# ---- multicycle_controller_flat ----
==> config.mk <==
export PLATFORM = sky130hd
export DESIGN_NAME = multicycle_controller_flat
export DESIGN_NICKNAME = d
export VERILOG_FILES = /design/src/rtl/mips_ctrl_pkg.sv /design/src/rtl/multicycle_controller_if.sv /design/src/rtl/alu_ctrl_decode.sv /design/src/rtl/multicycle_controller.sv /design/src/flat_wrapper.sv
export SDC_FILE = /design/constraint.sdc
export NUM_CORES = 1
export LEC_CHECK = 0
export CAP_MARGIN = 20
export CELL_PAD_IN_SITES_DETAIL_PLACEMENT = 2
export CELL_PAD_IN_SITES_GLOBAL_PLACEMENT = 2
export CORE_ASPECT_RATIO = 1.75
export CORE_MARGIN = 8
export CORE_UTILIZATION = 44
export CTS_BUF_LIST = sky130_fd_sc_hd__clkbuf_4 sky130_fd_sc_hd__clkbuf_8
export CTS_CLUSTER_DIAMETER = 40
export DETAILED_ROUTE_END_ITERATION = 10
export DONT_BUFFER_PORTS = 1
export PLACE_DENSITY = 0.95
export SLEW_MARGIN = 20
export SYNTH_ARGS = -nofsm -noshare
export SYNTH_HDL_FRONTEND = slang
export SYNTH_HIERARCHICAL = 1
export SYNTH_SLANG_ARGS = --single-unit
==> constraint.sdc <==
create_clock -name clk -period 7.21 [get_ports clk]
set_clock_uncertainty 0.2 [all_clocks]
set_input_delay 0.721 -clock clk [delete_from_list [all_inputs] [get_ports clk]]
set_output_delay 0.721 -clock clk [all_outputs]
set_load 0.02 [all_outputs]
==> src/rtl/mips_ctrl_pkg.sv <==
// Shared constants for the MIPS control path: opcodes, funct codes,
// ALU operation codes, controller states and PC source selects.
package mips_ctrl_pkg;

    // Primary opcodes (IR[31:26])
    localparam logic [5:0] OP_RTYPE = 6'h00;
    localparam logic [5:0] OP_J     = 6'h02;
    localparam logic [5:0] OP_BEQ   = 6'h04;
    localparam logic [5:0] OP_BNE   = 6'h05;
    localparam logic [5:0] OP_ADDI  = 6'h08;
    localparam logic [5:0] OP_ADDIU = 6'h09;
    localparam logic [5:0] OP_SLTI  = 6'h0A;
    localparam logic [5:0] OP_SLTIU = 6'h0B;
    localparam logic [5:0] OP_ANDI  = 6'h0C;
    localparam logic [5:0] OP_ORI   = 6'h0D;
    localparam logic [5:0] OP_LUI   = 6'h0F;
    localparam logic [5:0] OP_LW    = 6'h23;
    localparam logic [5:0] OP_SW    = 6'h2B;

    // R-type funct codes (IR[5:0])
    localparam logic [5:0] FN_SLL  = 6'h00;
    localparam logic [5:0] FN_SRL  = 6'h02;
    localparam logic [5:0] FN_SRA  = 6'h03;
    localparam logic [5:0] FN_SLLV = 6'h04;
    localparam logic [5:0] FN_ADD  = 6'h20;
    localparam logic [5:0] FN_SUB  = 6'h22;
    localparam logic [5:0] FN_AND  = 6'h24;
    localparam logic [5:0] FN_OR   = 6'h25;
    localparam logic [5:0] FN_SLT  = 6'h2A;

    // ALU operation codes, same order as the single-cycle decoder
    localparam logic [4:0] ALU_ADD   = 5'd0;
    localparam logic [4:0] ALU_SUB   = 5'd1;
    localparam logic [4:0] ALU_AND   = 5'd2;
    localparam logic [4:0] ALU_OR    = 5'd3;
    localparam logic [4:0] ALU_SRA   = 5'd4;
    localparam logic [4:0] ALU_SRL   = 5'd5;
    localparam logic [4:0] ALU_SLL   = 5'd6;
    localparam logic [4:0] ALU_SLLV  = 5'd7;
    localparam logic [4:0] ALU_SLT   = 5'd8;
    localparam logic [4:0] ALU_ADDI  = 5'd9;
    localparam logic [4:0] ALU_ADDIU = 5'd10;
    localparam logic [4:0] ALU_ANDI  = 5'd11;
    localparam logic [4:0] ALU_ORI   = 5'd12;
    localparam logic [4:0] ALU_LUI   = 5'd13;
    localparam logic [4:0] ALU_SLTIU = 5'd14;
    localparam logic [4:0] ALU_SLTI  = 5'd15;
    localparam logic [4:0] ALU_BEQ   = 5'd16;
    localparam logic [4:0] ALU_BNE   = 5'd17;
    localparam logic [4:0] ALU_LW    = 5'd18;
    localparam logic [4:0] ALU_SW    = 5'd19;

    // PC source selects
    localparam logic [1:0] PCSRC_SEQ    = 2'b00;
    localparam logic [1:0] PCSRC_BRANCH = 2'b01;
    localparam logic [1:0] PCSRC_JUMP   = 2'b10;

    typedef enum logic [3:0] {
        ST_FETCH   = 4'd0,
        ST_DECODE  = 4'd1,
        ST_EXEC    = 4'd2,
        ST_WB      = 4'd3,
        ST_ADDR    = 4'd4,
        ST_MEM     = 4'd5,
        ST_LDWB    = 4'd6,
        ST_BRANCH  = 4'd7,
        ST_JUMP    = 4'd8,
        ST_ILLEGAL = 4'd9
    } state_e;

    typedef enum logic [2:0] {
        CLS_RTYPE,
        CLS_ALUI,
        CLS_LOAD,
        CLS_STORE,
        CLS_BEQ,
        CLS_BNE,
        CLS_JUMP,
        CLS_ILLEGAL
    } instr_class_e;

endpackage

==> src/rtl/multicycle_controller_if.sv <==
// Bus between the multi-cycle controller and the IR / memory / datapath.
// Handshake: a memory strobe (mem_read in FETCH, mem_read/mem_write in MEM)
// stays asserted until the cycle in which mem_ready is high; that cycle
// completes the access. mem_ready has no effect in any other state.
interface multicycle_controller_if #(
    parameter int ALUCTR_W = 5,
    parameter int RETIRE_W = 32
);
    logic [5:0]          op_code;
    logic [5:0]          f_code;
    logic                mem_ready;
    logic                alu_zero;
    logic                ir_write;
    logic                pc_write;
    logic [1:0]          pc_src;
    logic [ALUCTR_W-1:0] alu_ctr;
    logic                alu_mux1;
    logic                alu_mux2;
    logic                reg_write;
    logic                mem_read;
    logic                mem_write;
    logic                sel_reg;
    logic                mem_to_reg;
    logic                illegal;
    logic [RETIRE_W-1:0] retired;
    logic [3:0]          state;

    // Controller side
    modport master (
        input  op_code, f_code, mem_ready, alu_zero,
        output ir_write, pc_write, pc_src, alu_ctr, alu_mux1, alu_mux2,
               reg_write, mem_read, mem_write, sel_reg, mem_to_reg,
               illegal, retired, state
    );

    // Memory / datapath side
    modport slave (
        output op_code, f_code, mem_ready, alu_zero,
        input  ir_write, pc_write, pc_src, alu_ctr, alu_mux1, alu_mux2,
               reg_write, mem_read, mem_write, sel_reg, mem_to_reg,
               illegal, retired, state
    );
endinterface

==> src/rtl/alu_ctrl_decode.sv <==
// Combinational instruction decoder shared with the single-cycle path:
// (op, funct) -> ALU code, operand selects and instruction class.
module alu_ctrl_decode
    import mips_ctrl_pkg::*;
(
    input  logic [5:0]   op_i,
    input  logic [5:0]   f_i,
    output logic [4:0]   alu_code_o,
    output logic         alu_mux1_o,
    output logic         alu_mux2_o,
    output instr_class_e cls_o
);

    // Table lookup; anything unrecognised is classed illegal with zero controls
    always_comb begin
        alu_code_o = ALU_ADD;
        alu_mux1_o = 1'b0;
        alu_mux2_o = 1'b0;
        cls_o      = CLS_ILLEGAL;
        case (op_i)
            OP_RTYPE: begin
                cls_o = CLS_RTYPE;
                case (f_i)
                    FN_ADD:  alu_code_o = ALU_ADD;
                    FN_SUB:  alu_code_o = ALU_SUB;
                    FN_AND:  alu_code_o = ALU_AND;
                    FN_OR:   alu_code_o = ALU_OR;
                    FN_SRA:  begin alu_code_o = ALU_SRA; alu_mux1_o = 1'b1; end
                    FN_SRL:  begin alu_code_o = ALU_SRL; alu_mux1_o = 1'b1; end
                    FN_SLL:  begin alu_code_o = ALU_SLL; alu_mux1_o = 1'b1; end
                    FN_SLLV: alu_code_o = ALU_SLLV;
                    FN_SLT:  alu_code_o = ALU_SLT;
                    default: cls_o = CLS_ILLEGAL;
                endcase
            end
            OP_ADDI:  begin cls_o = CLS_ALUI;  alu_code_o = ALU_ADDI;  alu_mux2_o = 1'b1; end
            OP_ADDIU: begin cls_o = CLS_ALUI;  alu_code_o = ALU_ADDIU; alu_mux2_o = 1'b1; end
            OP_ANDI:  begin cls_o = CLS_ALUI;  alu_code_o = ALU_ANDI;  alu_mux2_o = 1'b1; end
            OP_ORI:   begin cls_o = CLS_ALUI;  alu_code_o = ALU_ORI;   alu_mux2_o = 1'b1; end
            OP_LUI:   begin cls_o = CLS_ALUI;  alu_code_o = ALU_LUI;   alu_mux2_o = 1'b1; end
            OP_SLTIU: begin cls_o = CLS_ALUI;  alu_code_o = ALU_SLTIU; alu_mux2_o = 1'b1; end
            OP_SLTI:  begin cls_o = CLS_ALUI;  alu_code_o = ALU_SLTI;  alu_mux2_o = 1'b1; end
            OP_LW:    begin cls_o = CLS_LOAD;  alu_code_o = ALU_LW;    alu_mux2_o = 1'b1; end
            OP_SW:    begin cls_o = CLS_STORE; alu_code_o = ALU_SW;    alu_mux2_o = 1'b1; end
            OP_BEQ:   begin cls_o = CLS_BEQ;   alu_code_o = ALU_BEQ;   end
            OP_BNE:   begin cls_o = CLS_BNE;   alu_code_o = ALU_BNE;   end
            OP_J:     cls_o = CLS_JUMP;
            default:  cls_o = CLS_ILLEGAL;
        endcase
    end

endmodule

==> src/rtl/multicycle_controller.sv <==
// Multi-cycle MIPS controller: sequences each instruction through
// fetch/decode/execute/memory/writeback, counts retired instructions and
// parks in a sticky illegal state on unsupported encodings.
module multicycle_controller
    import mips_ctrl_pkg::*;
#(
    parameter int ALUCTR_W = 5,
    parameter int RETIRE_W = 32
) (
    input  logic                    clk,
    input  logic                    reset,
    multicycle_controller_if.master bus
);

    state_e              state_q;
    logic [5:0]          op_q;
    logic [5:0]          f_q;
    logic                illegal_q;
    logic [RETIRE_W-1:0] retired_q;

    logic [5:0]   dec_op;
    logic [5:0]   dec_f;
    logic [4:0]   dec_code;
    logic         dec_mux1;
    logic         dec_mux2;
    instr_class_e dec_cls;

    // DECODE classifies the live IR fields; every later state uses the latched copy
    assign dec_op = (state_q == ST_DECODE) ? bus.op_code : op_q;
    assign dec_f  = (state_q == ST_DECODE) ? bus.f_code  : f_q;

    alu_ctrl_decode u_decode (
        .op_i       (dec_op),
        .f_i        (dec_f),
        .alu_code_o (dec_code),
        .alu_mux1_o (dec_mux1),
        .alu_mux2_o (dec_mux2),
        .cls_o      (dec_cls)
    );

    // Sequencer: state, latched opcode fields, sticky illegal flag and retire counter
    always_ff @(posedge clk or posedge reset) begin
        if (reset) begin
            state_q   <= ST_FETCH;
            op_q      <= '0;
            f_q       <= '0;
            illegal_q <= 1'b0;
            retired_q <= '0;
        end else begin
            case (state_q)
                ST_FETCH: if (bus.mem_ready) state_q <= ST_DECODE;
                ST_DECODE: begin
                    op_q <= bus.op_code;
                    f_q  <= bus.f_code;
                    case (dec_cls)
                        CLS_RTYPE, CLS_ALUI: state_q <= ST_EXEC;
                        CLS_LOAD, CLS_STORE: state_q <= ST_ADDR;
                        CLS_BEQ, CLS_BNE:    state_q <= ST_BRANCH;
                        CLS_JUMP:            state_q <= ST_JUMP;
                        default: begin
                            state_q   <= ST_ILLEGAL;
                            illegal_q <= 1'b1;
                        end
                    endcase
                end
                ST_EXEC: state_q <= ST_WB;
                ST_ADDR: state_q <= ST_MEM;
                ST_MEM: begin
                    if (bus.mem_ready) begin
                        if (dec_cls == CLS_LOAD) begin
                            state_q <= ST_LDWB;
                        end else begin
                            state_q   <= ST_FETCH;
                            retired_q <= retired_q + RETIRE_W'(1);
                        end
                    end
                end
                ST_WB, ST_LDWB, ST_BRANCH, ST_JUMP: begin
                    state_q   <= ST_FETCH;
                    retired_q <= retired_q + RETIRE_W'(1);
                end
                ST_ILLEGAL: state_q <= ST_ILLEGAL;
                default:    state_q <= ST_FETCH;
            endcase
        end
    end

    logic       ir_write;
    logic       pc_write;
    logic [1:0] pc_src;
    logic [4:0] alu_code;
    logic       alu_mux1;
    logic       alu_mux2;
    logic       reg_write;
    logic       mem_read;
    logic       mem_write;
    logic       sel_reg;
    logic       mem_to_reg;

    // Per-state datapath controls; everything is forced low while reset is held
    always_comb begin
        ir_write   = 1'b0;
        pc_write   = 1'b0;
        pc_src     = PCSRC_SEQ;
        alu_code   = 5'd0;
        alu_mux1   = 1'b0;
        alu_mux2   = 1'b0;
        reg_write  = 1'b0;
        mem_read   = 1'b0;
        mem_write  = 1'b0;
        sel_reg    = 1'b0;
        mem_to_reg = 1'b0;
        if (!reset) begin
            case (state_q)
                ST_FETCH: begin
                    mem_read = 1'b1;
                    ir_write = bus.mem_ready;
                    pc_write = bus.mem_ready;
                end
                ST_EXEC, ST_WB: begin
                    alu_code  = dec_code;
                    alu_mux1  = dec_mux1;
                    alu_mux2  = dec_mux2;
                    reg_write = (state_q == ST_WB);
                    sel_reg   = (state_q == ST_WB) && (dec_cls == CLS_RTYPE);
                end
                ST_ADDR: begin
                    alu_code = dec_code;
                    alu_mux2 = 1'b1;
                end
                ST_MEM: begin
                    mem_read  = (dec_cls == CLS_LOAD);
                    mem_write = (dec_cls == CLS_STORE);
                end
                ST_LDWB: begin
                    reg_write  = 1'b1;
                    mem_to_reg = 1'b1;
                end
                ST_BRANCH: begin
                    alu_code = dec_code;
                    pc_src   = PCSRC_BRANCH;
                    pc_write = ((dec_cls == CLS_BEQ) &&  bus.alu_zero) ||
                               ((dec_cls == CLS_BNE) && !bus.alu_zero);
                end
                ST_JUMP: begin
                    pc_write = 1'b1;
                    pc_src   = PCSRC_JUMP;
                end
                default: ;
            endcase
        end
    end

    assign bus.ir_write   = ir_write;
    assign bus.pc_write   = pc_write;
    assign bus.pc_src     = pc_src;
    assign bus.alu_ctr    = ALUCTR_W'(alu_code);
    assign bus.alu_mux1   = alu_mux1;
    assign bus.alu_mux2   = alu_mux2;
    assign bus.reg_write  = reg_write;
    assign bus.mem_read   = mem_read;
    assign bus.mem_write  = mem_write;
    assign bus.sel_reg    = sel_reg;
    assign bus.mem_to_reg = mem_to_reg;
    assign bus.illegal    = illegal_q;
    assign bus.retired    = retired_q;
    assign bus.state      = state_q;

endmodule

==> src/flat_wrapper.sv <==
// flat-port wrapper written by rule: the top's interface ports become plain ports
module multicycle_controller_flat import mips_ctrl_pkg::*;
#(
    parameter int ALUCTR_W = 5,
    parameter int RETIRE_W = 32
)
  (clk, reset, bus_op_code, bus_f_code, bus_mem_ready, bus_alu_zero, bus_ir_write, bus_pc_write, bus_pc_src, bus_alu_ctr, bus_alu_mux1, bus_alu_mux2, bus_reg_write, bus_mem_read, bus_mem_write, bus_sel_reg, bus_mem_to_reg, bus_illegal, bus_retired, bus_state);
  multicycle_controller_if #(.ALUCTR_W(ALUCTR_W), .RETIRE_W(RETIRE_W)) bus_i ();
  input  logic clk;
  input  logic reset;
  input wire logic [$bits(bus_i.op_code)-1:0] bus_op_code;
  input wire logic [$bits(bus_i.f_code)-1:0] bus_f_code;
  input wire logic [$bits(bus_i.mem_ready)-1:0] bus_mem_ready;
  input wire logic [$bits(bus_i.alu_zero)-1:0] bus_alu_zero;
  output wire logic [$bits(bus_i.ir_write)-1:0] bus_ir_write;
  output wire logic [$bits(bus_i.pc_write)-1:0] bus_pc_write;
  output wire logic [$bits(bus_i.pc_src)-1:0] bus_pc_src;
  output wire logic [$bits(bus_i.alu_ctr)-1:0] bus_alu_ctr;
  output wire logic [$bits(bus_i.alu_mux1)-1:0] bus_alu_mux1;
  output wire logic [$bits(bus_i.alu_mux2)-1:0] bus_alu_mux2;
  output wire logic [$bits(bus_i.reg_write)-1:0] bus_reg_write;
  output wire logic [$bits(bus_i.mem_read)-1:0] bus_mem_read;
  output wire logic [$bits(bus_i.mem_write)-1:0] bus_mem_write;
  output wire logic [$bits(bus_i.sel_reg)-1:0] bus_sel_reg;
  output wire logic [$bits(bus_i.mem_to_reg)-1:0] bus_mem_to_reg;
  output wire logic [$bits(bus_i.illegal)-1:0] bus_illegal;
  output wire logic [$bits(bus_i.retired)-1:0] bus_retired;
  output wire logic [$bits(bus_i.state)-1:0] bus_state;
  assign bus_i.op_code = bus_op_code;
  assign bus_i.f_code = bus_f_code;
  assign bus_i.mem_ready = bus_mem_ready;
  assign bus_i.alu_zero = bus_alu_zero;
  assign bus_ir_write = bus_i.ir_write;
  assign bus_pc_write = bus_i.pc_write;
  assign bus_pc_src = bus_i.pc_src;
  assign bus_alu_ctr = bus_i.alu_ctr;
  assign bus_alu_mux1 = bus_i.alu_mux1;
  assign bus_alu_mux2 = bus_i.alu_mux2;
  assign bus_reg_write = bus_i.reg_write;
  assign bus_mem_read = bus_i.mem_read;
  assign bus_mem_write = bus_i.mem_write;
  assign bus_sel_reg = bus_i.sel_reg;
  assign bus_mem_to_reg = bus_i.mem_to_reg;
  assign bus_illegal = bus_i.illegal;
  assign bus_retired = bus_i.retired;
  assign bus_state = bus_i.state;
  multicycle_controller #(.ALUCTR_W(ALUCTR_W), .RETIRE_W(RETIRE_W)) u_core (.clk(clk), .reset(reset), .bus(bus_i));
endmodule
# ---- cmp2_seq_ctrl_flat ----
$ cat src/rtl/cmp2_seq_ctrl_if.sv
// Operand-source / comparator-slice bus of the digit-serial compare controller.
// The controller uses the slave modport; the environment drives through master.
interface cmp2_seq_ctrl_if #(
    parameter int unsigned WIDTH = 8
);
    logic             start;
    logic [WIDTH-1:0] a_in;
    logic [WIDTH-1:0] b_in;
    logic [1:0]       cmp_a;
    logic [1:0]       cmp_b;
    logic             cmp_eq;
    logic             cmp_gt;
    logic             cmp_lt;
    logic             busy;
    logic             done;
    logic             eq;
    logic             gt;
    logic             lt;
    logic             err;

    modport slave (
        input  start, a_in, b_in, cmp_eq, cmp_gt, cmp_lt,
        output cmp_a, cmp_b, busy, done, eq, gt, lt, err
    );

    modport master (
        output start, a_in, b_in, cmp_eq, cmp_gt, cmp_lt,
        input  cmp_a, cmp_b, busy, done, eq, gt, lt, err
    );
endinterface

$ cat src/rtl/cmp2_seq_ctrl.sv
// MSB-first digit-serial magnitude compare driving one shared 2-bit comparator
// slice; stops on the first unequal digit and reports a one-hot result.
module cmp2_seq_ctrl #(
    parameter int unsigned WIDTH = 8
) (
    input  logic                 clk,
    input  logic                 rst,
    cmp2_seq_ctrl_if.slave       bus
);
    localparam int unsigned K     = WIDTH / 2;
    localparam int unsigned IDX_W = (K > 1) ? $clog2(K) : 1;

    typedef enum logic [1:0] {
        S_IDLE = 2'd0,
        S_RUN  = 2'd1,
        S_DONE = 2'd2
    } state_e;

    state_e             state_q, state_d;
    logic [WIDTH-1:0]   a_q, a_d;
    logic [WIDTH-1:0]   b_q, b_d;
    logic [IDX_W-1:0]   idx_q, idx_d;
    logic [1:0]         cmp_a_q, cmp_a_d;
    logic [1:0]         cmp_b_q, cmp_b_d;
    logic               busy_q, busy_d;
    logic               done_q, done_d;
    logic               eq_q, eq_d;
    logic               gt_q, gt_d;
    logic               lt_q, lt_d;
    logic               err_q, err_d;
    logic [2:0]         resp_c;

    assign resp_c = {bus.cmp_eq, bus.cmp_gt, bus.cmp_lt};

    // State register and datapath flops
    always_ff @(posedge clk) begin
        if (rst) begin
            state_q <= S_IDLE;
            a_q     <= '0;
            b_q     <= '0;
            idx_q   <= '0;
            cmp_a_q <= '0;
            cmp_b_q <= '0;
            busy_q  <= 1'b0;
            done_q  <= 1'b0;
            eq_q    <= 1'b0;
            gt_q    <= 1'b0;
            lt_q    <= 1'b0;
            err_q   <= 1'b0;
        end else begin
            state_q <= state_d;
            a_q     <= a_d;
            b_q     <= b_d;
            idx_q   <= idx_d;
            cmp_a_q <= cmp_a_d;
            cmp_b_q <= cmp_b_d;
            busy_q  <= busy_d;
            done_q  <= done_d;
            eq_q    <= eq_d;
            gt_q    <= gt_d;
            lt_q    <= lt_d;
            err_q   <= err_d;
        end
    end

    // Next-state logic
    always_comb begin
        state_d = state_q;
        case (state_q)
            S_IDLE: if (bus.start) state_d = S_RUN;
            S_RUN: begin
                if (resp_c == 3'b100 && idx_q != '0) state_d = S_RUN;
                else                                 state_d = S_DONE;
            end
            S_DONE:  state_d = S_IDLE;
            default: state_d = S_IDLE;
        endcase
    end

    // Datapath and output next values; digit outputs are pre-selected for the
    // coming cycle so the slice sees a registered digit while in RUN.
    always_comb begin
        a_d   = a_q;
        b_d   = b_q;
        idx_d = idx_q;
        eq_d  = eq_q;
        gt_d  = gt_q;
        lt_d  = lt_q;
        err_d = err_q;
        case (state_q)
            S_IDLE: begin
                if (bus.start) begin
                    a_d   = bus.a_in;
                    b_d   = bus.b_in;
                    idx_d = IDX_W'(K - 1);
                    eq_d  = 1'b0;
                    gt_d  = 1'b0;
                    lt_d  = 1'b0;
                    err_d = 1'b0;
                end
            end
            S_RUN: begin
                case (resp_c)
                    3'b010: gt_d = 1'b1;
                    3'b001: lt_d = 1'b1;
                    3'b100: begin
                        if (idx_q == '0) eq_d = 1'b1;
                        else             idx_d = idx_q - IDX_W'(1);
                    end
                    default: err_d = 1'b1;
                endcase
            end
            default: ;
        endcase
        busy_d  = (state_d != S_IDLE);
        done_d  = (state_d == S_DONE);
        cmp_a_d = (state_d == S_RUN) ? a_d[{idx_d, 1'b0} +: 2] : 2'b00;
        cmp_b_d = (state_d == S_RUN) ? b_d[{idx_d, 1'b0} +: 2] : 2'b00;
    end

    assign bus.cmp_a = cmp_a_q;
    assign bus.cmp_b = cmp_b_q;
    assign bus.busy  = busy_q;
    assign bus.done  = done_q;
    assign bus.eq    = eq_q;
    assign bus.gt    = gt_q;
    assign bus.lt    = lt_q;
    assign bus.err   = err_q;
endmodule
$ cat src/flat_wrapper.sv
// flat-port wrapper written by rule: the top's interface ports become plain ports
module cmp2_seq_ctrl_flat 
#(
    parameter int unsigned WIDTH = 8
)
  (clk, rst, bus_start, bus_a_in, bus_b_in, bus_cmp_eq, bus_cmp_gt, bus_cmp_lt, bus_cmp_a, bus_cmp_b, bus_busy, bus_done, bus_eq, bus_gt, bus_lt, bus_err);
  cmp2_seq_ctrl_if #(.WIDTH(WIDTH)) bus_i ();
  input  logic clk;
  input  logic rst;
  input wire logic [$bits(bus_i.start)-1:0] bus_start;
  input wire logic [$bits(bus_i.a_in)-1:0] bus_a_in;
  input wire logic [$bits(bus_i.b_in)-1:0] bus_b_in;
  input wire logic [$bits(bus_i.cmp_eq)-1:0] bus_cmp_eq;
  input wire logic [$bits(bus_i.cmp_gt)-1:0] bus_cmp_gt;
  input wire logic [$bits(bus_i.cmp_lt)-1:0] bus_cmp_lt;
  output wire logic [$bits(bus_i.cmp_a)-1:0] bus_cmp_a;
  output wire logic [$bits(bus_i.cmp_b)-1:0] bus_cmp_b;
  output wire logic [$bits(bus_i.busy)-1:0] bus_busy;
  output wire logic [$bits(bus_i.done)-1:0] bus_done;
  output wire logic [$bits(bus_i.eq)-1:0] bus_eq;
  output wire logic [$bits(bus_i.gt)-1:0] bus_gt;
  output wire logic [$bits(bus_i.lt)-1:0] bus_lt;
  output wire logic [$bits(bus_i.err)-1:0] bus_err;
  assign bus_i.start = bus_start;
  assign bus_i.a_in = bus_a_in;
  assign bus_i.b_in = bus_b_in;
  assign bus_i.cmp_eq = bus_cmp_eq;
  assign bus_i.cmp_gt = bus_cmp_gt;
  assign bus_i.cmp_lt = bus_cmp_lt;
  assign bus_cmp_a = bus_i.cmp_a;
  assign bus_cmp_b = bus_i.cmp_b;
  assign bus_busy = bus_i.busy;
  assign bus_done = bus_i.done;
  assign bus_eq = bus_i.eq;
  assign bus_gt = bus_i.gt;
  assign bus_lt = bus_i.lt;
  assign bus_err = bus_i.err;
  cmp2_seq_ctrl #(.WIDTH(WIDTH)) u_core (.clk(clk), .rst(rst), .bus(bus_i));
endmodule
$ cat config.mk
export PLATFORM = sky130hd
export DESIGN_NAME = cmp2_seq_ctrl_flat
export DESIGN_NICKNAME = d
export VERILOG_FILES = /design/src/rtl/cmp2_seq_ctrl_if.sv /design/src/rtl/cmp2_seq_ctrl.sv /design/src/flat_wrapper.sv
export SDC_FILE = /design/constraint.sdc
export NUM_CORES = 1
export LEC_CHECK = 0
export ABC_AREA = 0
export CORE_UTILIZATION = 46
export DETAILED_ROUTE_END_ITERATION = 10
export PLACE_DENSITY_LB_ADDON = 0.1
export RECOVER_POWER = 25
export SETUP_SLACK_MARGIN = 0.2
export SLEW_MARGIN = 20
export SYNTH_ARGS = -nofsm -noshare
export SYNTH_HDL_FRONTEND = slang
export SYNTH_SLANG_ARGS = --single-unit
$ cat constraint.sdc
create_clock -name clk -period 2.05 [get_ports clk]
set_clock_uncertainty 0.05 [all_clocks]
set_input_delay 0.205 -clock clk [delete_from_list [all_inputs] [get_ports clk]]
set_output_delay 0.205 -clock clk [all_outputs]
set_load 0.02 [all_outputs]
multicycle_controller_flat, nets reached from selected ports:
Drawn at 4 px/um.
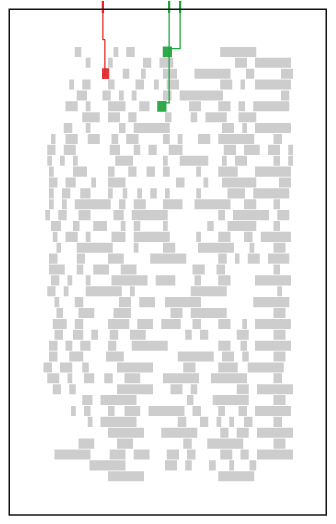
`bus_pc_write`: marked red, bits 1, direction output, end cells 1, wire 17.1 um. `bus_pc_src`: marked green, bits 2, direction output, end cells 2, wire 35.6 um.
I/O pins: 69
Port Buf Inserts: 0

multicycle_controller_flat, sequential cells colored by netlist name:
Drawn at 2 px/um. Other sequential cells in the stronger gray, the rest of the logic in the fainter gray.
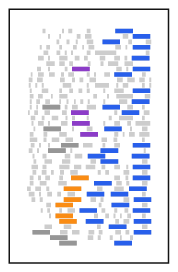
`u_core/bus.state`: marked purple, placed flops 4, where center. `u_core/bus.retired`: marked blue, placed flops 32. `u_core/f_q`: marked orange, placed flops 6.
Finished Core Util: 46.4%
Power Sequential: 430 uW

==> design notes, multicycle_controller_flat <==
The flow ran to the end, and the final reports show no timing, DRC or antenna violations. Per the cell usage report, the commonest logic cells after layout are dfrtp_1 (49), nor2_1 (27), xnor2_1 (21). Across all checked pins, the minimum headroom to the slew limit is 38.3%. The run gives 198 uW for the power consumed by the clock network. The buffer-and-inverter tally for the worst setup path was 1. The multi-input combinational cells in the finished layout cover a total of 1680 um2. Non-clock inverters in the final layout number 10.

Buffers inserted to repair hold after CTS numbered 0. The run gives 1230 um2 as the area used by sequential logic in the layout. Met1 wire length: 3220 um. The power report puts the leakage power at 0.00128 uW.

The clock passes through at most 2 buffers. The placeable core area is 6810 um2. For the number of fillers in the final layout, the log shows 737. The first routing iteration left 60 violations. The tools report the count of TritonRoute iterations in the first routing pass as 4.

Post-CTS repair ended up resizing 0 cells. The final global-route overflow total was 0; the area share of fa/ha/maj cells after synthesis was 2.05%. The slowest stage of the critical path belongs to the cell nor3_2. Per the layout area report, the sequential fraction of cell area is 38.9%. For reference, the critical path is captured by bus_mem_read. The final layout reports a setup TNS of 0 ps. From the final report, the count of setup violators was given as 0.
cmp2_seq_ctrl_flat, clock distribution:
Drawn at 4 px/um.
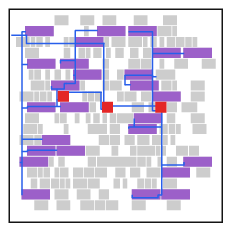
flip-flops: marked purple, count 26. clock drivers: marked red, count 3. clock wires: marked blue, length 270 um.
Position of the flops: widely spread.
clk ins delay skew pair: 310 ps
reported clock group power: 251 uW
Clk pwr share: 22.0%

==> design notes, cmp2_seq_ctrl_flat <==
The flow ran to the end, and the final reports show no timing, DRC or antenna violations. The final timing report gives a worst setup slack of 213 ps. The signal arrival time at the worst endpoint is 2020 ps, and the area of the mapped netlist is 1190 um2. The design draws 1140 uW. For this design the total switching power over the nets is 332 uW. The run gives 51.6% as the sequential fraction of design power. For the setup TNS after final layout, the log shows 0 ps.

Per the run report, area growth between synthesis and finish was 34.8%. The overall fraction of global-route tracks in use was 22.5%. In the final layout, flip-flops and latches take up 32.4% of the cell area.

The die is 52.9 um tall. Counting endpoints that fail hold in the final report gives 0. The layout summary lists the proportion of cells stronger than drive strength 1 as 12.8%.

Top cell class by occupied area: combinational gates. The summed area of non-filler cells in the final layout is 1610 um2, and the leakage power is 0.000622 uW. Startpoint of the worst setup timing path: bus_cmp_eq. The tool flagged a number of max-cap violations equal to 0. In this run, post-CTS repair resized a total of 0 instances.

The buffer-and-inverter tally for the worst setup path was 1; the synthesized-area fraction occupied by and/or/nand/nor cells was 23.8%. The area taken by sequential standard cells is reported as 520 um2. The transition time of the tightest slew-check pin is 454 ps. First-pass GRT wire length: 4510 um.

# ---- load_store_unit ----
## config.mk

```make
export PLATFORM = sky130hd
export DESIGN_NAME = load_store_unit
export DESIGN_NICKNAME = d
export VERILOG_FILES = /design/src/rtl/lsu_pkg.sv /design/src/rtl/lsu_align.sv /design/src/rtl/load_store_unit.sv
export SDC_FILE = /design/constraint.sdc
export NUM_CORES = 1
export LEC_CHECK = 0
export ABC_AREA = 1
export CORE_MARGIN = 10
export CORE_UTILIZATION = 43
export CTS_CLUSTER_SIZE = 8
export DETAILED_ROUTE_END_ITERATION = 8
export GPL_TIMING_DRIVEN = 0
export PLACE_DENSITY = 0.8
export RECOVER_POWER = 50
export SETUP_SLACK_MARGIN = 0.4
export SYNTH_ARGS = -nofsm -noshare
export SYNTH_HDL_FRONTEND = slang
export SYNTH_HIERARCHICAL = 1
export SYNTH_SLANG_ARGS = --single-unit
```

## constraint.sdc

```tcl
create_clock -name clk -period 1.9 [get_ports clk]
set_input_delay 0.285 -clock clk [delete_from_list [all_inputs] [get_ports clk]]
set_output_delay 0.285 -clock clk [all_outputs]
set_load 0.01 [all_outputs]
```

## src/rtl/lsu_pkg.sv

```systemverilog
`default_nettype none
// ============================================================================
// Module : lsu_pkg
// Brief  : Shared funct3 codes, FSM states, lane widths and the fault decoder
//          for the load/store unit.
// Rev    : 1.0
// ============================================================================
package lsu_pkg;

    localparam int BYTE_W = 8;
    localparam int HALF_W = 16;
    localparam int WORD_W = 32;

    localparam logic [WORD_W-1:0] BYTE_MASK = 32'h0000_00FF;
    localparam logic [WORD_W-1:0] HALF_MASK = 32'h0000_FFFF;

    localparam logic [2:0] F3_B  = 3'b000;
    localparam logic [2:0] F3_H  = 3'b001;
    localparam logic [2:0] F3_W  = 3'b010;
    localparam logic [2:0] F3_BU = 3'b100;
    localparam logic [2:0] F3_HU = 3'b101;

    typedef enum logic [2:0] {
        IDLE     = 3'd0,
        LOAD     = 3'd1,
        RMW_READ = 3'd2,
        WRITE    = 3'd3,
        RESP     = 3'd4
    } lsu_state_e;

    // Unsigned variants exist only for loads; everything else undefined is illegal.
    function automatic logic lsu_fault(input logic [2:0] funct3,
                                       input logic       is_store,
                                       input logic [1:0] addr_lo);
        logic f;
        case (funct3)
            F3_B:    f = 1'b0;
            F3_H:    f = addr_lo[0];
            F3_W:    f = |addr_lo;
            F3_BU:   f = is_store;
            F3_HU:   f = is_store | addr_lo[0];
            default: f = 1'b1;
        endcase
        return f;
    endfunction

endpackage
`default_nettype wire

```

## src/rtl/lsu_align.sv

```systemverilog
`default_nettype none
// ============================================================================
// Module : lsu_align
// Brief  : Combinational lane extract / sign-extend for loads and
//          byte/halfword merge into a read word for sub-word stores.
// Rev    : 1.0
// ============================================================================
module lsu_align
    import lsu_pkg::*;
(
    input  logic [2:0]        funct3_i,
    input  logic [1:0]        offset_i,
    input  logic [WORD_W-1:0] word_i,
    input  logic [WORD_W-1:0] wdata_i,
    output logic [WORD_W-1:0] load_o,
    output logic [WORD_W-1:0] merge_o
);

    logic [4:0]        shamt;
    logic [WORD_W-1:0] lane;

    assign shamt = {offset_i, 3'b000};
    assign lane  = word_i >> shamt;

    always_comb begin
        load_o = lane;
        case (funct3_i)
            F3_B:    load_o = {{(WORD_W-BYTE_W){lane[BYTE_W-1]}}, lane[BYTE_W-1:0]};
            F3_BU:   load_o = {{(WORD_W-BYTE_W){1'b0}}, lane[BYTE_W-1:0]};
            F3_H:    load_o = {{(WORD_W-HALF_W){lane[HALF_W-1]}}, lane[HALF_W-1:0]};
            F3_HU:   load_o = {{(WORD_W-HALF_W){1'b0}}, lane[HALF_W-1:0]};
            default: load_o = lane;
        endcase
    end

    always_comb begin
        merge_o = wdata_i;
        case (funct3_i)
            F3_B:    merge_o = (word_i & ~(BYTE_MASK << shamt)) | ((wdata_i & BYTE_MASK) << shamt);
            F3_H:    merge_o = (word_i & ~(HALF_MASK << shamt)) | ((wdata_i & HALF_MASK) << shamt);
            default: merge_o = wdata_i;
        endcase
    end

endmodule
`default_nettype wire

```

## src/rtl/load_store_unit.sv

```systemverilog
`default_nettype none
// ============================================================================
// Module : load_store_unit
// Brief  : RV32I load/store unit in front of a word-only data memory; sub-word
//          stores are done as read-modify-write.
// Rev    : 1.0
// ============================================================================
module load_store_unit
    import lsu_pkg::*;
#(
    parameter int ADDR_W = 32
) (
    input  logic              clk,
    input  logic              rst,
    input  logic              req_valid,
    output logic              req_ready,
    input  logic              req_is_store,
    input  logic [2:0]        req_funct3,
    input  logic [ADDR_W-1:0] req_addr,
    input  logic [31:0]       req_wdata,
    output logic              resp_valid,
    output logic [31:0]       resp_rdata,
    output logic              resp_fault,
    output logic              mem_read,
    output logic              mem_write,
    output logic [ADDR_W-1:0] mem_address,
    output logic [31:0]       mem_write_data,
    input  logic [31:0]       mem_read_data
);

    lsu_state_e        state_q, state_d;
    logic [2:0]        funct3_q, funct3_d;
    logic [ADDR_W-1:0] addr_q, addr_d;
    logic [WORD_W-1:0] merge_q, merge_d;
    logic [WORD_W-1:0] rdata_q, rdata_d;
    logic              fault_q, fault_d;
    logic [WORD_W-1:0] load_word;
    logic [WORD_W-1:0] merged_word;

    // merge_q holds the raw store data until RMW_READ overwrites it with the merged word.
    lsu_align u_align (
        .funct3_i (funct3_q),
        .offset_i (addr_q[1:0]),
        .word_i   (mem_read_data),
        .wdata_i  (merge_q),
        .load_o   (load_word),
        .merge_o  (merged_word)
    );

    always_comb begin
        state_d    = state_q;
        funct3_d   = funct3_q;
        addr_d     = addr_q;
        merge_d    = merge_q;
        rdata_d    = rdata_q;
        fault_d    = fault_q;
        req_ready  = 1'b0;
        mem_read   = 1'b0;
        mem_write  = 1'b0;
        resp_valid = 1'b0;
        case (state_q)
            IDLE: begin
                req_ready = 1'b1;
                if (req_valid) begin
                    funct3_d = req_funct3;
                    addr_d   = req_addr;
                    merge_d  = req_wdata;
                    if (lsu_fault(req_funct3, req_is_store, req_addr[1:0])) begin
                        state_d = RESP;
                        rdata_d = '0;
                        fault_d = 1'b1;
                    end else if (!req_is_store) begin
                        state_d = LOAD;
                    end else if (req_funct3 == F3_W) begin
                        state_d = WRITE;
                    end else begin
                        state_d = RMW_READ;
                    end
                end
            end
            LOAD: begin
                mem_read = 1'b1;
                rdata_d  = load_word;
                fault_d  = 1'b0;
                state_d  = RESP;
            end
            RMW_READ: begin
                mem_read = 1'b1;
                merge_d  = merged_word;
                state_d  = WRITE;
            end
            WRITE: begin
                mem_write = 1'b1;
                rdata_d   = '0;
                fault_d   = 1'b0;
                state_d   = RESP;
            end
            RESP: begin
                resp_valid = 1'b1;
                state_d    = IDLE;
            end
            default: state_d = IDLE;
        endcase
    end

    always_ff @(posedge clk) begin
        if (rst) begin
            state_q  <= IDLE;
            funct3_q <= '0;
            addr_q   <= '0;
            merge_q  <= '0;
            rdata_q  <= '0;
            fault_q  <= 1'b0;
        end else begin
            state_q  <= state_d;
            funct3_q <= funct3_d;
            addr_q   <= addr_d;
            merge_q  <= merge_d;
            rdata_q  <= rdata_d;
            fault_q  <= fault_d;
        end
    end

    assign mem_address    = {addr_q[ADDR_W-1:2], 2'b00};
    assign mem_write_data = merge_q;
    assign resp_rdata     = rdata_q;
    assign resp_fault     = fault_q;

endmodule
`default_nettype wire
```

# ---- vec_mem_seq_flat ----
### config.mk
export PLATFORM = sky130hd
export DESIGN_NAME = vec_mem_seq_flat
export DESIGN_NICKNAME = d
export VERILOG_FILES = /design/src/rtl/vec_mem_seq_if.sv /design/src/rtl/vec_mem_seq.sv /design/src/flat_wrapper.sv
export SDC_FILE = /design/constraint.sdc
export NUM_CORES = 1
export LEC_CHECK = 0
export ABC_AREA = 1
export CAP_MARGIN = 20
export CELL_PAD_IN_SITES_DETAIL_PLACEMENT = 1
export CELL_PAD_IN_SITES_GLOBAL_PLACEMENT = 1
export CORE_ASPECT_RATIO = 2
export CORE_MARGIN = 5
export CORE_UTILIZATION = 35
export CTS_CLUSTER_DIAMETER = 60
export DETAILED_ROUTE_END_ITERATION = 8
export GPL_TIMING_DRIVEN = 0
export MAX_ROUTING_LAYER = met4
export PLACE_DENSITY_LB_ADDON = 0.1
export SYNTH_ARGS = -nofsm -noshare
export SYNTH_HDL_FRONTEND = slang
export SYNTH_SLANG_ARGS = --single-unit
### constraint.sdc
create_clock -name clk -period 3.4 [get_ports clk]
set_input_delay 0.34 -clock clk [delete_from_list [all_inputs] [get_ports clk]]
set_output_delay 0.34 -clock clk [all_outputs]
set_load 0.005 [all_outputs]
### src/rtl/vec_mem_seq_if.sv
// Bus bundles for vec_mem_seq: the vector request/response side and the 8-bank memory side.
interface vec_mem_seq_req_if;
    logic         req_valid;
    logic         req_ready;
    logic         req_rw;
    logic [8:0]   req_base;
    logic [3:0]   req_len;
    logic [8:0]   req_stride;
    logic [255:0] wdata;
    logic [255:0] rdata;
    logic         resp_valid;
    logic         busy;

    modport master (
        output req_valid, req_rw, req_base, req_len, req_stride, wdata,
        input  req_ready, rdata, resp_valid, busy
    );

    modport slave (
        input  req_valid, req_rw, req_base, req_len, req_stride, wdata,
        output req_ready, rdata, resp_valid, busy
    );
endinterface

interface vec_mem_seq_mem_if;
    logic [31:0] mem_din;
    logic [5:0]  mem_addr;
    logic [2:0]  mem_bank_select;
    logic        mem_rw;
    logic        mem_start;
    logic        mem_ready;
    logic        mem_done;
    logic [31:0] mem_dout;

    modport master (
        output mem_din, mem_addr, mem_bank_select, mem_rw, mem_start,
        input  mem_ready, mem_done, mem_dout
    );

    modport slave (
        input  mem_din, mem_addr, mem_bank_select, mem_rw, mem_start,
        output mem_ready, mem_done, mem_dout
    );
endinterface

### src/rtl/vec_mem_seq.sv
// Vector memory sequencer: walks up to 8 elements over an 8-bank memory, one access at a time.
// Optional feature: define VMS_STRIDE_EN to step the element address by req_stride instead of 1.
module vec_mem_seq (
    input  logic               clk,
    input  logic               reset,
    vec_mem_seq_req_if.slave   req,
    vec_mem_seq_mem_if.master  mem
);

    typedef enum logic [1:0] {IDLE, ISSUE, WAIT, RESP} state_t;

    state_t       state;
    state_t       next_state;
    logic [3:0]   idx;
    logic [3:0]   len_q;
    logic         rw_q;
    logic [8:0]   cur_addr;
    logic [8:0]   step;
    logic [255:0] wdata_q;
    logic [255:0] rdata_q;
    logic         resp_q;
    logic [3:0]   len_clamped;
    logic         accept;
    logic         elem_done;
    logic         last_elem;

    assign len_clamped = (req.req_len > 4'd8) ? 4'd8 : req.req_len;
    assign accept      = (state == IDLE) && req.req_valid;
    assign elem_done   = (state == WAIT) && mem.mem_done;
    assign last_elem   = (idx + 4'd1) == len_q;

`ifdef VMS_STRIDE_EN
    logic [8:0] stride_q;

    always_ff @(posedge clk or negedge reset) begin
        if (!reset) begin
            stride_q <= '0;
        end else if (accept) begin
            stride_q <= req.req_stride;
        end
    end

    assign step = stride_q;
`else
    logic unused_stride;

    assign unused_stride = ^req.req_stride;
    assign step          = 9'd1;
`endif

    always_ff @(posedge clk or negedge reset) begin
        if (!reset) begin
            state <= IDLE;
        end else begin
            state <= next_state;
        end
    end

    always_comb begin
        next_state = state;
        case (state)
            IDLE: begin
                if (req.req_valid) begin
                    next_state = (len_clamped == 4'd0) ? RESP : ISSUE;
                end
            end
            ISSUE: begin
                if (mem.mem_ready) begin
                    next_state = WAIT;
                end
            end
            WAIT: begin
                if (mem.mem_done) begin
                    next_state = last_elem ? RESP : ISSUE;
                end
            end
            RESP:    next_state = IDLE;
            default: next_state = IDLE;
        endcase
    end

    // Memory-side address/data come straight from held registers, so they stay put across ISSUE and WAIT.
    always_comb begin
        req.req_ready       = (state == IDLE);
        req.busy            = (state != IDLE);
        req.rdata           = rdata_q;
        req.resp_valid      = resp_q;
        mem.mem_start       = (state == ISSUE) && mem.mem_ready;
        mem.mem_bank_select = cur_addr[2:0];
        mem.mem_addr        = cur_addr[8:3];
        mem.mem_din         = wdata_q[{idx[2:0], 5'd0} +: 32];
        mem.mem_rw          = rw_q;
    end

    always_ff @(posedge clk or negedge reset) begin
        if (!reset) begin
            idx      <= '0;
            len_q    <= '0;
            rw_q     <= 1'b0;
            cur_addr <= '0;
            wdata_q  <= '0;
            rdata_q  <= '0;
            resp_q   <= 1'b0;
        end else begin
            resp_q <= (state == RESP);
            if (accept) begin
                rw_q     <= req.req_rw;
                len_q    <= len_clamped;
                cur_addr <= req.req_base;
                wdata_q  <= req.wdata;
                idx      <= '0;
            end else if (elem_done) begin
                if (!rw_q) begin
                    rdata_q[{idx[2:0], 5'd0} +: 32] <= mem.mem_dout;
                end
                idx      <= idx + 4'd1;
                cur_addr <= cur_addr + step;
            end
        end
    end

endmodule

### src/flat_wrapper.sv
// flat-port wrapper written by rule: the top's interface ports become plain ports
module vec_mem_seq_flat 
  (clk, reset, req_req_valid, req_req_rw, req_req_base, req_req_len, req_req_stride, req_wdata, req_req_ready, req_rdata, req_resp_valid, req_busy, mem_mem_din, mem_mem_addr, mem_mem_bank_select, mem_mem_rw, mem_mem_start, mem_mem_ready, mem_mem_done, mem_mem_dout);
  vec_mem_seq_req_if req_i ();
  vec_mem_seq_mem_if mem_i ();
  input  logic clk;
  input  logic reset;
  input wire logic [$bits(req_i.req_valid)-1:0] req_req_valid;
  input wire logic [$bits(req_i.req_rw)-1:0] req_req_rw;
  input wire logic [$bits(req_i.req_base)-1:0] req_req_base;
  input wire logic [$bits(req_i.req_len)-1:0] req_req_len;
  input wire logic [$bits(req_i.req_stride)-1:0] req_req_stride;
  input wire logic [$bits(req_i.wdata)-1:0] req_wdata;
  output wire logic [$bits(req_i.req_ready)-1:0] req_req_ready;
  output wire logic [$bits(req_i.rdata)-1:0] req_rdata;
  output wire logic [$bits(req_i.resp_valid)-1:0] req_resp_valid;
  output wire logic [$bits(req_i.busy)-1:0] req_busy;
  output wire logic [$bits(mem_i.mem_din)-1:0] mem_mem_din;
  output wire logic [$bits(mem_i.mem_addr)-1:0] mem_mem_addr;
  output wire logic [$bits(mem_i.mem_bank_select)-1:0] mem_mem_bank_select;
  output wire logic [$bits(mem_i.mem_rw)-1:0] mem_mem_rw;
  output wire logic [$bits(mem_i.mem_start)-1:0] mem_mem_start;
  input wire logic [$bits(mem_i.mem_ready)-1:0] mem_mem_ready;
  input wire logic [$bits(mem_i.mem_done)-1:0] mem_mem_done;
  input wire logic [$bits(mem_i.mem_dout)-1:0] mem_mem_dout;
  assign req_i.req_valid = req_req_valid;
  assign req_i.req_rw = req_req_rw;
  assign req_i.req_base = req_req_base;
  assign req_i.req_len = req_req_len;
  assign req_i.req_stride = req_req_stride;
  assign req_i.wdata = req_wdata;
  assign req_req_ready = req_i.req_ready;
  assign req_rdata = req_i.rdata;
  assign req_resp_valid = req_i.resp_valid;
  assign req_busy = req_i.busy;
  assign mem_mem_din = mem_i.mem_din;
  assign mem_mem_addr = mem_i.mem_addr;
  assign mem_mem_bank_select = mem_i.mem_bank_select;
  assign mem_mem_rw = mem_i.mem_rw;
  assign mem_mem_start = mem_i.mem_start;
  assign mem_i.mem_ready = mem_mem_ready;
  assign mem_i.mem_done = mem_mem_done;
  assign mem_i.mem_dout = mem_mem_dout;
  vec_mem_seq u_core (.clk(clk), .reset(reset), .req(req_i), .mem(mem_i));
endmodule
# ---- div_seq_ctrl ----
## config.mk

```make
export PLATFORM = sky130hd
export DESIGN_NAME = div_seq_ctrl
export DESIGN_NICKNAME = d
export VERILOG_FILES = /design/src/rtl/div_pkg.sv /design/src/rtl/div_step.sv /design/src/rtl/div_seq_ctrl.sv
export SDC_FILE = /design/constraint.sdc
export NUM_CORES = 1
export LEC_CHECK = 0
export ABC_AREA = 1
export CAP_MARGIN = 20
export CORE_MARGIN = 2
export CORE_UTILIZATION = 54
export CTS_CLUSTER_SIZE = 40
export DETAILED_ROUTE_END_ITERATION = 8
export PLACE_DENSITY = 0.82
export SLEW_MARGIN = 20
export SYNTH_ARGS = -nofsm -noshare
export SYNTH_HDL_FRONTEND = slang
export SYNTH_SLANG_ARGS = --single-unit
```

## constraint.sdc

```tcl
create_clock -name clk -period 2.6 [get_ports clk]
set_input_delay 0.52 -clock clk [delete_from_list [all_inputs] [get_ports clk]]
set_output_delay 0.52 -clock clk [all_outputs]
set_load 0.03 [all_outputs]
```

## src/rtl/div_pkg.sv

```systemverilog
// Shared definitions for the sequential restoring divider.
//   state_t            controller states (IDLE, RUN, FIN)
//   DIV_WIDTH_DEFAULT  default operand width
//   cnt_w()            width of the step counter for a given operand width
package div_pkg;

  typedef enum logic [1:0] {
    IDLE = 2'd0,
    RUN  = 2'd1,
    FIN  = 2'd2
  } state_t;

  localparam int DIV_WIDTH_DEFAULT = 8;

  // The step counter runs 0..width-1; $clog2 of 2 is 1, which still covers it.
  function automatic int cnt_w(input int width);
    return (width > 2) ? $clog2(width) : 1;
  endfunction

endpackage

```

## src/rtl/div_step.sv

```systemverilog
// One restoring-division step (purely combinational).
//   i_rem  partial remainder before the step
//   i_quo  dividend/quotient shift register before the step
//   i_den  divisor
//   o_rem  partial remainder after shift and conditional subtract
//   o_quo  shift register after shift, new quotient bit in bit 0
module div_step
  import div_pkg::*;
#(
  parameter int WIDTH = DIV_WIDTH_DEFAULT
) (
  input  logic [WIDTH-1:0] i_rem,
  input  logic [WIDTH-1:0] i_quo,
  input  logic [WIDTH-1:0] i_den,
  output logic [WIDTH-1:0] o_rem,
  output logic [WIDTH-1:0] o_quo
);

  logic [WIDTH-1:0] w_rem_sh;
  logic [WIDTH:0]   w_trial;

  // {rem,quo} shifted left by one: the dividend MSB moves into the remainder.
  assign w_rem_sh = {i_rem[WIDTH-2:0], i_quo[WIDTH-1]};

  // The bit shifted out of rem is always 0 (rem < den before each shift and
  // rem < 2^(step-1)), so using it as the trial's top bit keeps full
  // precision without changing the result.
  assign w_trial = {i_rem[WIDTH-1], w_rem_sh} - {1'b0, i_den};

  // Trial MSB clear means the subtraction fit: keep it and emit a 1.
  assign o_rem = w_trial[WIDTH] ? w_rem_sh : w_trial[WIDTH-1:0];
  assign o_quo = {i_quo[WIDTH-2:0], ~w_trial[WIDTH]};

endmodule

```

## src/rtl/div_seq_ctrl.sv

```systemverilog
// Iterative restoring divider: unsigned n/d -> q, r, one quotient bit per
// clock, MSB first, over WIDTH RUN cycles, behind a start/ready/done handshake.
//   clk, rst      clock; asynchronous active-high reset
//   start, n, d   request and operands, sampled only while ready=1
//   ready         state is IDLE
//   busy          state is RUN
//   done          one-cycle pulse in FIN; q/r/div_by_zero valid from here
//   q, r          registered quotient/remainder, held until next result
//   div_by_zero   registered flag for the last result, held with q/r
module div_seq_ctrl
  import div_pkg::*;
#(
  parameter int WIDTH = DIV_WIDTH_DEFAULT
) (
  input  logic             clk,
  input  logic             rst,
  input  logic             start,
  input  logic [WIDTH-1:0] n,
  input  logic [WIDTH-1:0] d,
  output logic             ready,
  output logic             busy,
  output logic             done,
  output logic [WIDTH-1:0] q,
  output logic [WIDTH-1:0] r,
  output logic             div_by_zero
);

  localparam int             CNT_W    = cnt_w(WIDTH);
  localparam logic [CNT_W-1:0] CNT_LAST = CNT_W'(WIDTH - 1);

  state_t           r_state;
  state_t           w_state_nxt;
  logic [WIDTH-1:0] r_rem;
  logic [WIDTH-1:0] r_quo;
  logic [WIDTH-1:0] r_den;
  logic [CNT_W-1:0] r_cnt;
  logic [WIDTH-1:0] r_q;
  logic [WIDTH-1:0] r_r;
  logic             r_dbz;

  logic [WIDTH-1:0] w_step_rem;
  logic [WIDTH-1:0] w_step_quo;
  logic             w_accept;
  logic             w_div0;
  logic             w_last;

  div_step #(
    .WIDTH (WIDTH)
  ) u_step (
    .i_rem (r_rem),
    .i_quo (r_quo),
    .i_den (r_den),
    .o_rem (w_step_rem),
    .o_quo (w_step_quo)
  );

  always_comb begin
    w_state_nxt = r_state;
    w_accept    = 1'b0;
    w_div0      = 1'b0;
    w_last      = 1'b0;
    unique case (r_state)
      IDLE: begin
        if (start) begin
          // A zero divisor skips RUN and reports the fixed result directly.
          if (d == '0) begin
            w_div0      = 1'b1;
            w_state_nxt = FIN;
          end else begin
            w_accept    = 1'b1;
            w_state_nxt = RUN;
          end
        end
      end
      RUN: begin
        if (r_cnt == CNT_LAST) begin
          w_last      = 1'b1;
          w_state_nxt = FIN;
        end
      end
      FIN:     w_state_nxt = IDLE;
      default: w_state_nxt = IDLE;
    endcase
  end

  always_ff @(posedge clk or posedge rst) begin
    if (rst) begin
      r_state <= IDLE;
    end else begin
      r_state <= w_state_nxt;
    end
  end

  always_ff @(posedge clk or posedge rst) begin
    if (rst) begin
      r_rem <= '0;
      r_quo <= '0;
      r_den <= '0;
      r_cnt <= '0;
      r_q   <= '0;
      r_r   <= '0;
      r_dbz <= 1'b0;
    end else begin
      if (w_accept) begin
        r_rem <= '0;
        r_quo <= n;
        r_den <= d;
        r_cnt <= '0;
      end else if (r_state == RUN) begin
        r_rem <= w_step_rem;
        r_quo <= w_step_quo;
        r_cnt <= r_cnt + 1'b1;
      end

      // Results change only here, so they hold steady through IDLE.
      if (w_div0) begin
        r_q   <= '1;
        r_r   <= n;
        r_dbz <= 1'b1;
      end else if (w_last) begin
        r_q   <= w_step_quo;
        r_r   <= w_step_rem;
        r_dbz <= 1'b0;
      end
    end
  end

  assign ready       = (r_state == IDLE);
  assign busy        = (r_state == RUN);
  assign done        = (r_state == FIN);
  assign q           = r_q;
  assign r           = r_r;
  assign div_by_zero = r_dbz;

endmodule

```

div_seq_ctrl, placed cells, one color a class:
Drawn at 4 px/um.
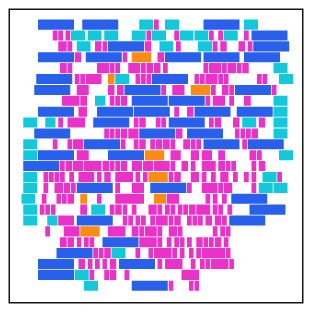
other buffers and delay cells: marked cyan, cells 41, share of their area 13%. clock drivers and dummy loads: marked orange, cells 8, share of their area 2.9%. combinational and other logic: marked magenta, cells 269, share of their area 45%. flops: marked blue, cells 46, share of their area 38%.

==> design notes, div_seq_ctrl <==
The capture point of the worst register-to-register path is recorded as r[4]$_DFFE_PP0P_. For this block, wires on met1 add up to 2480 um. In this run the critical register-to-register path is launched from r_quo[7]$_DFFE_PP0P_. Setup repair after global routing left no endpoint under its margin.

The placeable core area is 4660 um2, and the horizontal die dimension is 73.0 um. The logs give 4 for the count of TritonRoute iterations in the first routing pass and 0 for the count of yosys warnings during synthesis. The portion of netlist area occupied by mux cells was 0%. The routed layout has 2227 vias. Along the critical path, the tally of buffer and inverter instances is 2. The floorplan step set the die height to 73.0 um. By instance count, the leading cell after synthesis is nand2_1. The run finished with clean final reports. The share of the core filled with cells was 65.9%.
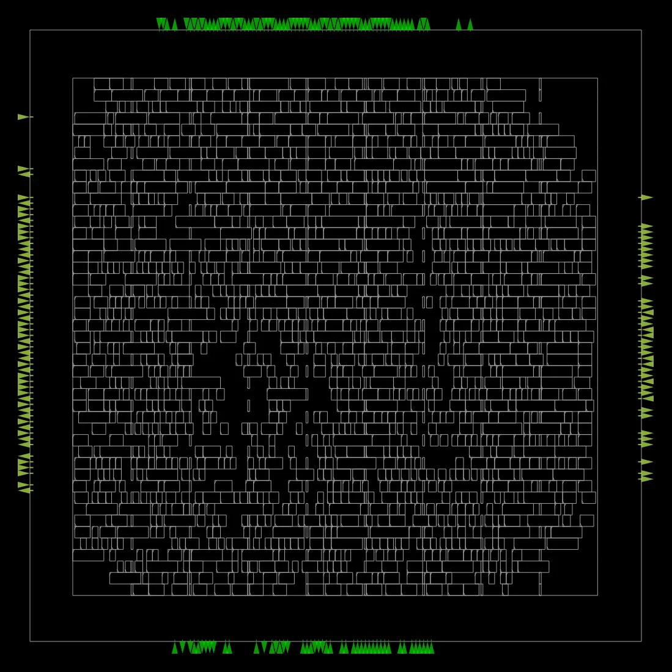
load_store_unit: placement view
fraction of area in registers: 19.2%
standard cell core area: 15200 um2
num sequential: 103

==> design notes, load_store_unit <==
The combinational power share was 44.0%; the count of yosys warnings during synthesis was 6. With the fraction of standard cell area in multi-input logic at 41.2%, the mean number of vias per cell is 5.39. The run gives 45 for the number of core rows. The tools report the via count of the first global-routing pass as 7737. The non-clock inverters instantiated in the layout total 82. The area share of fa/ha/maj cells after synthesis came out at 0.749%. For reference, the clock transition at the flip-flops on the worst setup and hold paths is 70 ps. The run gives 0 ps for the setup TNS after final layout. The first detailed-routing pass ran for 9 iterations. The sequential element share of the synthesized area was 30.8%; the reg-to-reg setup timing slack was 180 ps.

The synthesis-stage register bit count is 103, and the routing usage on met3 is 6.68%. For the number of antenna violations at the first check in global routing, the log shows 0. Summing every instance area after synthesis gives 6690 um2. Count of H-tree levels built during CTS: 3. The multi-input combinational gate total is 855, and the final antenna-violating net count is 0. The average detailed-routed wire length per instance was 19.1 um; the summed area of non-filler cells in the final layout was 10900 um2. After the first detailed-routing iteration, the DRC count stood at 767. The tools report the worst clock skew as 12.2 ps.

The power per standard cell area works out to 710 nW/um2. In this run the clock root is driven by a clkbuf_16. With the number of stages on the worst hold path at 2, the number of sinks handled by clock tree synthesis is 103.

Among logic cells in the layout, the one with the most instances is nand2_1. The number of I/O port buffers was 201; the post-synth area from yosys stat was 6690 um2. Clock network fraction of total power: 23.0%. The top power consumer group is combinational cells.

In the placement report, post-DP HPWL is listed as 21200 um. The clock passes through at most 2 buffers. Main logic family after synthesis: simple AND/OR/NAND/NOR gates. The run gives 12100 um for the met1 wire length. By instance count after routing, the leading logic cell types are nand2_1 (334), nand3_1 (119), nor2_1 (109). The buffer-and-inverter tally for the worst setup path was 3.

Tally of OpenROAD warnings: 32. Yosys stat counts 1142 cells in the synthesized netlist. As reported, the later end of the worst-skew pair has a clock insertion delay of 370 ps. The area share of the leading cell type in the synthesized netlist came out at 30.8%. The run finished with clean final reports. With the fraction of met2 tracks used by global routing at 41.3%, the post-CTS setup repair buffer count is 24.

The final-layout clock buffer total is 11. Summing the areas of all xor and xnor instances in the mapped netlist gives 0% of the synthesized area. The run gives 0 as the max-cap check violation count.
vec_mem_seq_flat, placement view:
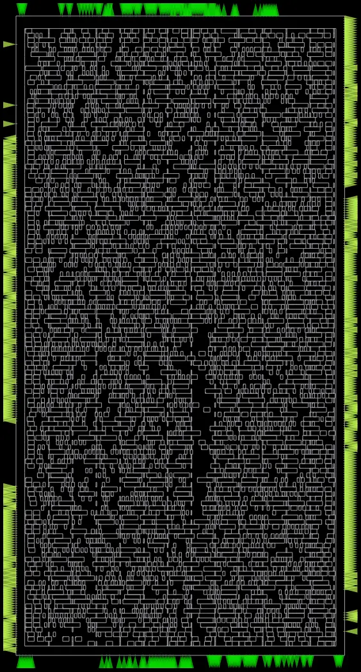
num sequential: 533
standard cell core area: 64900 um2
fraction of area in registers: 41.5%
inserted tap cell count: 871
Finished Core Util: 49.5%

vec_mem_seq_flat, placed cells, one color a class:
Drawn at 1 px/um.
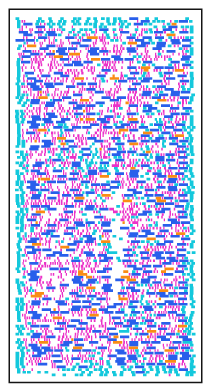
flops: marked blue, cells 533, share of their area 43%. combinational and other logic: marked magenta, cells 2110, share of their area 29%. clock drivers and dummy loads: marked orange, cells 86, share of their area 5.3%. other buffers and delay cells: marked cyan, cells 788, share of their area 23%.

==> design notes, vec_mem_seq_flat <==
The tally of OpenROAD warnings was 40. The net load switching power is 11500 uW, and the leakage power is 0.0153 uW. For the met1 wire length, the log shows 39800 um.

The clock network power reported by the tool is 5870 uW. For the fraction of met2 tracks used by global routing, the log shows 59.5%. TritonCTS built the clock tree. The run gives 883 nW/um2 for the power per standard cell area. In the power breakdown, the biggest contributor is combinational cells. The run gives 2980 ps for the signal arrival time at the worst endpoint. The highest clock rate this design can be run at is 301 MHz.

The synthesis-stage register bit count is 533, and the switching power share of the total is 40.4%. By startpoint and endpoint, the worst setup path is classified as reg -> out. The die is 372 um tall.

Final worst hold slack: 250 ps. The run gives 2815 for the cell total in the yosys stat output. The DRC marker count from the first detailed-route iteration was 1363; the relative slew slack was 24.4%.

The biggest area consumer among synthesized cells was dfrtp_1. The global routing report lists combined usage of all routing layers as 32.9%. The run gives 50 for the clock buffer count from CTS. The run finished with clean final reports. The routed design uses 60700 um of met2 wire. Maximum VDD drop: 406 uV. The run gives 0 for the count of endpoints failing hold in the final timing report. The clock network is responsible for 20.7% of the overall power.

The run gives 93600 um for the final HPWL from detailed placement. Top cell class by occupied area: flip-flops and latches. Looking at the clock tree report, the maximum root-to-sink buffer count equals 3. The share of total power dissipated in combinational logic is 43.0%. The sequential element share of the synthesized area came out at 58.2%.

With the xor/xnor cell area share of the yosys netlist at 0.115%, the number of buffers other than clock buffers in the final layout is 788. The run gives 35.3% for the starting density of the core. The final report gives the standard cell area, fillers excluded, as 32100 um2.

Startpoint of the worst setup timing path: u_core.idx[2]$_DFFE_PN0P_. The run gives 7 as the number of antenna violations at the first check in global routing. 2015 cells are multi-input combinational gates. Counting every sink on the clock net gives 533. In the final layout, clock buffers and inverters account for 5.10% of the cell area.

The tools report the total DRC errors in the routed layout as 0. The design internal power is 16900 uW, and the clock transition at the registers of the reported paths is 70 ps. With the total length of routed met3 wires at 7310 um, the highest net fanout along the worst path is 10. The mean number of vias per cell works out to 5.18.

Per the detail_route log, the uppermost layer with routed signals is met4. The number of distinct library cells after synthesis was 33. The most numerous cell in the Yosys netlist was nand2_1. TritonRoute output was used to compute an average wire per cell of 26.3 um. On met1, the global router reports a usage of 33.3%.

The slowest stage of the critical path is the clkbuf_1 cell. For the pin with the worst max-slew slack, the measured transition is 1130 ps. When the netlist entered floorplanning its net count stood at 3135. The average instance in the mapped netlist occupies 8.14 um2. The routed design has 116000 um of wire. The post-route fraction of the period consumed by the critical path is 97.6%, and the area of the die is 71000 um2.

The non-clock buffer contribution to total cell area was 22.3%. The fraction of standard cell area in multi-input logic came out at 26.4%. The endpoint of the most critical register-to-register path was u_core.req.rdata[93]$_DFFE_PN0P_. The first global-routing pass estimated 166000 um of wire.

==> gallery <==
Clock distribution.
image #1
Drawn at 2 px/um.
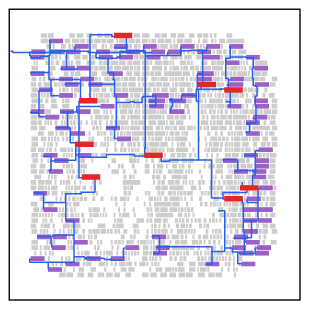
image #2
Drawn at 4 px/um.
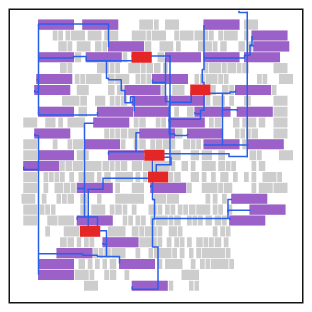
image #3
Drawn at 1 px/um.
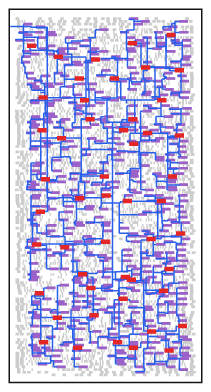
Image #1 is load_store_unit.
Image #2 is div_seq_ctrl.
Image #3 is vec_mem_seq_flat.
- fewest sequential cells: image #2
- most sequential cells: image #3


# ---- row_t2b ----
row_t2b, nets reached from selected ports:
Drawn at 6 px/um.
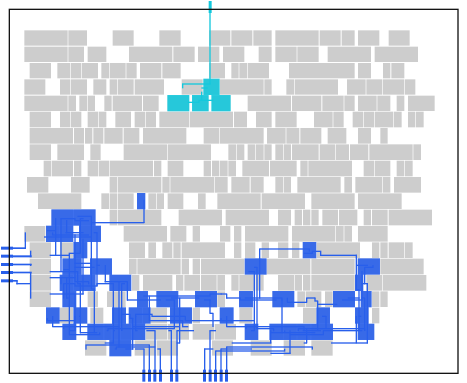

<file path="config.mk">
export PLATFORM = sky130hd
export DESIGN_NAME = row_t2b
export DESIGN_NICKNAME = d
export VERILOG_FILES = /design/src/rtl/flb_pkg.sv /design/src/rtl/row_t2b_t2b.sv /design/src/rtl/row_t2b.sv
export SDC_FILE = /design/constraint.sdc
export NUM_CORES = 1
export LEC_CHECK = 0
export CORE_ASPECT_RATIO = 0.8
export CORE_MARGIN = 2
export CORE_UTILIZATION = 58
export DETAILED_ROUTE_END_ITERATION = 8
export PLACE_DENSITY = 0.84
export SLEW_MARGIN = 5
export SYNTH_ARGS = -nofsm -noshare
export SYNTH_HDL_FRONTEND = slang
export SYNTH_HIERARCHICAL = 1
export SYNTH_SLANG_ARGS = --single-unit
</file>
<file path="constraint.sdc">
create_clock -name clk -period 6 [get_ports clk]
set_input_delay 0.6 -clock clk [delete_from_list [all_inputs] [get_ports clk]]
set_output_delay 0.6 -clock clk [all_outputs]
set_load 0.05 [all_outputs]
</file>
<file path="src/rtl/flb_pkg.sv">
// flb_pkg: shared row widths, binary row type and offset/complement mode for the row encoder and decoder.
package flb_pkg;
    localparam int ROW_TW    = 16;
    localparam int ROW_BW    = 4;
    localparam int ROW_CNT_W = 8;
    typedef logic [ROW_BW-1:0] row_bin_t;
    typedef enum logic {OC_PLAIN = 1'b0, OC_COMP = 1'b1} oc_mode_t;
endpackage

</file>
<file path="src/rtl/row_t2b_t2b.sv">
// row_t2b_t2b: combinational bubble correction on the raw code, and popcount/monotonic/error on the stage-1 code.
module row_t2b_t2b
    import flb_pkg::*;
#(
    parameter int TW = ROW_TW,
    parameter int NW = $clog2(ROW_TW + 1)
) (
    input  logic [TW-1:0] code,
    output logic [TW-1:0] corr,
    output logic          bubble,
    input  logic [TW-1:0] s1_code,
    input  logic          s1_oc,
    input  logic          s1_bubble,
    output logic [NW-1:0] n,
    output logic          err
);
    logic [TW+1:0] ext;
    logic          non_mono;

    // Edge bits are replicated so the end positions vote with themselves.
    assign ext = {code[TW-1], code, code[0]};

    always_comb begin
        corr = '0;
        for (int k = 0; k < TW; k++)
            corr[k] = (ext[k] & ext[k+1]) | (ext[k] & ext[k+2]) | (ext[k+1] & ext[k+2]);
    end

    assign bubble = corr != code;

    always_comb begin
        n = '0;
        for (int k = 0; k < TW; k++)
            n = n + NW'(s1_code[k]);
    end

    assign non_mono = |((s1_code >> 1) & ~s1_code);
    assign err      = s1_bubble | non_mono | (s1_oc ? n == '0 : n == NW'(TW));
endmodule

</file>
<file path="src/rtl/row_t2b.sv">
// row_t2b: two-stage valid/ready thermometer-to-binary row decoder with saturating error counter.
module row_t2b
    import flb_pkg::*;
#(
    parameter int TW    = ROW_TW,
    parameter int BW    = ROW_BW,
    parameter int CNT_W = ROW_CNT_W
) (
    input  logic             clk,
    input  logic             rst_n,
    input  logic             in_valid,
    output logic             in_ready,
    input  logic [TW-1:0]    data_i,
    input  logic             oc_i,
    output logic             out_valid,
    input  logic             out_ready,
    output logic [BW-1:0]    data_o,
    output logic             err_o,
    input  logic             clr_cnt,
    output logic [CNT_W-1:0] err_cnt_o
);
    localparam int NW = BW + 1;

    logic [TW-1:0] corr, s1_code;
    logic          bubble, s1_bubble, s1_valid, err, s1_adv, s2_adv;
    oc_mode_t      s1_oc;
    logic [NW-1:0] n;
    row_bin_t      val;

    assign s2_adv   = !out_valid || out_ready;
    assign s1_adv   = !s1_valid || s2_adv;
    assign in_ready = s1_adv;

    row_t2b_t2b #(.TW(TW), .NW(NW)) u_t2b (
        .code      (data_i),
        .corr      (corr),
        .bubble    (bubble),
        .s1_code   (s1_code),
        .s1_oc     (s1_oc == OC_COMP),
        .s1_bubble (s1_bubble),
        .n         (n),
        .err       (err)
    );

    // A full row (n == TW) only reaches the top bit of n; plain mode clamps it, complement mode wraps it to 0.
    assign val = s1_oc == OC_COMP ? (~n[BW-1:0]) + row_bin_t'(1) : (n[BW] ? '1 : n[BW-1:0]);

    always_ff @(posedge clk) begin
        if (!rst_n) begin
            s1_valid  <= 1'b0;
            s1_code   <= '0;
            s1_oc     <= OC_PLAIN;
            s1_bubble <= 1'b0;
            out_valid <= 1'b0;
            data_o    <= '0;
            err_o     <= 1'b0;
            err_cnt_o <= '0;
        end else begin
            if (s1_adv) begin
                s1_valid <= in_valid;
                if (in_valid) begin
                    s1_code   <= corr;
                    s1_oc     <= oc_mode_t'(oc_i);
                    s1_bubble <= bubble;
                end
            end
            if (s2_adv) begin
                out_valid <= s1_valid;
                if (s1_valid) begin
                    data_o <= val;
                    err_o  <= err;
                end
            end
            if (clr_cnt)
                err_cnt_o <= '0;
            else if (out_valid && out_ready && err_o && err_cnt_o != '1)
                err_cnt_o <= err_cnt_o + CNT_W'(1);
        end
    end
endmodule

</file>
# ---- lpcm_arbiter ----
===== src/rtl/lpcm_arbiter.sv =====
// Round-robin arbiter granting N LPCM sources bursts of up to MAX_BURST samples on one channel.
// Define LPCM_ARBITER_STATS_EN to add per-requester saturating accepted-sample counters (sample_cnt).
module lpcm_arbiter #(
    parameter int N         = 2,
    parameter int WIDTH     = 32,
    parameter int MAX_BURST = 16,
    parameter int GAP       = 1
) (
    input  logic                 clk,
    input  logic                 rst_n,
    input  logic [N-1:0]         req,
    output logic [N-1:0]         gnt,
    input  logic [N-1:0]         in_en,
    input  logic [N*WIDTH-1:0]   in_data,
    output logic                 out_en,
    output logic [WIDTH-1:0]     out_data,
    output logic                 burst_done,
    output logic                 busy
`ifdef LPCM_ARBITER_STATS_EN
    ,
    output logic [N*32-1:0]      sample_cnt
`endif
);

    localparam int IW     = $clog2(N);
    localparam int CW     = $clog2(MAX_BURST + 1);
    localparam int GW     = 4;
    localparam int GAP_LD = (GAP > 0) ? GAP - 1 : 0;

    typedef enum logic [1:0] {
        ST_IDLE,
        ST_GRANT,
        ST_GAP
    } state_t;

    state_t            state_q;
    logic [N-1:0]      gnt_q;
    logic [IW-1:0]     gidx_q;
    logic [IW-1:0]     ptr_q;
    logic [CW-1:0]     cnt_q;
    logic [GW-1:0]     gap_q;
    logic              out_en_q;
    logic [WIDTH-1:0]  out_data_q;
    logic              burst_done_q;

    logic              sel_found;
    logic [IW-1:0]     sel_idx;
    logic [IW:0]       cand;
    logic              accept;
    logic [WIDTH-1:0]  gdata;
    logic [CW-1:0]     cnt_d;
    logic [IW-1:0]     ptr_d;
    logic              burst_end;

    // Rotating priority: first requester at or above ptr, wrapping modulo N.
    always_comb begin
        sel_found = 1'b0;
        sel_idx   = '0;
        cand      = '0;
        for (int unsigned i = 0; i < N; i++) begin
            cand = {1'b0, ptr_q} + (IW+1)'(i);
            if (cand >= (IW+1)'(N)) begin
                cand = cand - (IW+1)'(N);
            end
            if (!sel_found && req[cand[IW-1:0]]) begin
                sel_found = 1'b1;
                sel_idx   = cand[IW-1:0];
            end
        end
    end

    always_comb begin
        accept    = |(gnt_q & in_en);
        gdata     = in_data[gidx_q*WIDTH +: WIDTH];
        cnt_d     = cnt_q + 1'b1;
        ptr_d     = (gidx_q == IW'(N - 1)) ? '0 : gidx_q + 1'b1;
        // A sample presented with req already low is still taken; the burst ends on that same edge.
        burst_end = (state_q == ST_GRANT) &&
                    ((accept && (cnt_d == CW'(MAX_BURST))) || !req[gidx_q]);
    end

    always_ff @(posedge clk or negedge rst_n) begin
        if (!rst_n) begin
            state_q      <= ST_IDLE;
            gnt_q        <= '0;
            gidx_q       <= '0;
            ptr_q        <= '0;
            cnt_q        <= '0;
            gap_q        <= '0;
            out_en_q     <= 1'b0;
            out_data_q   <= '0;
            burst_done_q <= 1'b0;
        end else begin
            out_en_q     <= 1'b0;
            out_data_q   <= '0;
            burst_done_q <= 1'b0;
            case (state_q)
                ST_IDLE: begin
                    if (sel_found) begin
                        gnt_q   <= N'(1) << sel_idx;
                        gidx_q  <= sel_idx;
                        cnt_q   <= '0;
                        state_q <= ST_GRANT;
                    end else begin
                        gnt_q <= '0;
                    end
                end
                ST_GRANT: begin
                    if (accept) begin
                        out_en_q   <= 1'b1;
                        out_data_q <= gdata;
                        cnt_q      <= cnt_d;
                    end
                    if (burst_end) begin
                        gnt_q        <= '0;
                        burst_done_q <= 1'b1;
                        ptr_q        <= ptr_d;
                        if (GAP > 0) begin
                            gap_q   <= GW'(GAP_LD);
                            state_q <= ST_GAP;
                        end else begin
                            state_q <= ST_IDLE;
                        end
                    end
                end
                ST_GAP: begin
                    if (gap_q == '0) begin
                        state_q <= ST_IDLE;
                    end else begin
                        gap_q <= gap_q - 1'b1;
                    end
                end
                default: begin
                    state_q <= ST_IDLE;
                    gnt_q   <= '0;
                end
            endcase
        end
    end

    assign gnt        = gnt_q;
    assign out_en     = out_en_q;
    assign out_data   = out_data_q;
    assign burst_done = burst_done_q;
    assign busy       = (state_q != ST_IDLE);

`ifdef LPCM_ARBITER_STATS_EN
    logic [N*32-1:0] stat_q;

    always_ff @(posedge clk or negedge rst_n) begin
        if (!rst_n) begin
            stat_q <= '0;
        end else begin
            for (int unsigned i = 0; i < N; i++) begin
                if (gnt_q[i] && in_en[i] && (stat_q[i*32 +: 32] != '1)) begin
                    stat_q[i*32 +: 32] <= stat_q[i*32 +: 32] + 32'd1;
                end
            end
        end
    end

    assign sample_cnt = stat_q;
`endif

endmodule


===== config.mk =====
export PLATFORM = sky130hd
export DESIGN_NAME = lpcm_arbiter
export DESIGN_NICKNAME = d
export VERILOG_FILES = /design/src/rtl/lpcm_arbiter.sv
export SDC_FILE = /design/constraint.sdc
export NUM_CORES = 1
export LEC_CHECK = 0
export ABC_AREA = 0
export CAP_MARGIN = 40
export CORE_ASPECT_RATIO = 0.7
export CORE_MARGIN = 10
export CORE_UTILIZATION = 42
export CTS_BUF_LIST = sky130_fd_sc_hd__clkbuf_2
export CTS_CLUSTER_SIZE = 24
export DETAILED_ROUTE_END_ITERATION = 8
export PLACE_DENSITY = 0.82
export SETUP_SLACK_MARGIN = 0.4
export SYNTH_ARGS = -nofsm -noshare
export SYNTH_HDL_FRONTEND = slang
export SYNTH_SLANG_ARGS = --single-unit

===== constraint.sdc =====
create_clock -name clk -period 2.3 [get_ports clk]
set_input_delay 0.23 -clock clk [delete_from_list [all_inputs] [get_ports clk]]
set_output_delay 0.23 -clock clk [all_outputs]
set_load 0.1 [all_outputs]

lpcm_arbiter, placed cells, one color a class:
Drawn at 2 px/um.
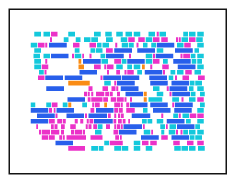
combinational and other logic: marked magenta, cells 144, share of their area 30%. clock drivers and dummy loads: marked orange, cells 8, share of their area 2.1%. flops: marked blue, cells 49, share of their area 37%. other buffers and delay cells: marked cyan, cells 113, share of their area 31%.

==> design notes, lpcm_arbiter <==
Non-clock buffering takes up 30.2% of total cell area after layout. RePlAce ended its routability-driven mode at a weighted congestion of 0.794. After Yosys synthesis, and, or, nand and nor cells account for 13.9% of the synthesized area. Sorting the synthesized cells by how often they occur yields dfrtp_1 (49), nor2_1 (36), mux2i_1 (32). The report lists the power per cell area as 1110 nW/um2.

Global routing finished with a remaining overflow of 0. The top cell class by occupied area is flip-flops and latches. The post-synthesis average cell area came out at 11.2 um2.

Traced cell by cell, the critical path runs through or2_2 -> buf_4. The count of H-tree levels built during CTS is 2, and the fraction of met2 tracks used by global routing is 22.6%. The share of async-settable or async-resettable flops after synthesis came out at 100%. In the final layout, clock buffers and inverters account for 2.02% of the cell area. Power in combinational cells: 2140 uW. The run gives 1770 ps for the final critical path time including I/O delays and setup. The flow measured a signed area growth from synthesis to layout of 50.5%. The worst setup slack after placement was 456 ps; the overall fraction of global-route tracks in use was 14.4%.

At the end of the flow, the number of nets in the layout was 386. The run finished with clean final reports. The cell total in the yosys stat output is 203.

The logs give 0 for the count of yosys warnings during synthesis and 43.3% for the starting density of the core. The flow reports that the clock network draws 12.3% of the design power. The share of post-route cells with drive strength above 1 was 22.3%; the xor/xnor cell area share of the yosys netlist was 0.773%.

The run gives 1918 as the via count of the first global-routing pass. The run gives 3330 um2 for the post-place instance area. The critical path in this run is classified as reg -> out.

The tally of OpenROAD warnings works out to 27. Per the slew report, the remaining headroom to the max-slew limit stands at 67.7%. Per the log, the first TritonRoute iteration ended with a DRC count of 95. The area used by sequential logic in the layout is 1230 um2, and the mean number of vias per cell is 4.91.

The most numerous cell in the Yosys netlist is dfrtp_1. The most critical hold endpoint after final layout shows a slack of 260 ps. With the clock buffer count from CTS at 5, the sequential fraction of design power is 31.3%. In the finished design the tool counted flip-flops and latches totalling 49. The run gives 203 as the synthesized instance count. The most used routing layer was met2. Per the breakdown, switching nets consume 49.4% of all power. The largest stage delay on the critical path is 530 ps. Looking at the cell usage after synthesis, the top flip-flop cell is dfrtp_1. The tools report the number of antenna violations at the first check in global routing as 0. The internal power of the cells totals 1920 uW. The fraction of cell area in multi-input combinational cells is reported as 28.3%. The run reported a max-capacitance violation count of 0.
row_t2b, clock distribution:
Drawn at 4 px/um.
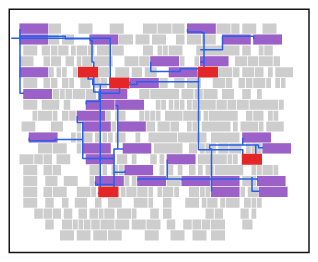
clock wires: marked blue, length 390 um. flip-flops: marked purple, count 33. clock drivers: marked red, count 5.
There are 6 routed clock nets.
reported clock group power: 215 uW
clk ins delay skew pair: 290 ps

row_t2b, sequential cells colored by netlist name:
Drawn at 4 px/um. Other sequential cells in the stronger gray, the rest of the logic in the fainter gray.
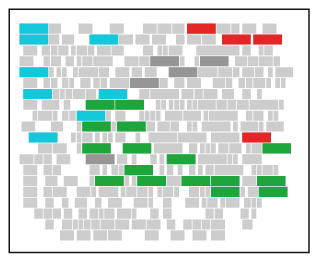
`data_o`: marked red, placed flops 4, where north-east. `s1_code`: marked green, placed flops 16. `err_cnt_o`: marked cyan, placed flops 8.
Another 5 sequential cells are not colored.
Power Sequential: 244 uW
fraction of area in registers: 23.5%

Notes on 'nets reached from selected ports' of row_t2b above:
`out_ready`: marked cyan, bits 1, direction input, end cells 4, wire 24.1 um. `data_i`: marked blue, bits 16, direction input, end cells 46, wire 708 um.

==> design notes, row_t2b <==
The flow ran to the end, and the final reports show no timing, DRC or antenna violations. The run gives 0 for the max-cap check violation count. The layout report lists the non-clock buffer share of cell area as 12.8%. The run gives 16 for the flip-flop count of the largest register, all copies and words added. The biggest slice of the area belongs to combinational gates.

The power per standard cell area was 257 nW/um2. The run gives 32 for the number of non-clock inverters in the layout. The run gives 7.15 ps for the worst clock skew.

The number of gates resized after cts was 0; the number of I/O port buffers was 36. Detailed placement reports a standard cell area of 2690 um2. After the last flow step, the layout net total stands at 355. CTS placed an instance of clkbuf_8 at the clock tree root. With the number of fillers in the final layout at 304, the share of async-settable or async-resettable flops after synthesis is 0%. The run gives 50 for the number of distinct library cells after synthesis.

Area of the mapped netlist: 2310 um2. The tightest min-delay check is of the reg -> reg type. The cell count after synthesis came out at 282. In the global route stage, overall resource usage came out at 25.1%. The most used routing layer was met2. The end point of the worst hold path was s1_bubble$_SDFFE_PN0P_. Post-synthesis average cell area: 8.19 um2.

The standard cell with the maximum stage delay on the critical path was fa_1. Detailed-route iteration 0 reported a violation count of 123. The via count of the first global-routing pass is 1905, and the area share of fa/ha/maj cells after synthesis is 18.5%. In the post-synthesis netlist, the biggest area contributors are dfxtp_1 (29%), fa_1 (8.7%), nand2_1 (6.8%). TritonRoute output was used to compute an average wire per cell of 14.1 um.

==> layout pictures side by side <==
Placement view.
shot_01.png
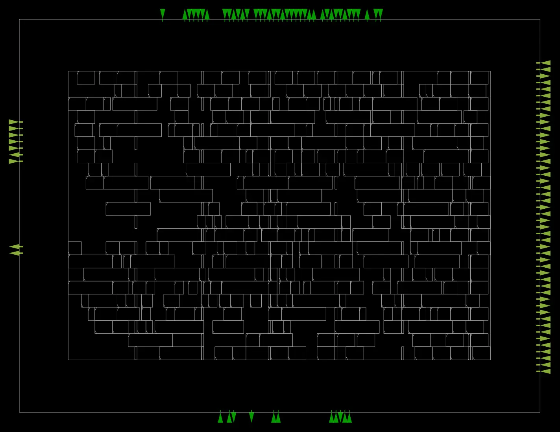
shot_02.png
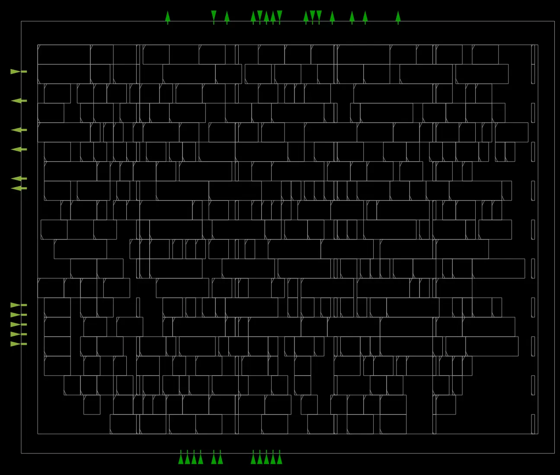
- most sequential cells: shot_01.png
- row_t2b = shot_02.png
- lpcm_arbiter = shot_01.png


# ---- seq_det_ctrl ----
seq_det_ctrl, placement view:
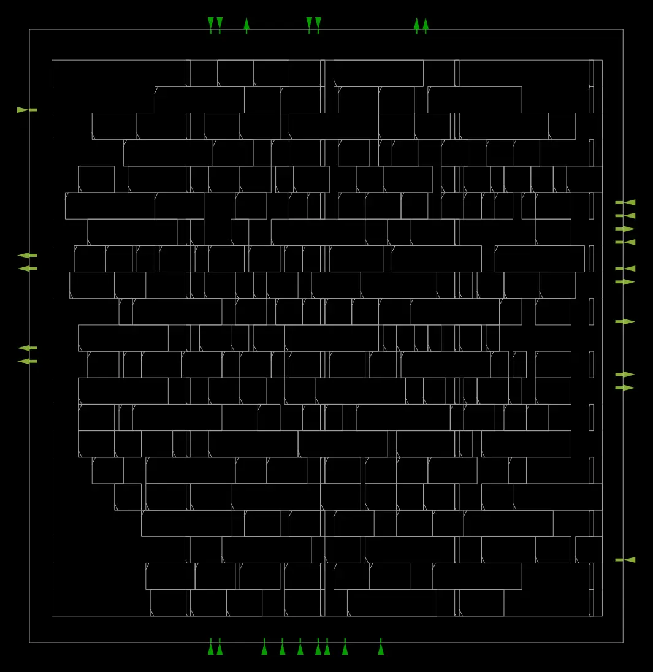

--- src/rtl/seq_det_ctrl.sv ---
// Programmable overlapping serial pattern detector with config/arm/run/done sequencing.
// Optional build macro SEQ_DET_MASK_EN adds a per-bit don't-care mask (cfg_mask).
module seq_det_ctrl #(
  parameter int PAT_W = 4,
  parameter int CNT_W = 8
) (
  input  logic             clk,
  input  logic             reset,
  input  logic             cfg_valid,
  output logic             cfg_ready,
  input  logic [PAT_W-1:0] cfg_pattern,
  input  logic [CNT_W-1:0] cfg_target,
`ifdef SEQ_DET_MASK_EN
  input  logic [PAT_W-1:0] cfg_mask,
`endif
  input  logic             start,
  input  logic             abort,
  input  logic             data_valid,
  input  logic             data_in,
  output logic             detected,
  output logic [CNT_W-1:0] match_count,
  output logic             busy,
  output logic             done
);

  localparam int FILL_W = $clog2(PAT_W + 1);
  localparam logic [FILL_W-1:0] FILL_FULL = FILL_W'(PAT_W);

  typedef enum logic [1:0] {
    S_IDLE  = 2'd0,
    S_ARMED = 2'd1,
    S_RUN   = 2'd2,
    S_DONE  = 2'd3
  } state_t;

  state_t            state_reg;
  logic [PAT_W-1:0]  history_reg;
  logic [PAT_W-1:0]  pattern_reg;
  logic [CNT_W-1:0]  target_reg;
  logic [FILL_W-1:0] fill_reg;
  logic [PAT_W-1:0]  mask_eff;

`ifdef SEQ_DET_MASK_EN
  logic [PAT_W-1:0]  mask_reg;
  assign mask_eff = mask_reg;
`else
  assign mask_eff = '0;
`endif

  logic [PAT_W-1:0]  history_next;
  logic [FILL_W-1:0] fill_next;
  logic [PAT_W-1:0]  bit_ok;
  logic [CNT_W-1:0]  count_plus;
  logic [CNT_W-1:0]  count_next;
  logic              match_hit;
  logic              target_hit;
  logic              handshake;
  logic              can_start;

  assign history_next = {history_reg[PAT_W-2:0], data_in};
  assign fill_next    = (fill_reg == FILL_FULL) ? fill_reg : fill_reg + FILL_W'(1);

  // Per-bit compare against the post-shift history; masked bits always agree.
  genvar gi;
  generate
    for (gi = 0; gi < PAT_W; gi++) begin : g_cmp
      assign bit_ok[gi] = mask_eff[gi] | (history_next[gi] ~^ pattern_reg[gi]);
    end
  endgenerate

  assign match_hit  = (fill_next == FILL_FULL) && (&bit_ok);
  assign count_plus = match_count + CNT_W'(1);
  assign count_next = (&match_count) ? match_count : count_plus;
  assign target_hit = (target_reg != '0) && (count_plus == target_reg);
  assign handshake  = cfg_valid && cfg_ready;
  assign can_start  = (state_reg == S_ARMED) || (state_reg == S_DONE);

  always_ff @(posedge clk or negedge reset) begin
    if (!reset) begin
      state_reg   <= S_IDLE;
      history_reg <= '0;
      pattern_reg <= '0;
      target_reg  <= '0;
      fill_reg    <= '0;
`ifdef SEQ_DET_MASK_EN
      mask_reg    <= '0;
`endif
      cfg_ready   <= 1'b1;
      detected    <= 1'b0;
      match_count <= '0;
      busy        <= 1'b0;
      done        <= 1'b0;
    end else begin
      detected <= 1'b0;
      if (abort) begin
        state_reg <= S_IDLE;
        cfg_ready <= 1'b1;
        busy      <= 1'b0;
        done      <= 1'b0;
      end else if (handshake) begin
        state_reg   <= S_ARMED;
        pattern_reg <= cfg_pattern;
        target_reg  <= cfg_target;
`ifdef SEQ_DET_MASK_EN
        mask_reg    <= cfg_mask;
`endif
        cfg_ready   <= 1'b0;
        busy        <= 1'b0;
        done        <= 1'b0;
      end else if (start && can_start) begin
        state_reg   <= S_RUN;
        match_count <= '0;
        history_reg <= '0;
        fill_reg    <= '0;
        cfg_ready   <= 1'b0;
        busy        <= 1'b1;
        done        <= 1'b0;
      end else if (state_reg == S_RUN && data_valid) begin
        history_reg <= history_next;
        fill_reg    <= fill_next;
        if (match_hit) begin
          detected    <= 1'b1;
          match_count <= count_next;
          // Reaching the target freezes the run; later bits are ignored.
          if (target_hit) begin
            state_reg <= S_DONE;
            cfg_ready <= 1'b1;
            busy      <= 1'b0;
            done      <= 1'b1;
          end
        end
      end
    end
  end

endmodule
--- config.mk ---
export PLATFORM = sky130hd
export DESIGN_NAME = seq_det_ctrl
export DESIGN_NICKNAME = d
export VERILOG_FILES = /design/src/rtl/seq_det_ctrl.sv
export SDC_FILE = /design/constraint.sdc
export NUM_CORES = 1
export LEC_CHECK = 0
export CORE_AREA = 2 2 59 61
export CTS_BUF_LIST = sky130_fd_sc_hd__clkbuf_8
export DETAILED_ROUTE_END_ITERATION = 8
export DIE_AREA = 0 0 61 63
export GPL_ROUTABILITY_DRIVEN = 0
export PLACE_DENSITY = 0.82
export SLEW_MARGIN = 20
export SYNTH_ARGS = -nofsm -noshare
export SYNTH_HDL_FRONTEND = slang
export SYNTH_SLANG_ARGS = --single-unit
--- constraint.sdc ---
create_clock -name clk -period 2.12 [get_ports clk]
set_input_delay 0.424 -clock clk [delete_from_list [all_inputs] [get_ports clk]]
set_output_delay 0.424 -clock clk [all_outputs]
set_load 0.05 [all_outputs]
# ---- sat_engine_loader_flat ----
File: src/rtl/sat_engine_loader_if.sv
// ---------------------------------------------------------------------------
// sat_engine_loader_if
//
// Purpose : bundles the two streaming handshakes that sit between the bin
//           manager and sat_engine_loader.
//           - clause-in stream : bin manager -> loader, one clause per beat
//           - read-back stream : loader -> bin manager, one clause per beat
//
// Signal names keep the loader's point of view (_i = into the loader,
// _o = out of the loader) so they read the same inside the loader and in
// the bin manager.
//
// Modports:
//   master : bin-manager side (drives clause-in, consumes read-back)
//   slave  : loader side      (consumes clause-in, drives read-back)
// ---------------------------------------------------------------------------
interface sat_engine_loader_if #(
    parameter int NUM_VARS = 8
) ();

    logic                  cls_valid_i;
    logic                  cls_ready_o;
    logic [2*NUM_VARS-1:0] cls_data_i;

    logic                  wb_valid_o;
    logic                  wb_ready_i;
    logic [2*NUM_VARS-1:0] wb_data_o;

    modport master (
        output cls_valid_i,
        output cls_data_i,
        input  cls_ready_o,
        input  wb_valid_o,
        input  wb_data_o,
        output wb_ready_i
    );

    modport slave (
        input  cls_valid_i,
        input  cls_data_i,
        output cls_ready_o,
        output wb_valid_o,
        output wb_data_o,
        input  wb_ready_i
    );

endinterface

File: src/rtl/sat_engine_loader.sv
// ---------------------------------------------------------------------------
// sat_engine_loader
//
// Purpose : upstream sequencer for sat_engine. Accepts one bin, streams its
//           clauses into the engine clause array one row per cycle, writes the
//           variable and level state vectors, starts the engine, waits for it
//           to finish and (optionally) reads the clause array back out.
//           The loader owns every engine strobe, so load, run and read-back
//           phases never overlap.
//
// Build option:
//   LOADER_WB_EN  defined     -> clause read-back phase (WB_CLS) present.
//                 not defined -> RUN goes straight to DONE; rd_carray_o,
//                                wb_valid_o and wb_data_o are tied to zero.
//
// Ports:
//   clk, rst            clock (rising edge), asynchronous active-low reset
//   bus                 clause-in / read-back handshakes (slave modport)
//   start_load_i        one-cycle load request, honoured only in IDLE
//   cur_bin_num_i,
//   load_lvl_i,
//   base_lvl_i          bin parameters, captured on the accepted request
//   vars_states_i       variable-state vector, captured on the request
//   lvl_states_i        level-state vector, captured on the request
//   wr_carray_o         one-hot clause-row write strobe
//   rd_carray_o         one-hot clause-row read strobe
//   clause_o            clause-row write data
//   clause_core_i       clause-row read data from the engine
//   wr_var_states_o     variable-state write strobes
//   vars_states_o       variable-state write data
//   wr_lvl_states_o     level-state write strobes
//   lvl_states_o        level-state write data
//   start_core_o        one-cycle engine start pulse
//   base_lvl_en_o       base-level write enable (with start_core_o)
//   cur_bin_num_o,
//   load_lvl_o,
//   base_lvl_o          captured parameters presented to the engine
//   done_core_i         engine completion, only honoured in RUN
//   busy_o              high in every state but IDLE
//   done_o              one-cycle completion pulse
// ---------------------------------------------------------------------------
module sat_engine_loader #(
    parameter int NUM_CLAUSES      = 8,
    parameter int NUM_VARS         = 8,
    parameter int NUM_LVLS         = 8,
    parameter int WIDTH_LVL        = 16,
    parameter int WIDTH_VAR_STATES = 19,
    parameter int WIDTH_LVL_STATES = 11
) (
    input  logic                                 clk,
    input  logic                                 rst,

    sat_engine_loader_if.slave                   bus,

    input  logic                                 start_load_i,
    input  logic [WIDTH_LVL-1:0]                 cur_bin_num_i,
    input  logic [WIDTH_LVL-1:0]                 load_lvl_i,
    input  logic [WIDTH_LVL-1:0]                 base_lvl_i,
    input  logic [WIDTH_VAR_STATES*NUM_VARS-1:0] vars_states_i,
    input  logic [WIDTH_LVL_STATES*NUM_LVLS-1:0] lvl_states_i,

    output logic [NUM_CLAUSES-1:0]               wr_carray_o,
    output logic [NUM_CLAUSES-1:0]               rd_carray_o,
    output logic [2*NUM_VARS-1:0]                clause_o,
    input  logic [2*NUM_VARS-1:0]                clause_core_i,

    output logic [NUM_VARS-1:0]                  wr_var_states_o,
    output logic [WIDTH_VAR_STATES*NUM_VARS-1:0] vars_states_o,
    output logic [NUM_LVLS-1:0]                  wr_lvl_states_o,
    output logic [WIDTH_LVL_STATES*NUM_LVLS-1:0] lvl_states_o,

    output logic                                 start_core_o,
    output logic                                 base_lvl_en_o,
    output logic [WIDTH_LVL-1:0]                 cur_bin_num_o,
    output logic [WIDTH_LVL-1:0]                 load_lvl_o,
    output logic [WIDTH_LVL-1:0]                 base_lvl_o,
    input  logic                                 done_core_i,

    output logic                                 busy_o,
    output logic                                 done_o
);

    localparam int CLS_W = 2 * NUM_VARS;
    localparam int VS_W  = WIDTH_VAR_STATES * NUM_VARS;
    localparam int LS_W  = WIDTH_LVL_STATES * NUM_LVLS;
    // Row counter is at least one bit wide so a single-row array still works.
    localparam int CW    = (NUM_CLAUSES > 1) ? $clog2(NUM_CLAUSES) : 1;
    localparam logic [CW-1:0] LAST_ROW = CW'(NUM_CLAUSES - 1);

    typedef enum logic [2:0] {
        IDLE   = 3'd0,
        LD_CLS = 3'd1,
        LD_VS  = 3'd2,
        LD_LS  = 3'd3,
        START  = 3'd4,
        RUN    = 3'd5,
        WB_CLS = 3'd6,
        DONE   = 3'd7
    } state_e;

    // One-hot strobe for a clause row.
    function automatic logic [NUM_CLAUSES-1:0] row_strobe(input logic [CW-1:0] row);
        row_strobe = NUM_CLAUSES'(1'b1) << row;
    endfunction

    state_e                  state_q;
    logic [CW-1:0]           row_q;
    logic                    cls_ready_q;
    logic [NUM_CLAUSES-1:0]  wr_carray_q;
    logic [CLS_W-1:0]        clause_q;
    logic [NUM_VARS-1:0]     wr_var_q;
    logic [NUM_LVLS-1:0]     wr_lvl_q;
    logic [VS_W-1:0]         vars_states_q;
    logic [LS_W-1:0]         lvl_states_q;
    logic                    start_core_q;
    logic                    base_lvl_en_q;
    logic [WIDTH_LVL-1:0]    cur_bin_num_q;
    logic [WIDTH_LVL-1:0]    load_lvl_q;
    logic [WIDTH_LVL-1:0]    base_lvl_q;
    logic                    busy_q;
    logic                    done_q;
    logic                    cls_accept_s;

`ifdef LOADER_WB_EN
    logic [NUM_CLAUSES-1:0]  rd_carray_q;
    logic                    rd_pend_q;   // read strobe is on the bus this cycle
    logic                    wb_valid_q;
    logic [CLS_W-1:0]        wb_data_q;
`endif

    // A clause beat is taken only while the registered ready is high.
    assign cls_accept_s = bus.cls_valid_i & cls_ready_q;

    // Sequencer FSM: state, row counter, captured bin and all registered outputs.
    always_ff @(posedge clk or negedge rst) begin
        if (!rst) begin
            state_q       <= IDLE;
            row_q         <= '0;
            cls_ready_q   <= 1'b0;
            wr_carray_q   <= '0;
            clause_q      <= '0;
            wr_var_q      <= '0;
            wr_lvl_q      <= '0;
            vars_states_q <= '0;
            lvl_states_q  <= '0;
            start_core_q  <= 1'b0;
            base_lvl_en_q <= 1'b0;
            cur_bin_num_q <= '0;
            load_lvl_q    <= '0;
            base_lvl_q    <= '0;
            busy_q        <= 1'b0;
            done_q        <= 1'b0;
`ifdef LOADER_WB_EN
            rd_carray_q   <= '0;
            rd_pend_q     <= 1'b0;
            wb_valid_q    <= 1'b0;
            wb_data_q     <= '0;
`endif
        end else begin
            // Strobes are single-cycle unless a state re-asserts them.
            wr_carray_q   <= '0;
            wr_var_q      <= '0;
            wr_lvl_q      <= '0;
            start_core_q  <= 1'b0;
            base_lvl_en_q <= 1'b0;
            done_q        <= 1'b0;
`ifdef LOADER_WB_EN
            rd_carray_q   <= '0;
`endif
            case (state_q)
                IDLE: begin
                    if (start_load_i) begin
                        cur_bin_num_q <= cur_bin_num_i;
                        load_lvl_q    <= load_lvl_i;
                        base_lvl_q    <= base_lvl_i;
                        vars_states_q <= vars_states_i;
                        lvl_states_q  <= lvl_states_i;
                        row_q         <= '0;
                        cls_ready_q   <= 1'b1;
                        busy_q        <= 1'b1;
                        state_q       <= LD_CLS;
                    end
                end

                LD_CLS: begin
                    if (cls_accept_s) begin
                        wr_carray_q <= row_strobe(row_q);
                        clause_q    <= bus.cls_data_i;
                        // Ready drops together with the last write so no
                        // extra beat can slip in.
                        if (row_q == LAST_ROW) begin
                            cls_ready_q <= 1'b0;
                            state_q     <= LD_VS;
                        end else begin
                            row_q <= row_q + CW'(1'b1);
                        end
                    end
                end

                LD_VS: begin
                    wr_var_q <= '1;
                    state_q  <= LD_LS;
                end

                LD_LS: begin
                    wr_lvl_q <= '1;
                    state_q  <= START;
                end

                START: begin
                    start_core_q  <= 1'b1;
                    base_lvl_en_q <= 1'b1;
                    state_q       <= RUN;
                end

                RUN: begin
                    if (done_core_i) begin
`ifdef LOADER_WB_EN
                        row_q      <= '0;
                        rd_pend_q  <= 1'b0;
                        wb_valid_q <= 1'b0;
                        state_q    <= WB_CLS;
`else
                        state_q    <= DONE;
`endif
                    end
                end

`ifdef LOADER_WB_EN
                // Three-phase row loop: issue strobe, capture engine data,
                // hold until the bin manager takes it. The next strobe is
                // issued in the handshake cycle, so one row costs 2 cycles
                // when wb_ready_i is high.
                WB_CLS: begin
                    if (rd_pend_q) begin
                        wb_data_q  <= clause_core_i;
                        wb_valid_q <= 1'b1;
                        rd_pend_q  <= 1'b0;
                    end else if (wb_valid_q) begin
                        if (bus.wb_ready_i) begin
                            wb_valid_q <= 1'b0;
                            if (row_q == LAST_ROW) begin
                                state_q <= DONE;
                            end else begin
                                row_q       <= row_q + CW'(1'b1);
                                rd_carray_q <= row_strobe(row_q + CW'(1'b1));
                                rd_pend_q   <= 1'b1;
                            end
                        end
                    end else begin
                        rd_carray_q <= row_strobe(row_q);
                        rd_pend_q   <= 1'b1;
                    end
                end
`endif

                DONE: begin
                    done_q  <= 1'b1;
                    busy_q  <= 1'b0;
                    state_q <= IDLE;
                end

                default: begin
                    cls_ready_q <= 1'b0;
                    busy_q      <= 1'b0;
                    state_q     <= IDLE;
                end
            endcase
        end
    end

    assign bus.cls_ready_o = cls_ready_q;
    assign wr_carray_o     = wr_carray_q;
    assign clause_o        = clause_q;
    assign wr_var_states_o = wr_var_q;
    assign vars_states_o   = vars_states_q;
    assign wr_lvl_states_o = wr_lvl_q;
    assign lvl_states_o    = lvl_states_q;
    assign start_core_o    = start_core_q;
    assign base_lvl_en_o   = base_lvl_en_q;
    assign cur_bin_num_o   = cur_bin_num_q;
    assign load_lvl_o      = load_lvl_q;
    assign base_lvl_o      = base_lvl_q;
    assign busy_o          = busy_q;
    assign done_o          = done_q;

`ifdef LOADER_WB_EN
    assign rd_carray_o     = rd_carray_q;
    assign bus.wb_valid_o  = wb_valid_q;
    assign bus.wb_data_o   = wb_data_q;
`else
    logic unused_wb_s;

    assign rd_carray_o     = '0;
    assign bus.wb_valid_o  = 1'b0;
    assign bus.wb_data_o   = '0;
    // Read-back inputs have no consumer without the read-back phase.
    assign unused_wb_s     = ^{bus.wb_ready_i, clause_core_i};
`endif

endmodule
File: src/flat_wrapper.sv
// flat-port wrapper written by rule: the top's interface ports become plain ports
module sat_engine_loader_flat 
#(
    parameter int NUM_CLAUSES      = 8,
    parameter int NUM_VARS         = 8,
    parameter int NUM_LVLS         = 8,
    parameter int WIDTH_LVL        = 16,
    parameter int WIDTH_VAR_STATES = 19,
    parameter int WIDTH_LVL_STATES = 11
)
  (clk, rst, start_load_i, cur_bin_num_i, load_lvl_i, base_lvl_i, vars_states_i, lvl_states_i, wr_carray_o, rd_carray_o, clause_o, clause_core_i, wr_var_states_o, vars_states_o, wr_lvl_states_o, lvl_states_o, start_core_o, base_lvl_en_o, cur_bin_num_o, load_lvl_o, base_lvl_o, done_core_i, busy_o, done_o, bus_cls_valid_i, bus_cls_data_i, bus_cls_ready_o, bus_wb_valid_o, bus_wb_data_o, bus_wb_ready_i);
  sat_engine_loader_if #(.NUM_VARS(NUM_VARS)) bus_i ();
  input  logic clk;
  input  logic rst;
  input  logic start_load_i;
  input  logic [WIDTH_LVL-1:0] cur_bin_num_i;
  input  logic [WIDTH_LVL-1:0] load_lvl_i;
  input  logic [WIDTH_LVL-1:0] base_lvl_i;
  input  logic [WIDTH_VAR_STATES*NUM_VARS-1:0] vars_states_i;
  input  logic [WIDTH_LVL_STATES*NUM_LVLS-1:0] lvl_states_i;
  output logic [NUM_CLAUSES-1:0] wr_carray_o;
  output logic [NUM_CLAUSES-1:0] rd_carray_o;
  output logic [2*NUM_VARS-1:0] clause_o;
  input  logic [2*NUM_VARS-1:0] clause_core_i;
  output logic [NUM_VARS-1:0] wr_var_states_o;
  output logic [WIDTH_VAR_STATES*NUM_VARS-1:0] vars_states_o;
  output logic [NUM_LVLS-1:0] wr_lvl_states_o;
  output logic [WIDTH_LVL_STATES*NUM_LVLS-1:0] lvl_states_o;
  output logic start_core_o;
  output logic base_lvl_en_o;
  output logic [WIDTH_LVL-1:0] cur_bin_num_o;
  output logic [WIDTH_LVL-1:0] load_lvl_o;
  output logic [WIDTH_LVL-1:0] base_lvl_o;
  input  logic done_core_i;
  output logic busy_o;
  output logic done_o;
  input wire logic [$bits(bus_i.cls_valid_i)-1:0] bus_cls_valid_i;
  input wire logic [$bits(bus_i.cls_data_i)-1:0] bus_cls_data_i;
  output wire logic [$bits(bus_i.cls_ready_o)-1:0] bus_cls_ready_o;
  output wire logic [$bits(bus_i.wb_valid_o)-1:0] bus_wb_valid_o;
  output wire logic [$bits(bus_i.wb_data_o)-1:0] bus_wb_data_o;
  input wire logic [$bits(bus_i.wb_ready_i)-1:0] bus_wb_ready_i;
  assign bus_i.cls_valid_i = bus_cls_valid_i;
  assign bus_i.cls_data_i = bus_cls_data_i;
  assign bus_cls_ready_o = bus_i.cls_ready_o;
  assign bus_wb_valid_o = bus_i.wb_valid_o;
  assign bus_wb_data_o = bus_i.wb_data_o;
  assign bus_i.wb_ready_i = bus_wb_ready_i;
  sat_engine_loader #(.NUM_CLAUSES(NUM_CLAUSES), .NUM_VARS(NUM_VARS), .NUM_LVLS(NUM_LVLS), .WIDTH_LVL(WIDTH_LVL), .WIDTH_VAR_STATES(WIDTH_VAR_STATES), .WIDTH_LVL_STATES(WIDTH_LVL_STATES)) u_core (.clk(clk), .rst(rst), .bus(bus_i), .start_load_i(start_load_i), .cur_bin_num_i(cur_bin_num_i), .load_lvl_i(load_lvl_i), .base_lvl_i(base_lvl_i), .vars_states_i(vars_states_i), .lvl_states_i(lvl_states_i), .wr_carray_o(wr_carray_o), .rd_carray_o(rd_carray_o), .clause_o(clause_o), .clause_core_i(clause_core_i), .wr_var_states_o(wr_var_states_o), .vars_states_o(vars_states_o), .wr_lvl_states_o(wr_lvl_states_o), .lvl_states_o(lvl_states_o), .start_core_o(start_core_o), .base_lvl_en_o(base_lvl_en_o), .cur_bin_num_o(cur_bin_num_o), .load_lvl_o(load_lvl_o), .base_lvl_o(base_lvl_o), .done_core_i(done_core_i), .busy_o(busy_o), .done_o(done_o));
endmodule
File: config.mk
export PLATFORM = sky130hd
export DESIGN_NAME = sat_engine_loader_flat
export DESIGN_NICKNAME = d
export VERILOG_FILES = /design/src/rtl/sat_engine_loader_if.sv /design/src/rtl/sat_engine_loader.sv /design/src/flat_wrapper.sv
export SDC_FILE = /design/constraint.sdc
export NUM_CORES = 1
export LEC_CHECK = 0
export CAP_MARGIN = 30
export CORE_AREA = 8 8 259 261
export CTS_BUF_LIST = sky130_fd_sc_hd__clkbuf_4 sky130_fd_sc_hd__clkbuf_8 sky130_fd_sc_hd__clkbuf_16
export DETAILED_ROUTE_END_ITERATION = 6
export DIE_AREA = 0 0 267 269
export PLACE_DENSITY = 0.47
export SLEW_MARGIN = 20
export SYNTH_ARGS = -nofsm -noshare
export SYNTH_HDL_FRONTEND = slang
export SYNTH_SLANG_ARGS = --single-unit
File: constraint.sdc
create_clock -name clk -period 1.99 [get_ports clk]
set_input_delay 0.398 -clock clk [delete_from_list [all_inputs] [get_ports clk]]
set_output_delay 0.398 -clock clk [all_outputs]
set_load 0.005 [all_outputs]
# ---- seg7_scan2 ----
<file path="src/rtl/seg7_pkg.sv">
// seg7_pkg: shared constants for the two-digit 7-segment scan driver.
//   Segment patterns are {g,f,e,d,c,b,a}, active-high.
//   Digit enables are one-hot, active-high.
package seg7_pkg;

    localparam logic [6:0] SEG_0     = 7'h3F;
    localparam logic [6:0] SEG_1     = 7'h06;
    localparam logic [6:0] SEG_2     = 7'h5B;
    localparam logic [6:0] SEG_3     = 7'h4F;
    localparam logic [6:0] SEG_4     = 7'h66;
    localparam logic [6:0] SEG_5     = 7'h6D;
    localparam logic [6:0] SEG_6     = 7'h7D;
    localparam logic [6:0] SEG_7     = 7'h07;
    localparam logic [6:0] SEG_8     = 7'h7F;
    localparam logic [6:0] SEG_9     = 7'h6F;
    localparam logic [6:0] SEG_DASH  = 7'h40;
    localparam logic [6:0] SEG_BLANK = 7'h00;

    localparam logic [1:0] DIG_NONE  = 2'b00;
    localparam logic [1:0] DIG_ONES  = 2'b01;
    localparam logic [1:0] DIG_TENS  = 2'b10;

endpackage

</file>
<file path="src/rtl/bcd2seg7.sv">
// bcd2seg7: combinational BCD to 7-segment decoder.
//   BCD  in  4  digit value; 10-15 are not BCD and show a dash
//   SEG  out 7  segment pattern {g,f,e,d,c,b,a}, active-high
module bcd2seg7
    import seg7_pkg::*;
(
    input  logic [3:0] BCD,
    output logic [6:0] SEG
);

    always_comb begin
        // NOTE: every path assigns SEG (default arm), so no latch is inferred.
        unique case (BCD)
            4'd0:    SEG = SEG_0;
            4'd1:    SEG = SEG_1;
            4'd2:    SEG = SEG_2;
            4'd3:    SEG = SEG_3;
            4'd4:    SEG = SEG_4;
            4'd5:    SEG = SEG_5;
            4'd6:    SEG = SEG_6;
            4'd7:    SEG = SEG_7;
            4'd8:    SEG = SEG_8;
            4'd9:    SEG = SEG_9;
            default: SEG = SEG_DASH;
        endcase
    end

endmodule

</file>
<file path="src/rtl/seg7_scan2.sv">
// seg7_scan2: two-digit multiplexed 7-segment driver with carry indication.
//   CLK   in  1  system clock, rising edge
//   RST   in  1  synchronous active-high reset
//   DIN2  in  4  tens digit (BCD)
//   DIN1  in  4  ones digit (BCD)
//   CIN   in  1  carry level from the counter; each rise starts a DP window
//   SEG   out 7  shared segment bus {g,f,e,d,c,b,a}, registered
//   DP    out 1  decimal point, lit in the ones slot during a carry window
//   DIG   out 2  one-hot digit enable: 01 ones, 10 tens, 00 before first tick
// Build option: define SEG7_LZB_EN to blank a leading zero in the tens slot.
module seg7_scan2
    import seg7_pkg::*;
#(
    parameter int SCAN_DIV   = 1000,
    parameter int CARRY_HOLD = 50
) (
    input  logic       CLK,
    input  logic       RST,
    input  logic [3:0] DIN2,
    input  logic [3:0] DIN1,
    input  logic       CIN,
    output logic [6:0] SEG,
    output logic       DP,
    output logic [1:0] DIG
);

    localparam int              PW    = $clog2(SCAN_DIV);
    localparam int              HW    = $clog2(CARRY_HOLD + 1);
    localparam logic [PW-1:0]   PMAX  = PW'(SCAN_DIV - 1);
    localparam logic [HW-1:0]   HLOAD = HW'(CARRY_HOLD);

    logic [PW-1:0] pcnt;
    logic          slot;        // 0: ones displayed, 1: tens displayed
    logic [3:0]    sh2, sh1;    // frame-coherent copies of the digits
    logic          cin_d;
    logic [HW-1:0] hcnt;

    logic          tick, frame_start, rise;
    logic [3:0]    sh2_nx, sh1_nx, nib;
    logic [6:0]    seg_dec, seg_nx;
    logic [1:0]    dig_nx;
    logic          dp_nx;

    always_comb begin
        tick        = (pcnt == PMAX);
        frame_start = tick & slot;
        rise        = CIN & ~cin_d;

        // Shadow values as they will be after this edge, so the ones slot
        // entered at frame start shows the freshly sampled DIN1.
        sh2_nx = frame_start ? DIN2 : sh2;
        sh1_nx = frame_start ? DIN1 : sh1;

        // slot is the current slot; the value decoded is for the next one.
        nib    = slot ? sh1_nx : sh2_nx;
        seg_nx = seg_dec;
`ifdef SEG7_LZB_EN
        if (!slot && sh2_nx == 4'd0)
            seg_nx = SEG_BLANK;
`endif
        dig_nx = slot ? DIG_ONES : DIG_TENS;
        // Entering ones: sample the hold count before this frame's decrement,
        // so a window of CARRY_HOLD covers CARRY_HOLD full ones slots.
        dp_nx  = slot ? ((hcnt != '0) | rise) : 1'b0;
    end

    bcd2seg7 u_dec (
        .BCD (nib),
        .SEG (seg_dec)
    );

    always_ff @(posedge CLK) begin
        // NOTE: state uses non-blocking assignments so all registers see
        // pre-edge values regardless of statement order.
        if (RST) begin
            pcnt  <= '0;
            slot  <= 1'b1;
            sh2   <= 4'd0;
            sh1   <= 4'd0;
            cin_d <= 1'b0;
            hcnt  <= '0;
            SEG   <= SEG_BLANK;
            DIG   <= DIG_NONE;
            DP    <= 1'b0;
        end else begin
            pcnt  <= tick ? '0 : pcnt + 1'b1;
            cin_d <= CIN;
            sh2   <= sh2_nx;
            sh1   <= sh1_nx;

            // A rise beats the frame-start decrement and retriggers the window.
            if (rise)
                hcnt <= HLOAD;
            else if (frame_start && hcnt != '0)
                hcnt <= hcnt - 1'b1;

            if (tick) begin
                slot <= ~slot;
                SEG  <= seg_nx;
                DIG  <= dig_nx;
                DP   <= dp_nx;
            end else if (!slot) begin
                // A carry during an active ones slot lights DP right away.
                DP   <= DP | rise;
            end
        end
    end

endmodule

</file>
<file path="config.mk">
export PLATFORM = sky130hd
export DESIGN_NAME = seg7_scan2
export DESIGN_NICKNAME = d
export VERILOG_FILES = /design/src/rtl/seg7_pkg.sv /design/src/rtl/bcd2seg7.sv /design/src/rtl/seg7_scan2.sv
export SDC_FILE = /design/constraint.sdc
export NUM_CORES = 1
export LEC_CHECK = 0
export ABC_AREA = 1
export CORE_MARGIN = 4
export CORE_UTILIZATION = 50
export CTS_CLUSTER_SIZE = 24
export DETAILED_ROUTE_END_ITERATION = 7
export GPL_ROUTABILITY_DRIVEN = 0
export GPL_TIMING_DRIVEN = 0
export MAX_ROUTING_LAYER = met4
export PLACE_DENSITY = 0.77
export SLEW_MARGIN = 30
export SYNTH_ARGS = -nofsm -noshare
export SYNTH_HDL_FRONTEND = slang
export SYNTH_SLANG_ARGS = --single-unit
export TNS_END_PERCENT = 30
</file>
<file path="constraint.sdc">
create_clock -name CLK -period 6.3 [get_ports CLK]
set_clock_uncertainty 0.15 [all_clocks]
set_input_delay 1.575 -clock CLK [delete_from_list [all_inputs] [get_ports CLK]]
set_output_delay 1.575 -clock CLK [all_outputs]
set_load 0.05 [all_outputs]
</file>
seg7_scan2, clock distribution:
Drawn at 4 px/um.
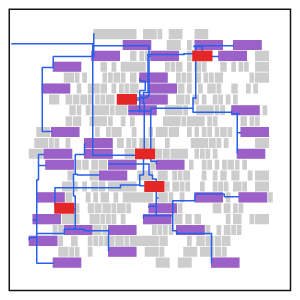
flip-flops: marked purple, count 36. clock wires: marked blue, length 490 um. clock drivers: marked red, count 5.
Position of the flops: widely spread. There are 6 routed clock nets.
Clk pwr share: 44.5%
clk ins delay skew pair: 290 ps
reported clock group power: 204 uW

seg7_scan2, placement view:
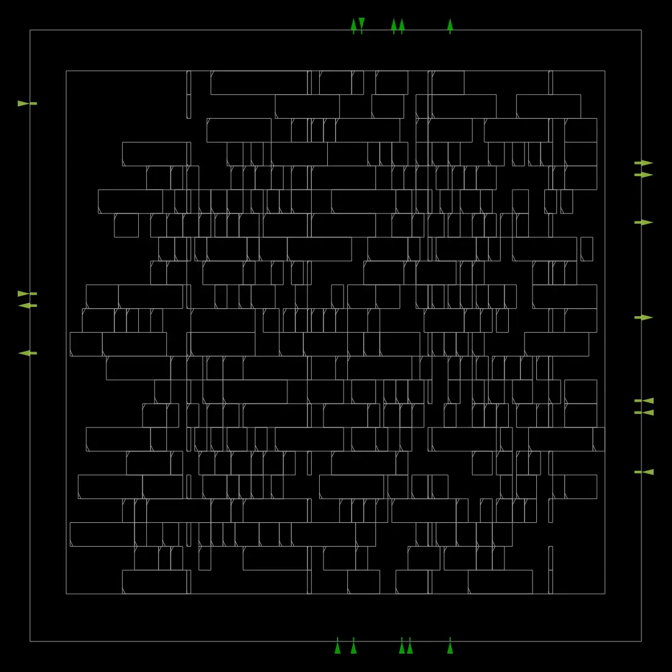
standard cell core area: 3690 um2
num sequential: 36

==> design notes, seg7_scan2 <==
The run finished with clean final reports. The setup path with the least slack is of type reg -> out. Post-place instance area: 2170 um2. Derived from the worst setup path, the maximum achievable clock frequency is 313 MHz. For met1 alone, demand over resource in global routing was 20.0%. The launching element type of the critical path is a register. Per the detail_route log, met2 wirelength is 1760 um. The number of stages on the worst hold path was 1. The number of core rows was 22. Counting instances in the post-synthesis netlist gives the leading cell types as nand2_1 (70), inv_1 (46), dfxtp_1 (36). The worst min-delay path startpoint is pcnt[0]$_SDFF_PP0_. The number of synthesized flops with an enable pin is 0.

met2 is the most crowded layer. With the horizontal die dimension at 70.0 um, the highest net fanout along the worst path is 2. Among all flip-flop cells after synthesis, the most frequent one is dfxtp_1.

The run gives 0 for the number of pins exceeding their max-slew limit in the final report. The most critical hold endpoint after final layout shows a slack of 308 ps. With the DRC marker count from the first detailed-route iteration at 112, the area share of the leading cell type in the synthesized netlist is 37.5%. The floorplan step records an initial core utilization of 52.0%.

The number of cells on the worst reg-to-reg path came out at 15. Listed in order, past its start point the critical path passes clkdlybuf4s50_1. The run gives 0.00108 uW for the leakage power. The standard cell with the maximum stage delay on the critical path is clkdlybuf4s50_1.
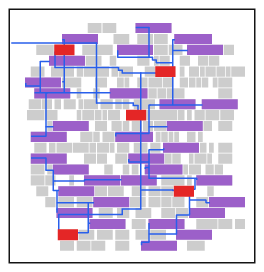
seq_det_ctrl: clock distribution
Drawn at 4 px/um.
flip-flops: marked purple, count 32. clock wires: marked blue, length 428 um. clock drivers: marked red, count 5.
Position of the flops: widely spread.
reported clock group power: 473 uW
Clk pwr share: 32.8%
final worst clock skew: 4.51 ps

Notes on 'placement view' of seq_det_ctrl above:
standard cell core area: 3230 um2
Finished Core Util: 69.5%
Finished Layout Cells: 247
placement row count: 21
total of fill cells in the finished design: 259

==> design notes, seq_det_ctrl <==
The flow ran to the end, and the final reports show no timing, DRC or antenna violations. With the total length of routed met3 wires at 207 um, the clock transition at the registers of the reported paths is 70 ps. For this block, the routed nets add up to 3810 um of wire.

The post-placement cell count is 237. TritonCTS built the clock tree. The flow inserted 46 tap cells. Power spread over the standard cell area amounts to 641 nW/um2. Per the synthesis report, the XOR/XNOR share of the synthesized area is 8.82%. The tools report the maximum number of pins on one net before global-route repair as 33. The first detailed-routing pass ran for 4 iterations. At the worst endpoint, the arrival time is 1610 ps.

Summing over every cut layer, the via total after detailed routing is 1381. The script logs the mean routed wire length per placed instance as 15.4 um. The script reports the combined buffer and inverter count of the critical path as 2.

In this run the worst path has a maximum fanout of 9. The launching element type of the critical path was a register. After Yosys synthesis, full adders, half adders and majority gates account for 2.22% of the synthesized area.
sat_engine_loader_flat, placement view:
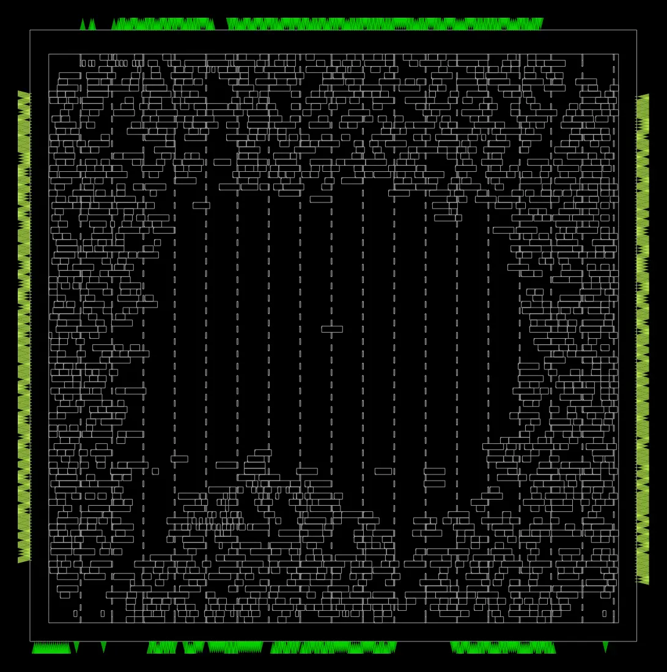
standard cell core area: 62700 um2
fraction of area in registers: 37.7%
Finished Core Util: 34.3%
inserted tap cell count: 846
num sequential: 324

==> design notes, sat_engine_loader_flat <==
The non-clock buffer contribution to total cell area was 32.7%; the net load switching power was 3460 uW. In the layout the tool counted multi-input logic cells amounting to 382. The tools report the via count of the first global-routing pass as 9787.

Cell internal power was estimated by the tool at 12500 uW. The overall power is 16000 uW, and the maximum number of pins on one net before global-route repair is 48. The worst register-to-register path begins at u_core.row_q[0]$_DFFE_PN0P_. In this run the horizontal extent of the chip is 267 um.

Based on the critical path, the design can be clocked at up to 527 MHz. The run gives 64.0% for the area share of the leading cell type in the synthesized netlist. Kind of end point of the critical path: an output pin. The finished cells cover 21500 um2. Per the detail_route log, the uppermost layer with routed signals is met5.

met2 is the most crowded layer. The signal arrival time at the worst endpoint is 1500 ps, and the filler-free cell count of the finished design is 2318. The final timing report gives a worst setup slack of 93.6 ps. For met1 alone, demand over resource in global routing was 12.5%.

Looking at the gate-level netlist, the highest instance count belongs to dfrtp_1. The flow ran to the end, and the final reports show no timing, DRC or antenna violations. The starting density of the core was 20.2%; the tally of OpenROAD warnings was 47. The count of nets left with antenna violations once routing finished came out at 0. The synthesis-stage register bit count is 324, and the number of non-clock inverters in the layout is 7. Grouping non-sequential cells by family puts the most area in multiplexers.

With the number of synthesized flops with an enable pin at 0, the number of core rows is 92. The post-route fraction of the period consumed by the critical path came out at 95.3%. Clock tree root buffer cell: clkbuf_16.

The type of the worst setup path was reg -> out. Detailed placement ended at an HPWL of 35300 um. The run gives 2 for the number of antenna violations at the first check in global routing.

The boundary pin count came out at 684. The combinational gate area was 3960 um2. The number of pins exceeding their max-slew limit in the final report is 0, and the number of sinks handled by clock tree synthesis is 324.

Once placement completed, the tool counted placed cells totaling 2248. The fraction of met2 tracks used by global routing came out at 20.8%. The launch point of the critical path was reported as u_core.vars_states_o[127]$_DFFE_PN0P_. The routed design has 44400 um of wire. Of all nets on the critical path, the largest fanout is 2. The run gives 8740 for the count of vias placed by the detailed router. The net count of the finished layout is 1776. The filler cells instantiated in the layout total 6141.

With the clock buffer count from CTS at 39, the largest buffer count on any clock path is 3. The capture point of the worst register-to-register path is recorded as u_core.row_q[2]$_DFFE_PN0P_. Detailed placement reports a standard cell area of 20200 um2. The logs give 0 for the count of yosys warnings during synthesis and 1590 ps for the data required time at the worst endpoint. The synthesized netlist devotes 0% of its cell area to XOR and XNOR gates. Maximum VDD drop: 548 uV.

The clock distribution area overhead in the final layout works out to 6.05%. With the power in combinational cells at 1770 uW, the number of distinct library cells after synthesis is 34. The layout report lists the combined flip-flop and latch area as 8110 um2. The register with the most flip-flops in the layout has 152 of them. The run gives 0 as the final global-route overflow total. The and-or/or-and share of the synthesized area is 0.770%, and the average detailed-routed wire length per instance is 19.2 um. The run gives 1 for the number of buffers inserted by hold repair at cts.

The tightest min-delay check is of the in -> async type. Walking the worst path, the cells encountered are clkdlybuf4s50_1. The run gives 12700 um2 as the area of the mapped netlist.

At the end of routability-driven placement, the weighted congestion stood at 0.775. The synthesized netlist was found by Yosys to have 765 cells.


==> notes/layouts.md <==
Pictures saved along the way, in no particular order.

Placement view.
(a)
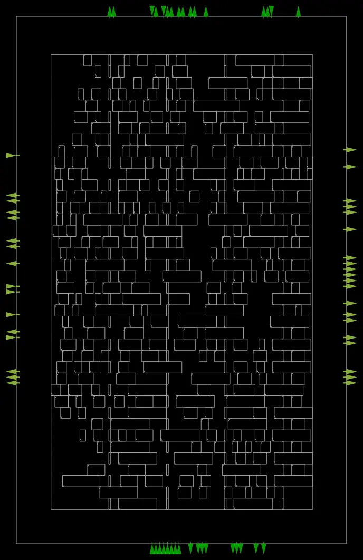
(b)
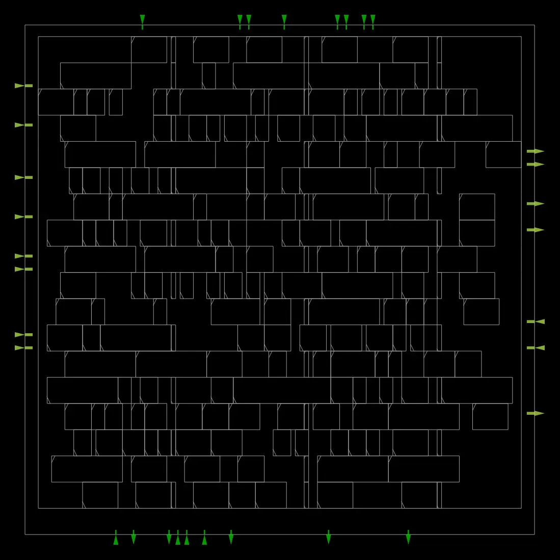
(c)
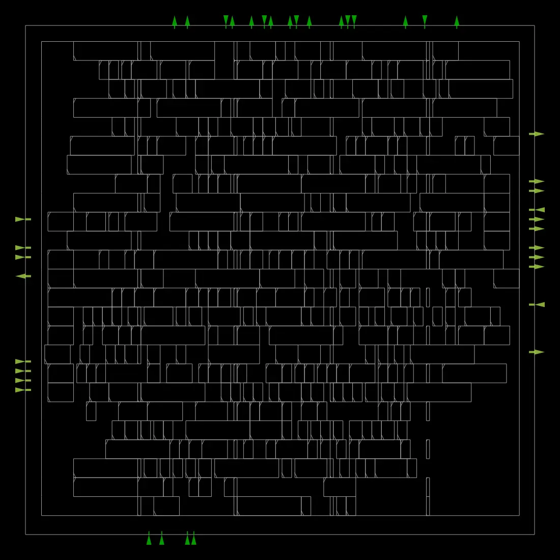
(b) -> cmp2_seq_ctrl_flat
(a) -> multicycle_controller_flat
(c) -> div_seq_ctrl
The one with the fewest cells is (b).
The one with the fewest sequential cells is (b).


==> gallery <==
Placed cells, one color a class.
Plate I
Drawn at 1 px/um.
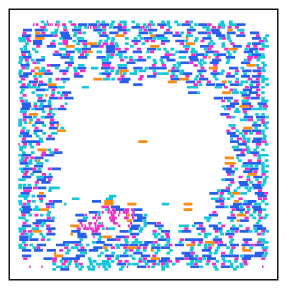
Plate II
Drawn at 4 px/um.
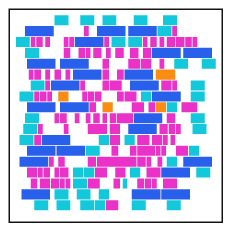
Plate III
Drawn at 4 px/um.
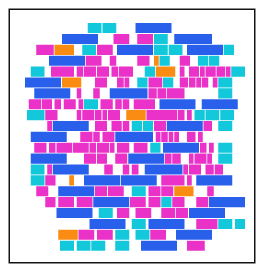
Plate IV
Drawn at 2 px/um.
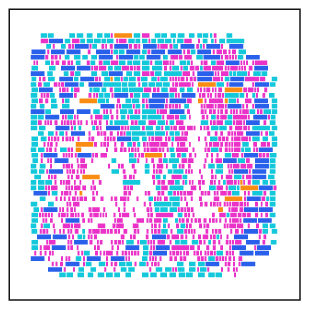
Plate V
Drawn at 2 px/um.
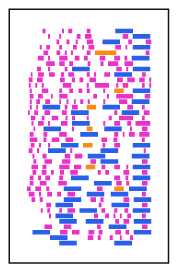
Plate VI
Drawn at 4 px/um.
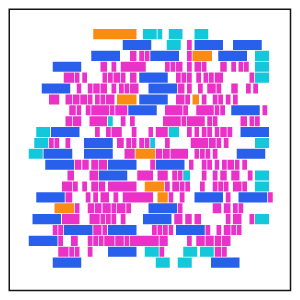
- Plate II = cmp2_seq_ctrl_flat
- Plate VI = seg7_scan2
- Plate IV = load_store_unit
- Plate I = sat_engine_loader_flat
- Plate V = multicycle_controller_flat
- Plate III = seq_det_ctrl
The one with the most cells is Plate I.

Key to Plate V:
clock drivers and dummy loads: marked orange, cells 7, share of their area 3.5%. flops: marked blue, cells 49, share of their area 40%. combinational and other logic: marked magenta, cells 245, share of their area 56%.

No activity file was given, so power comes from the tool's default toggle rates.
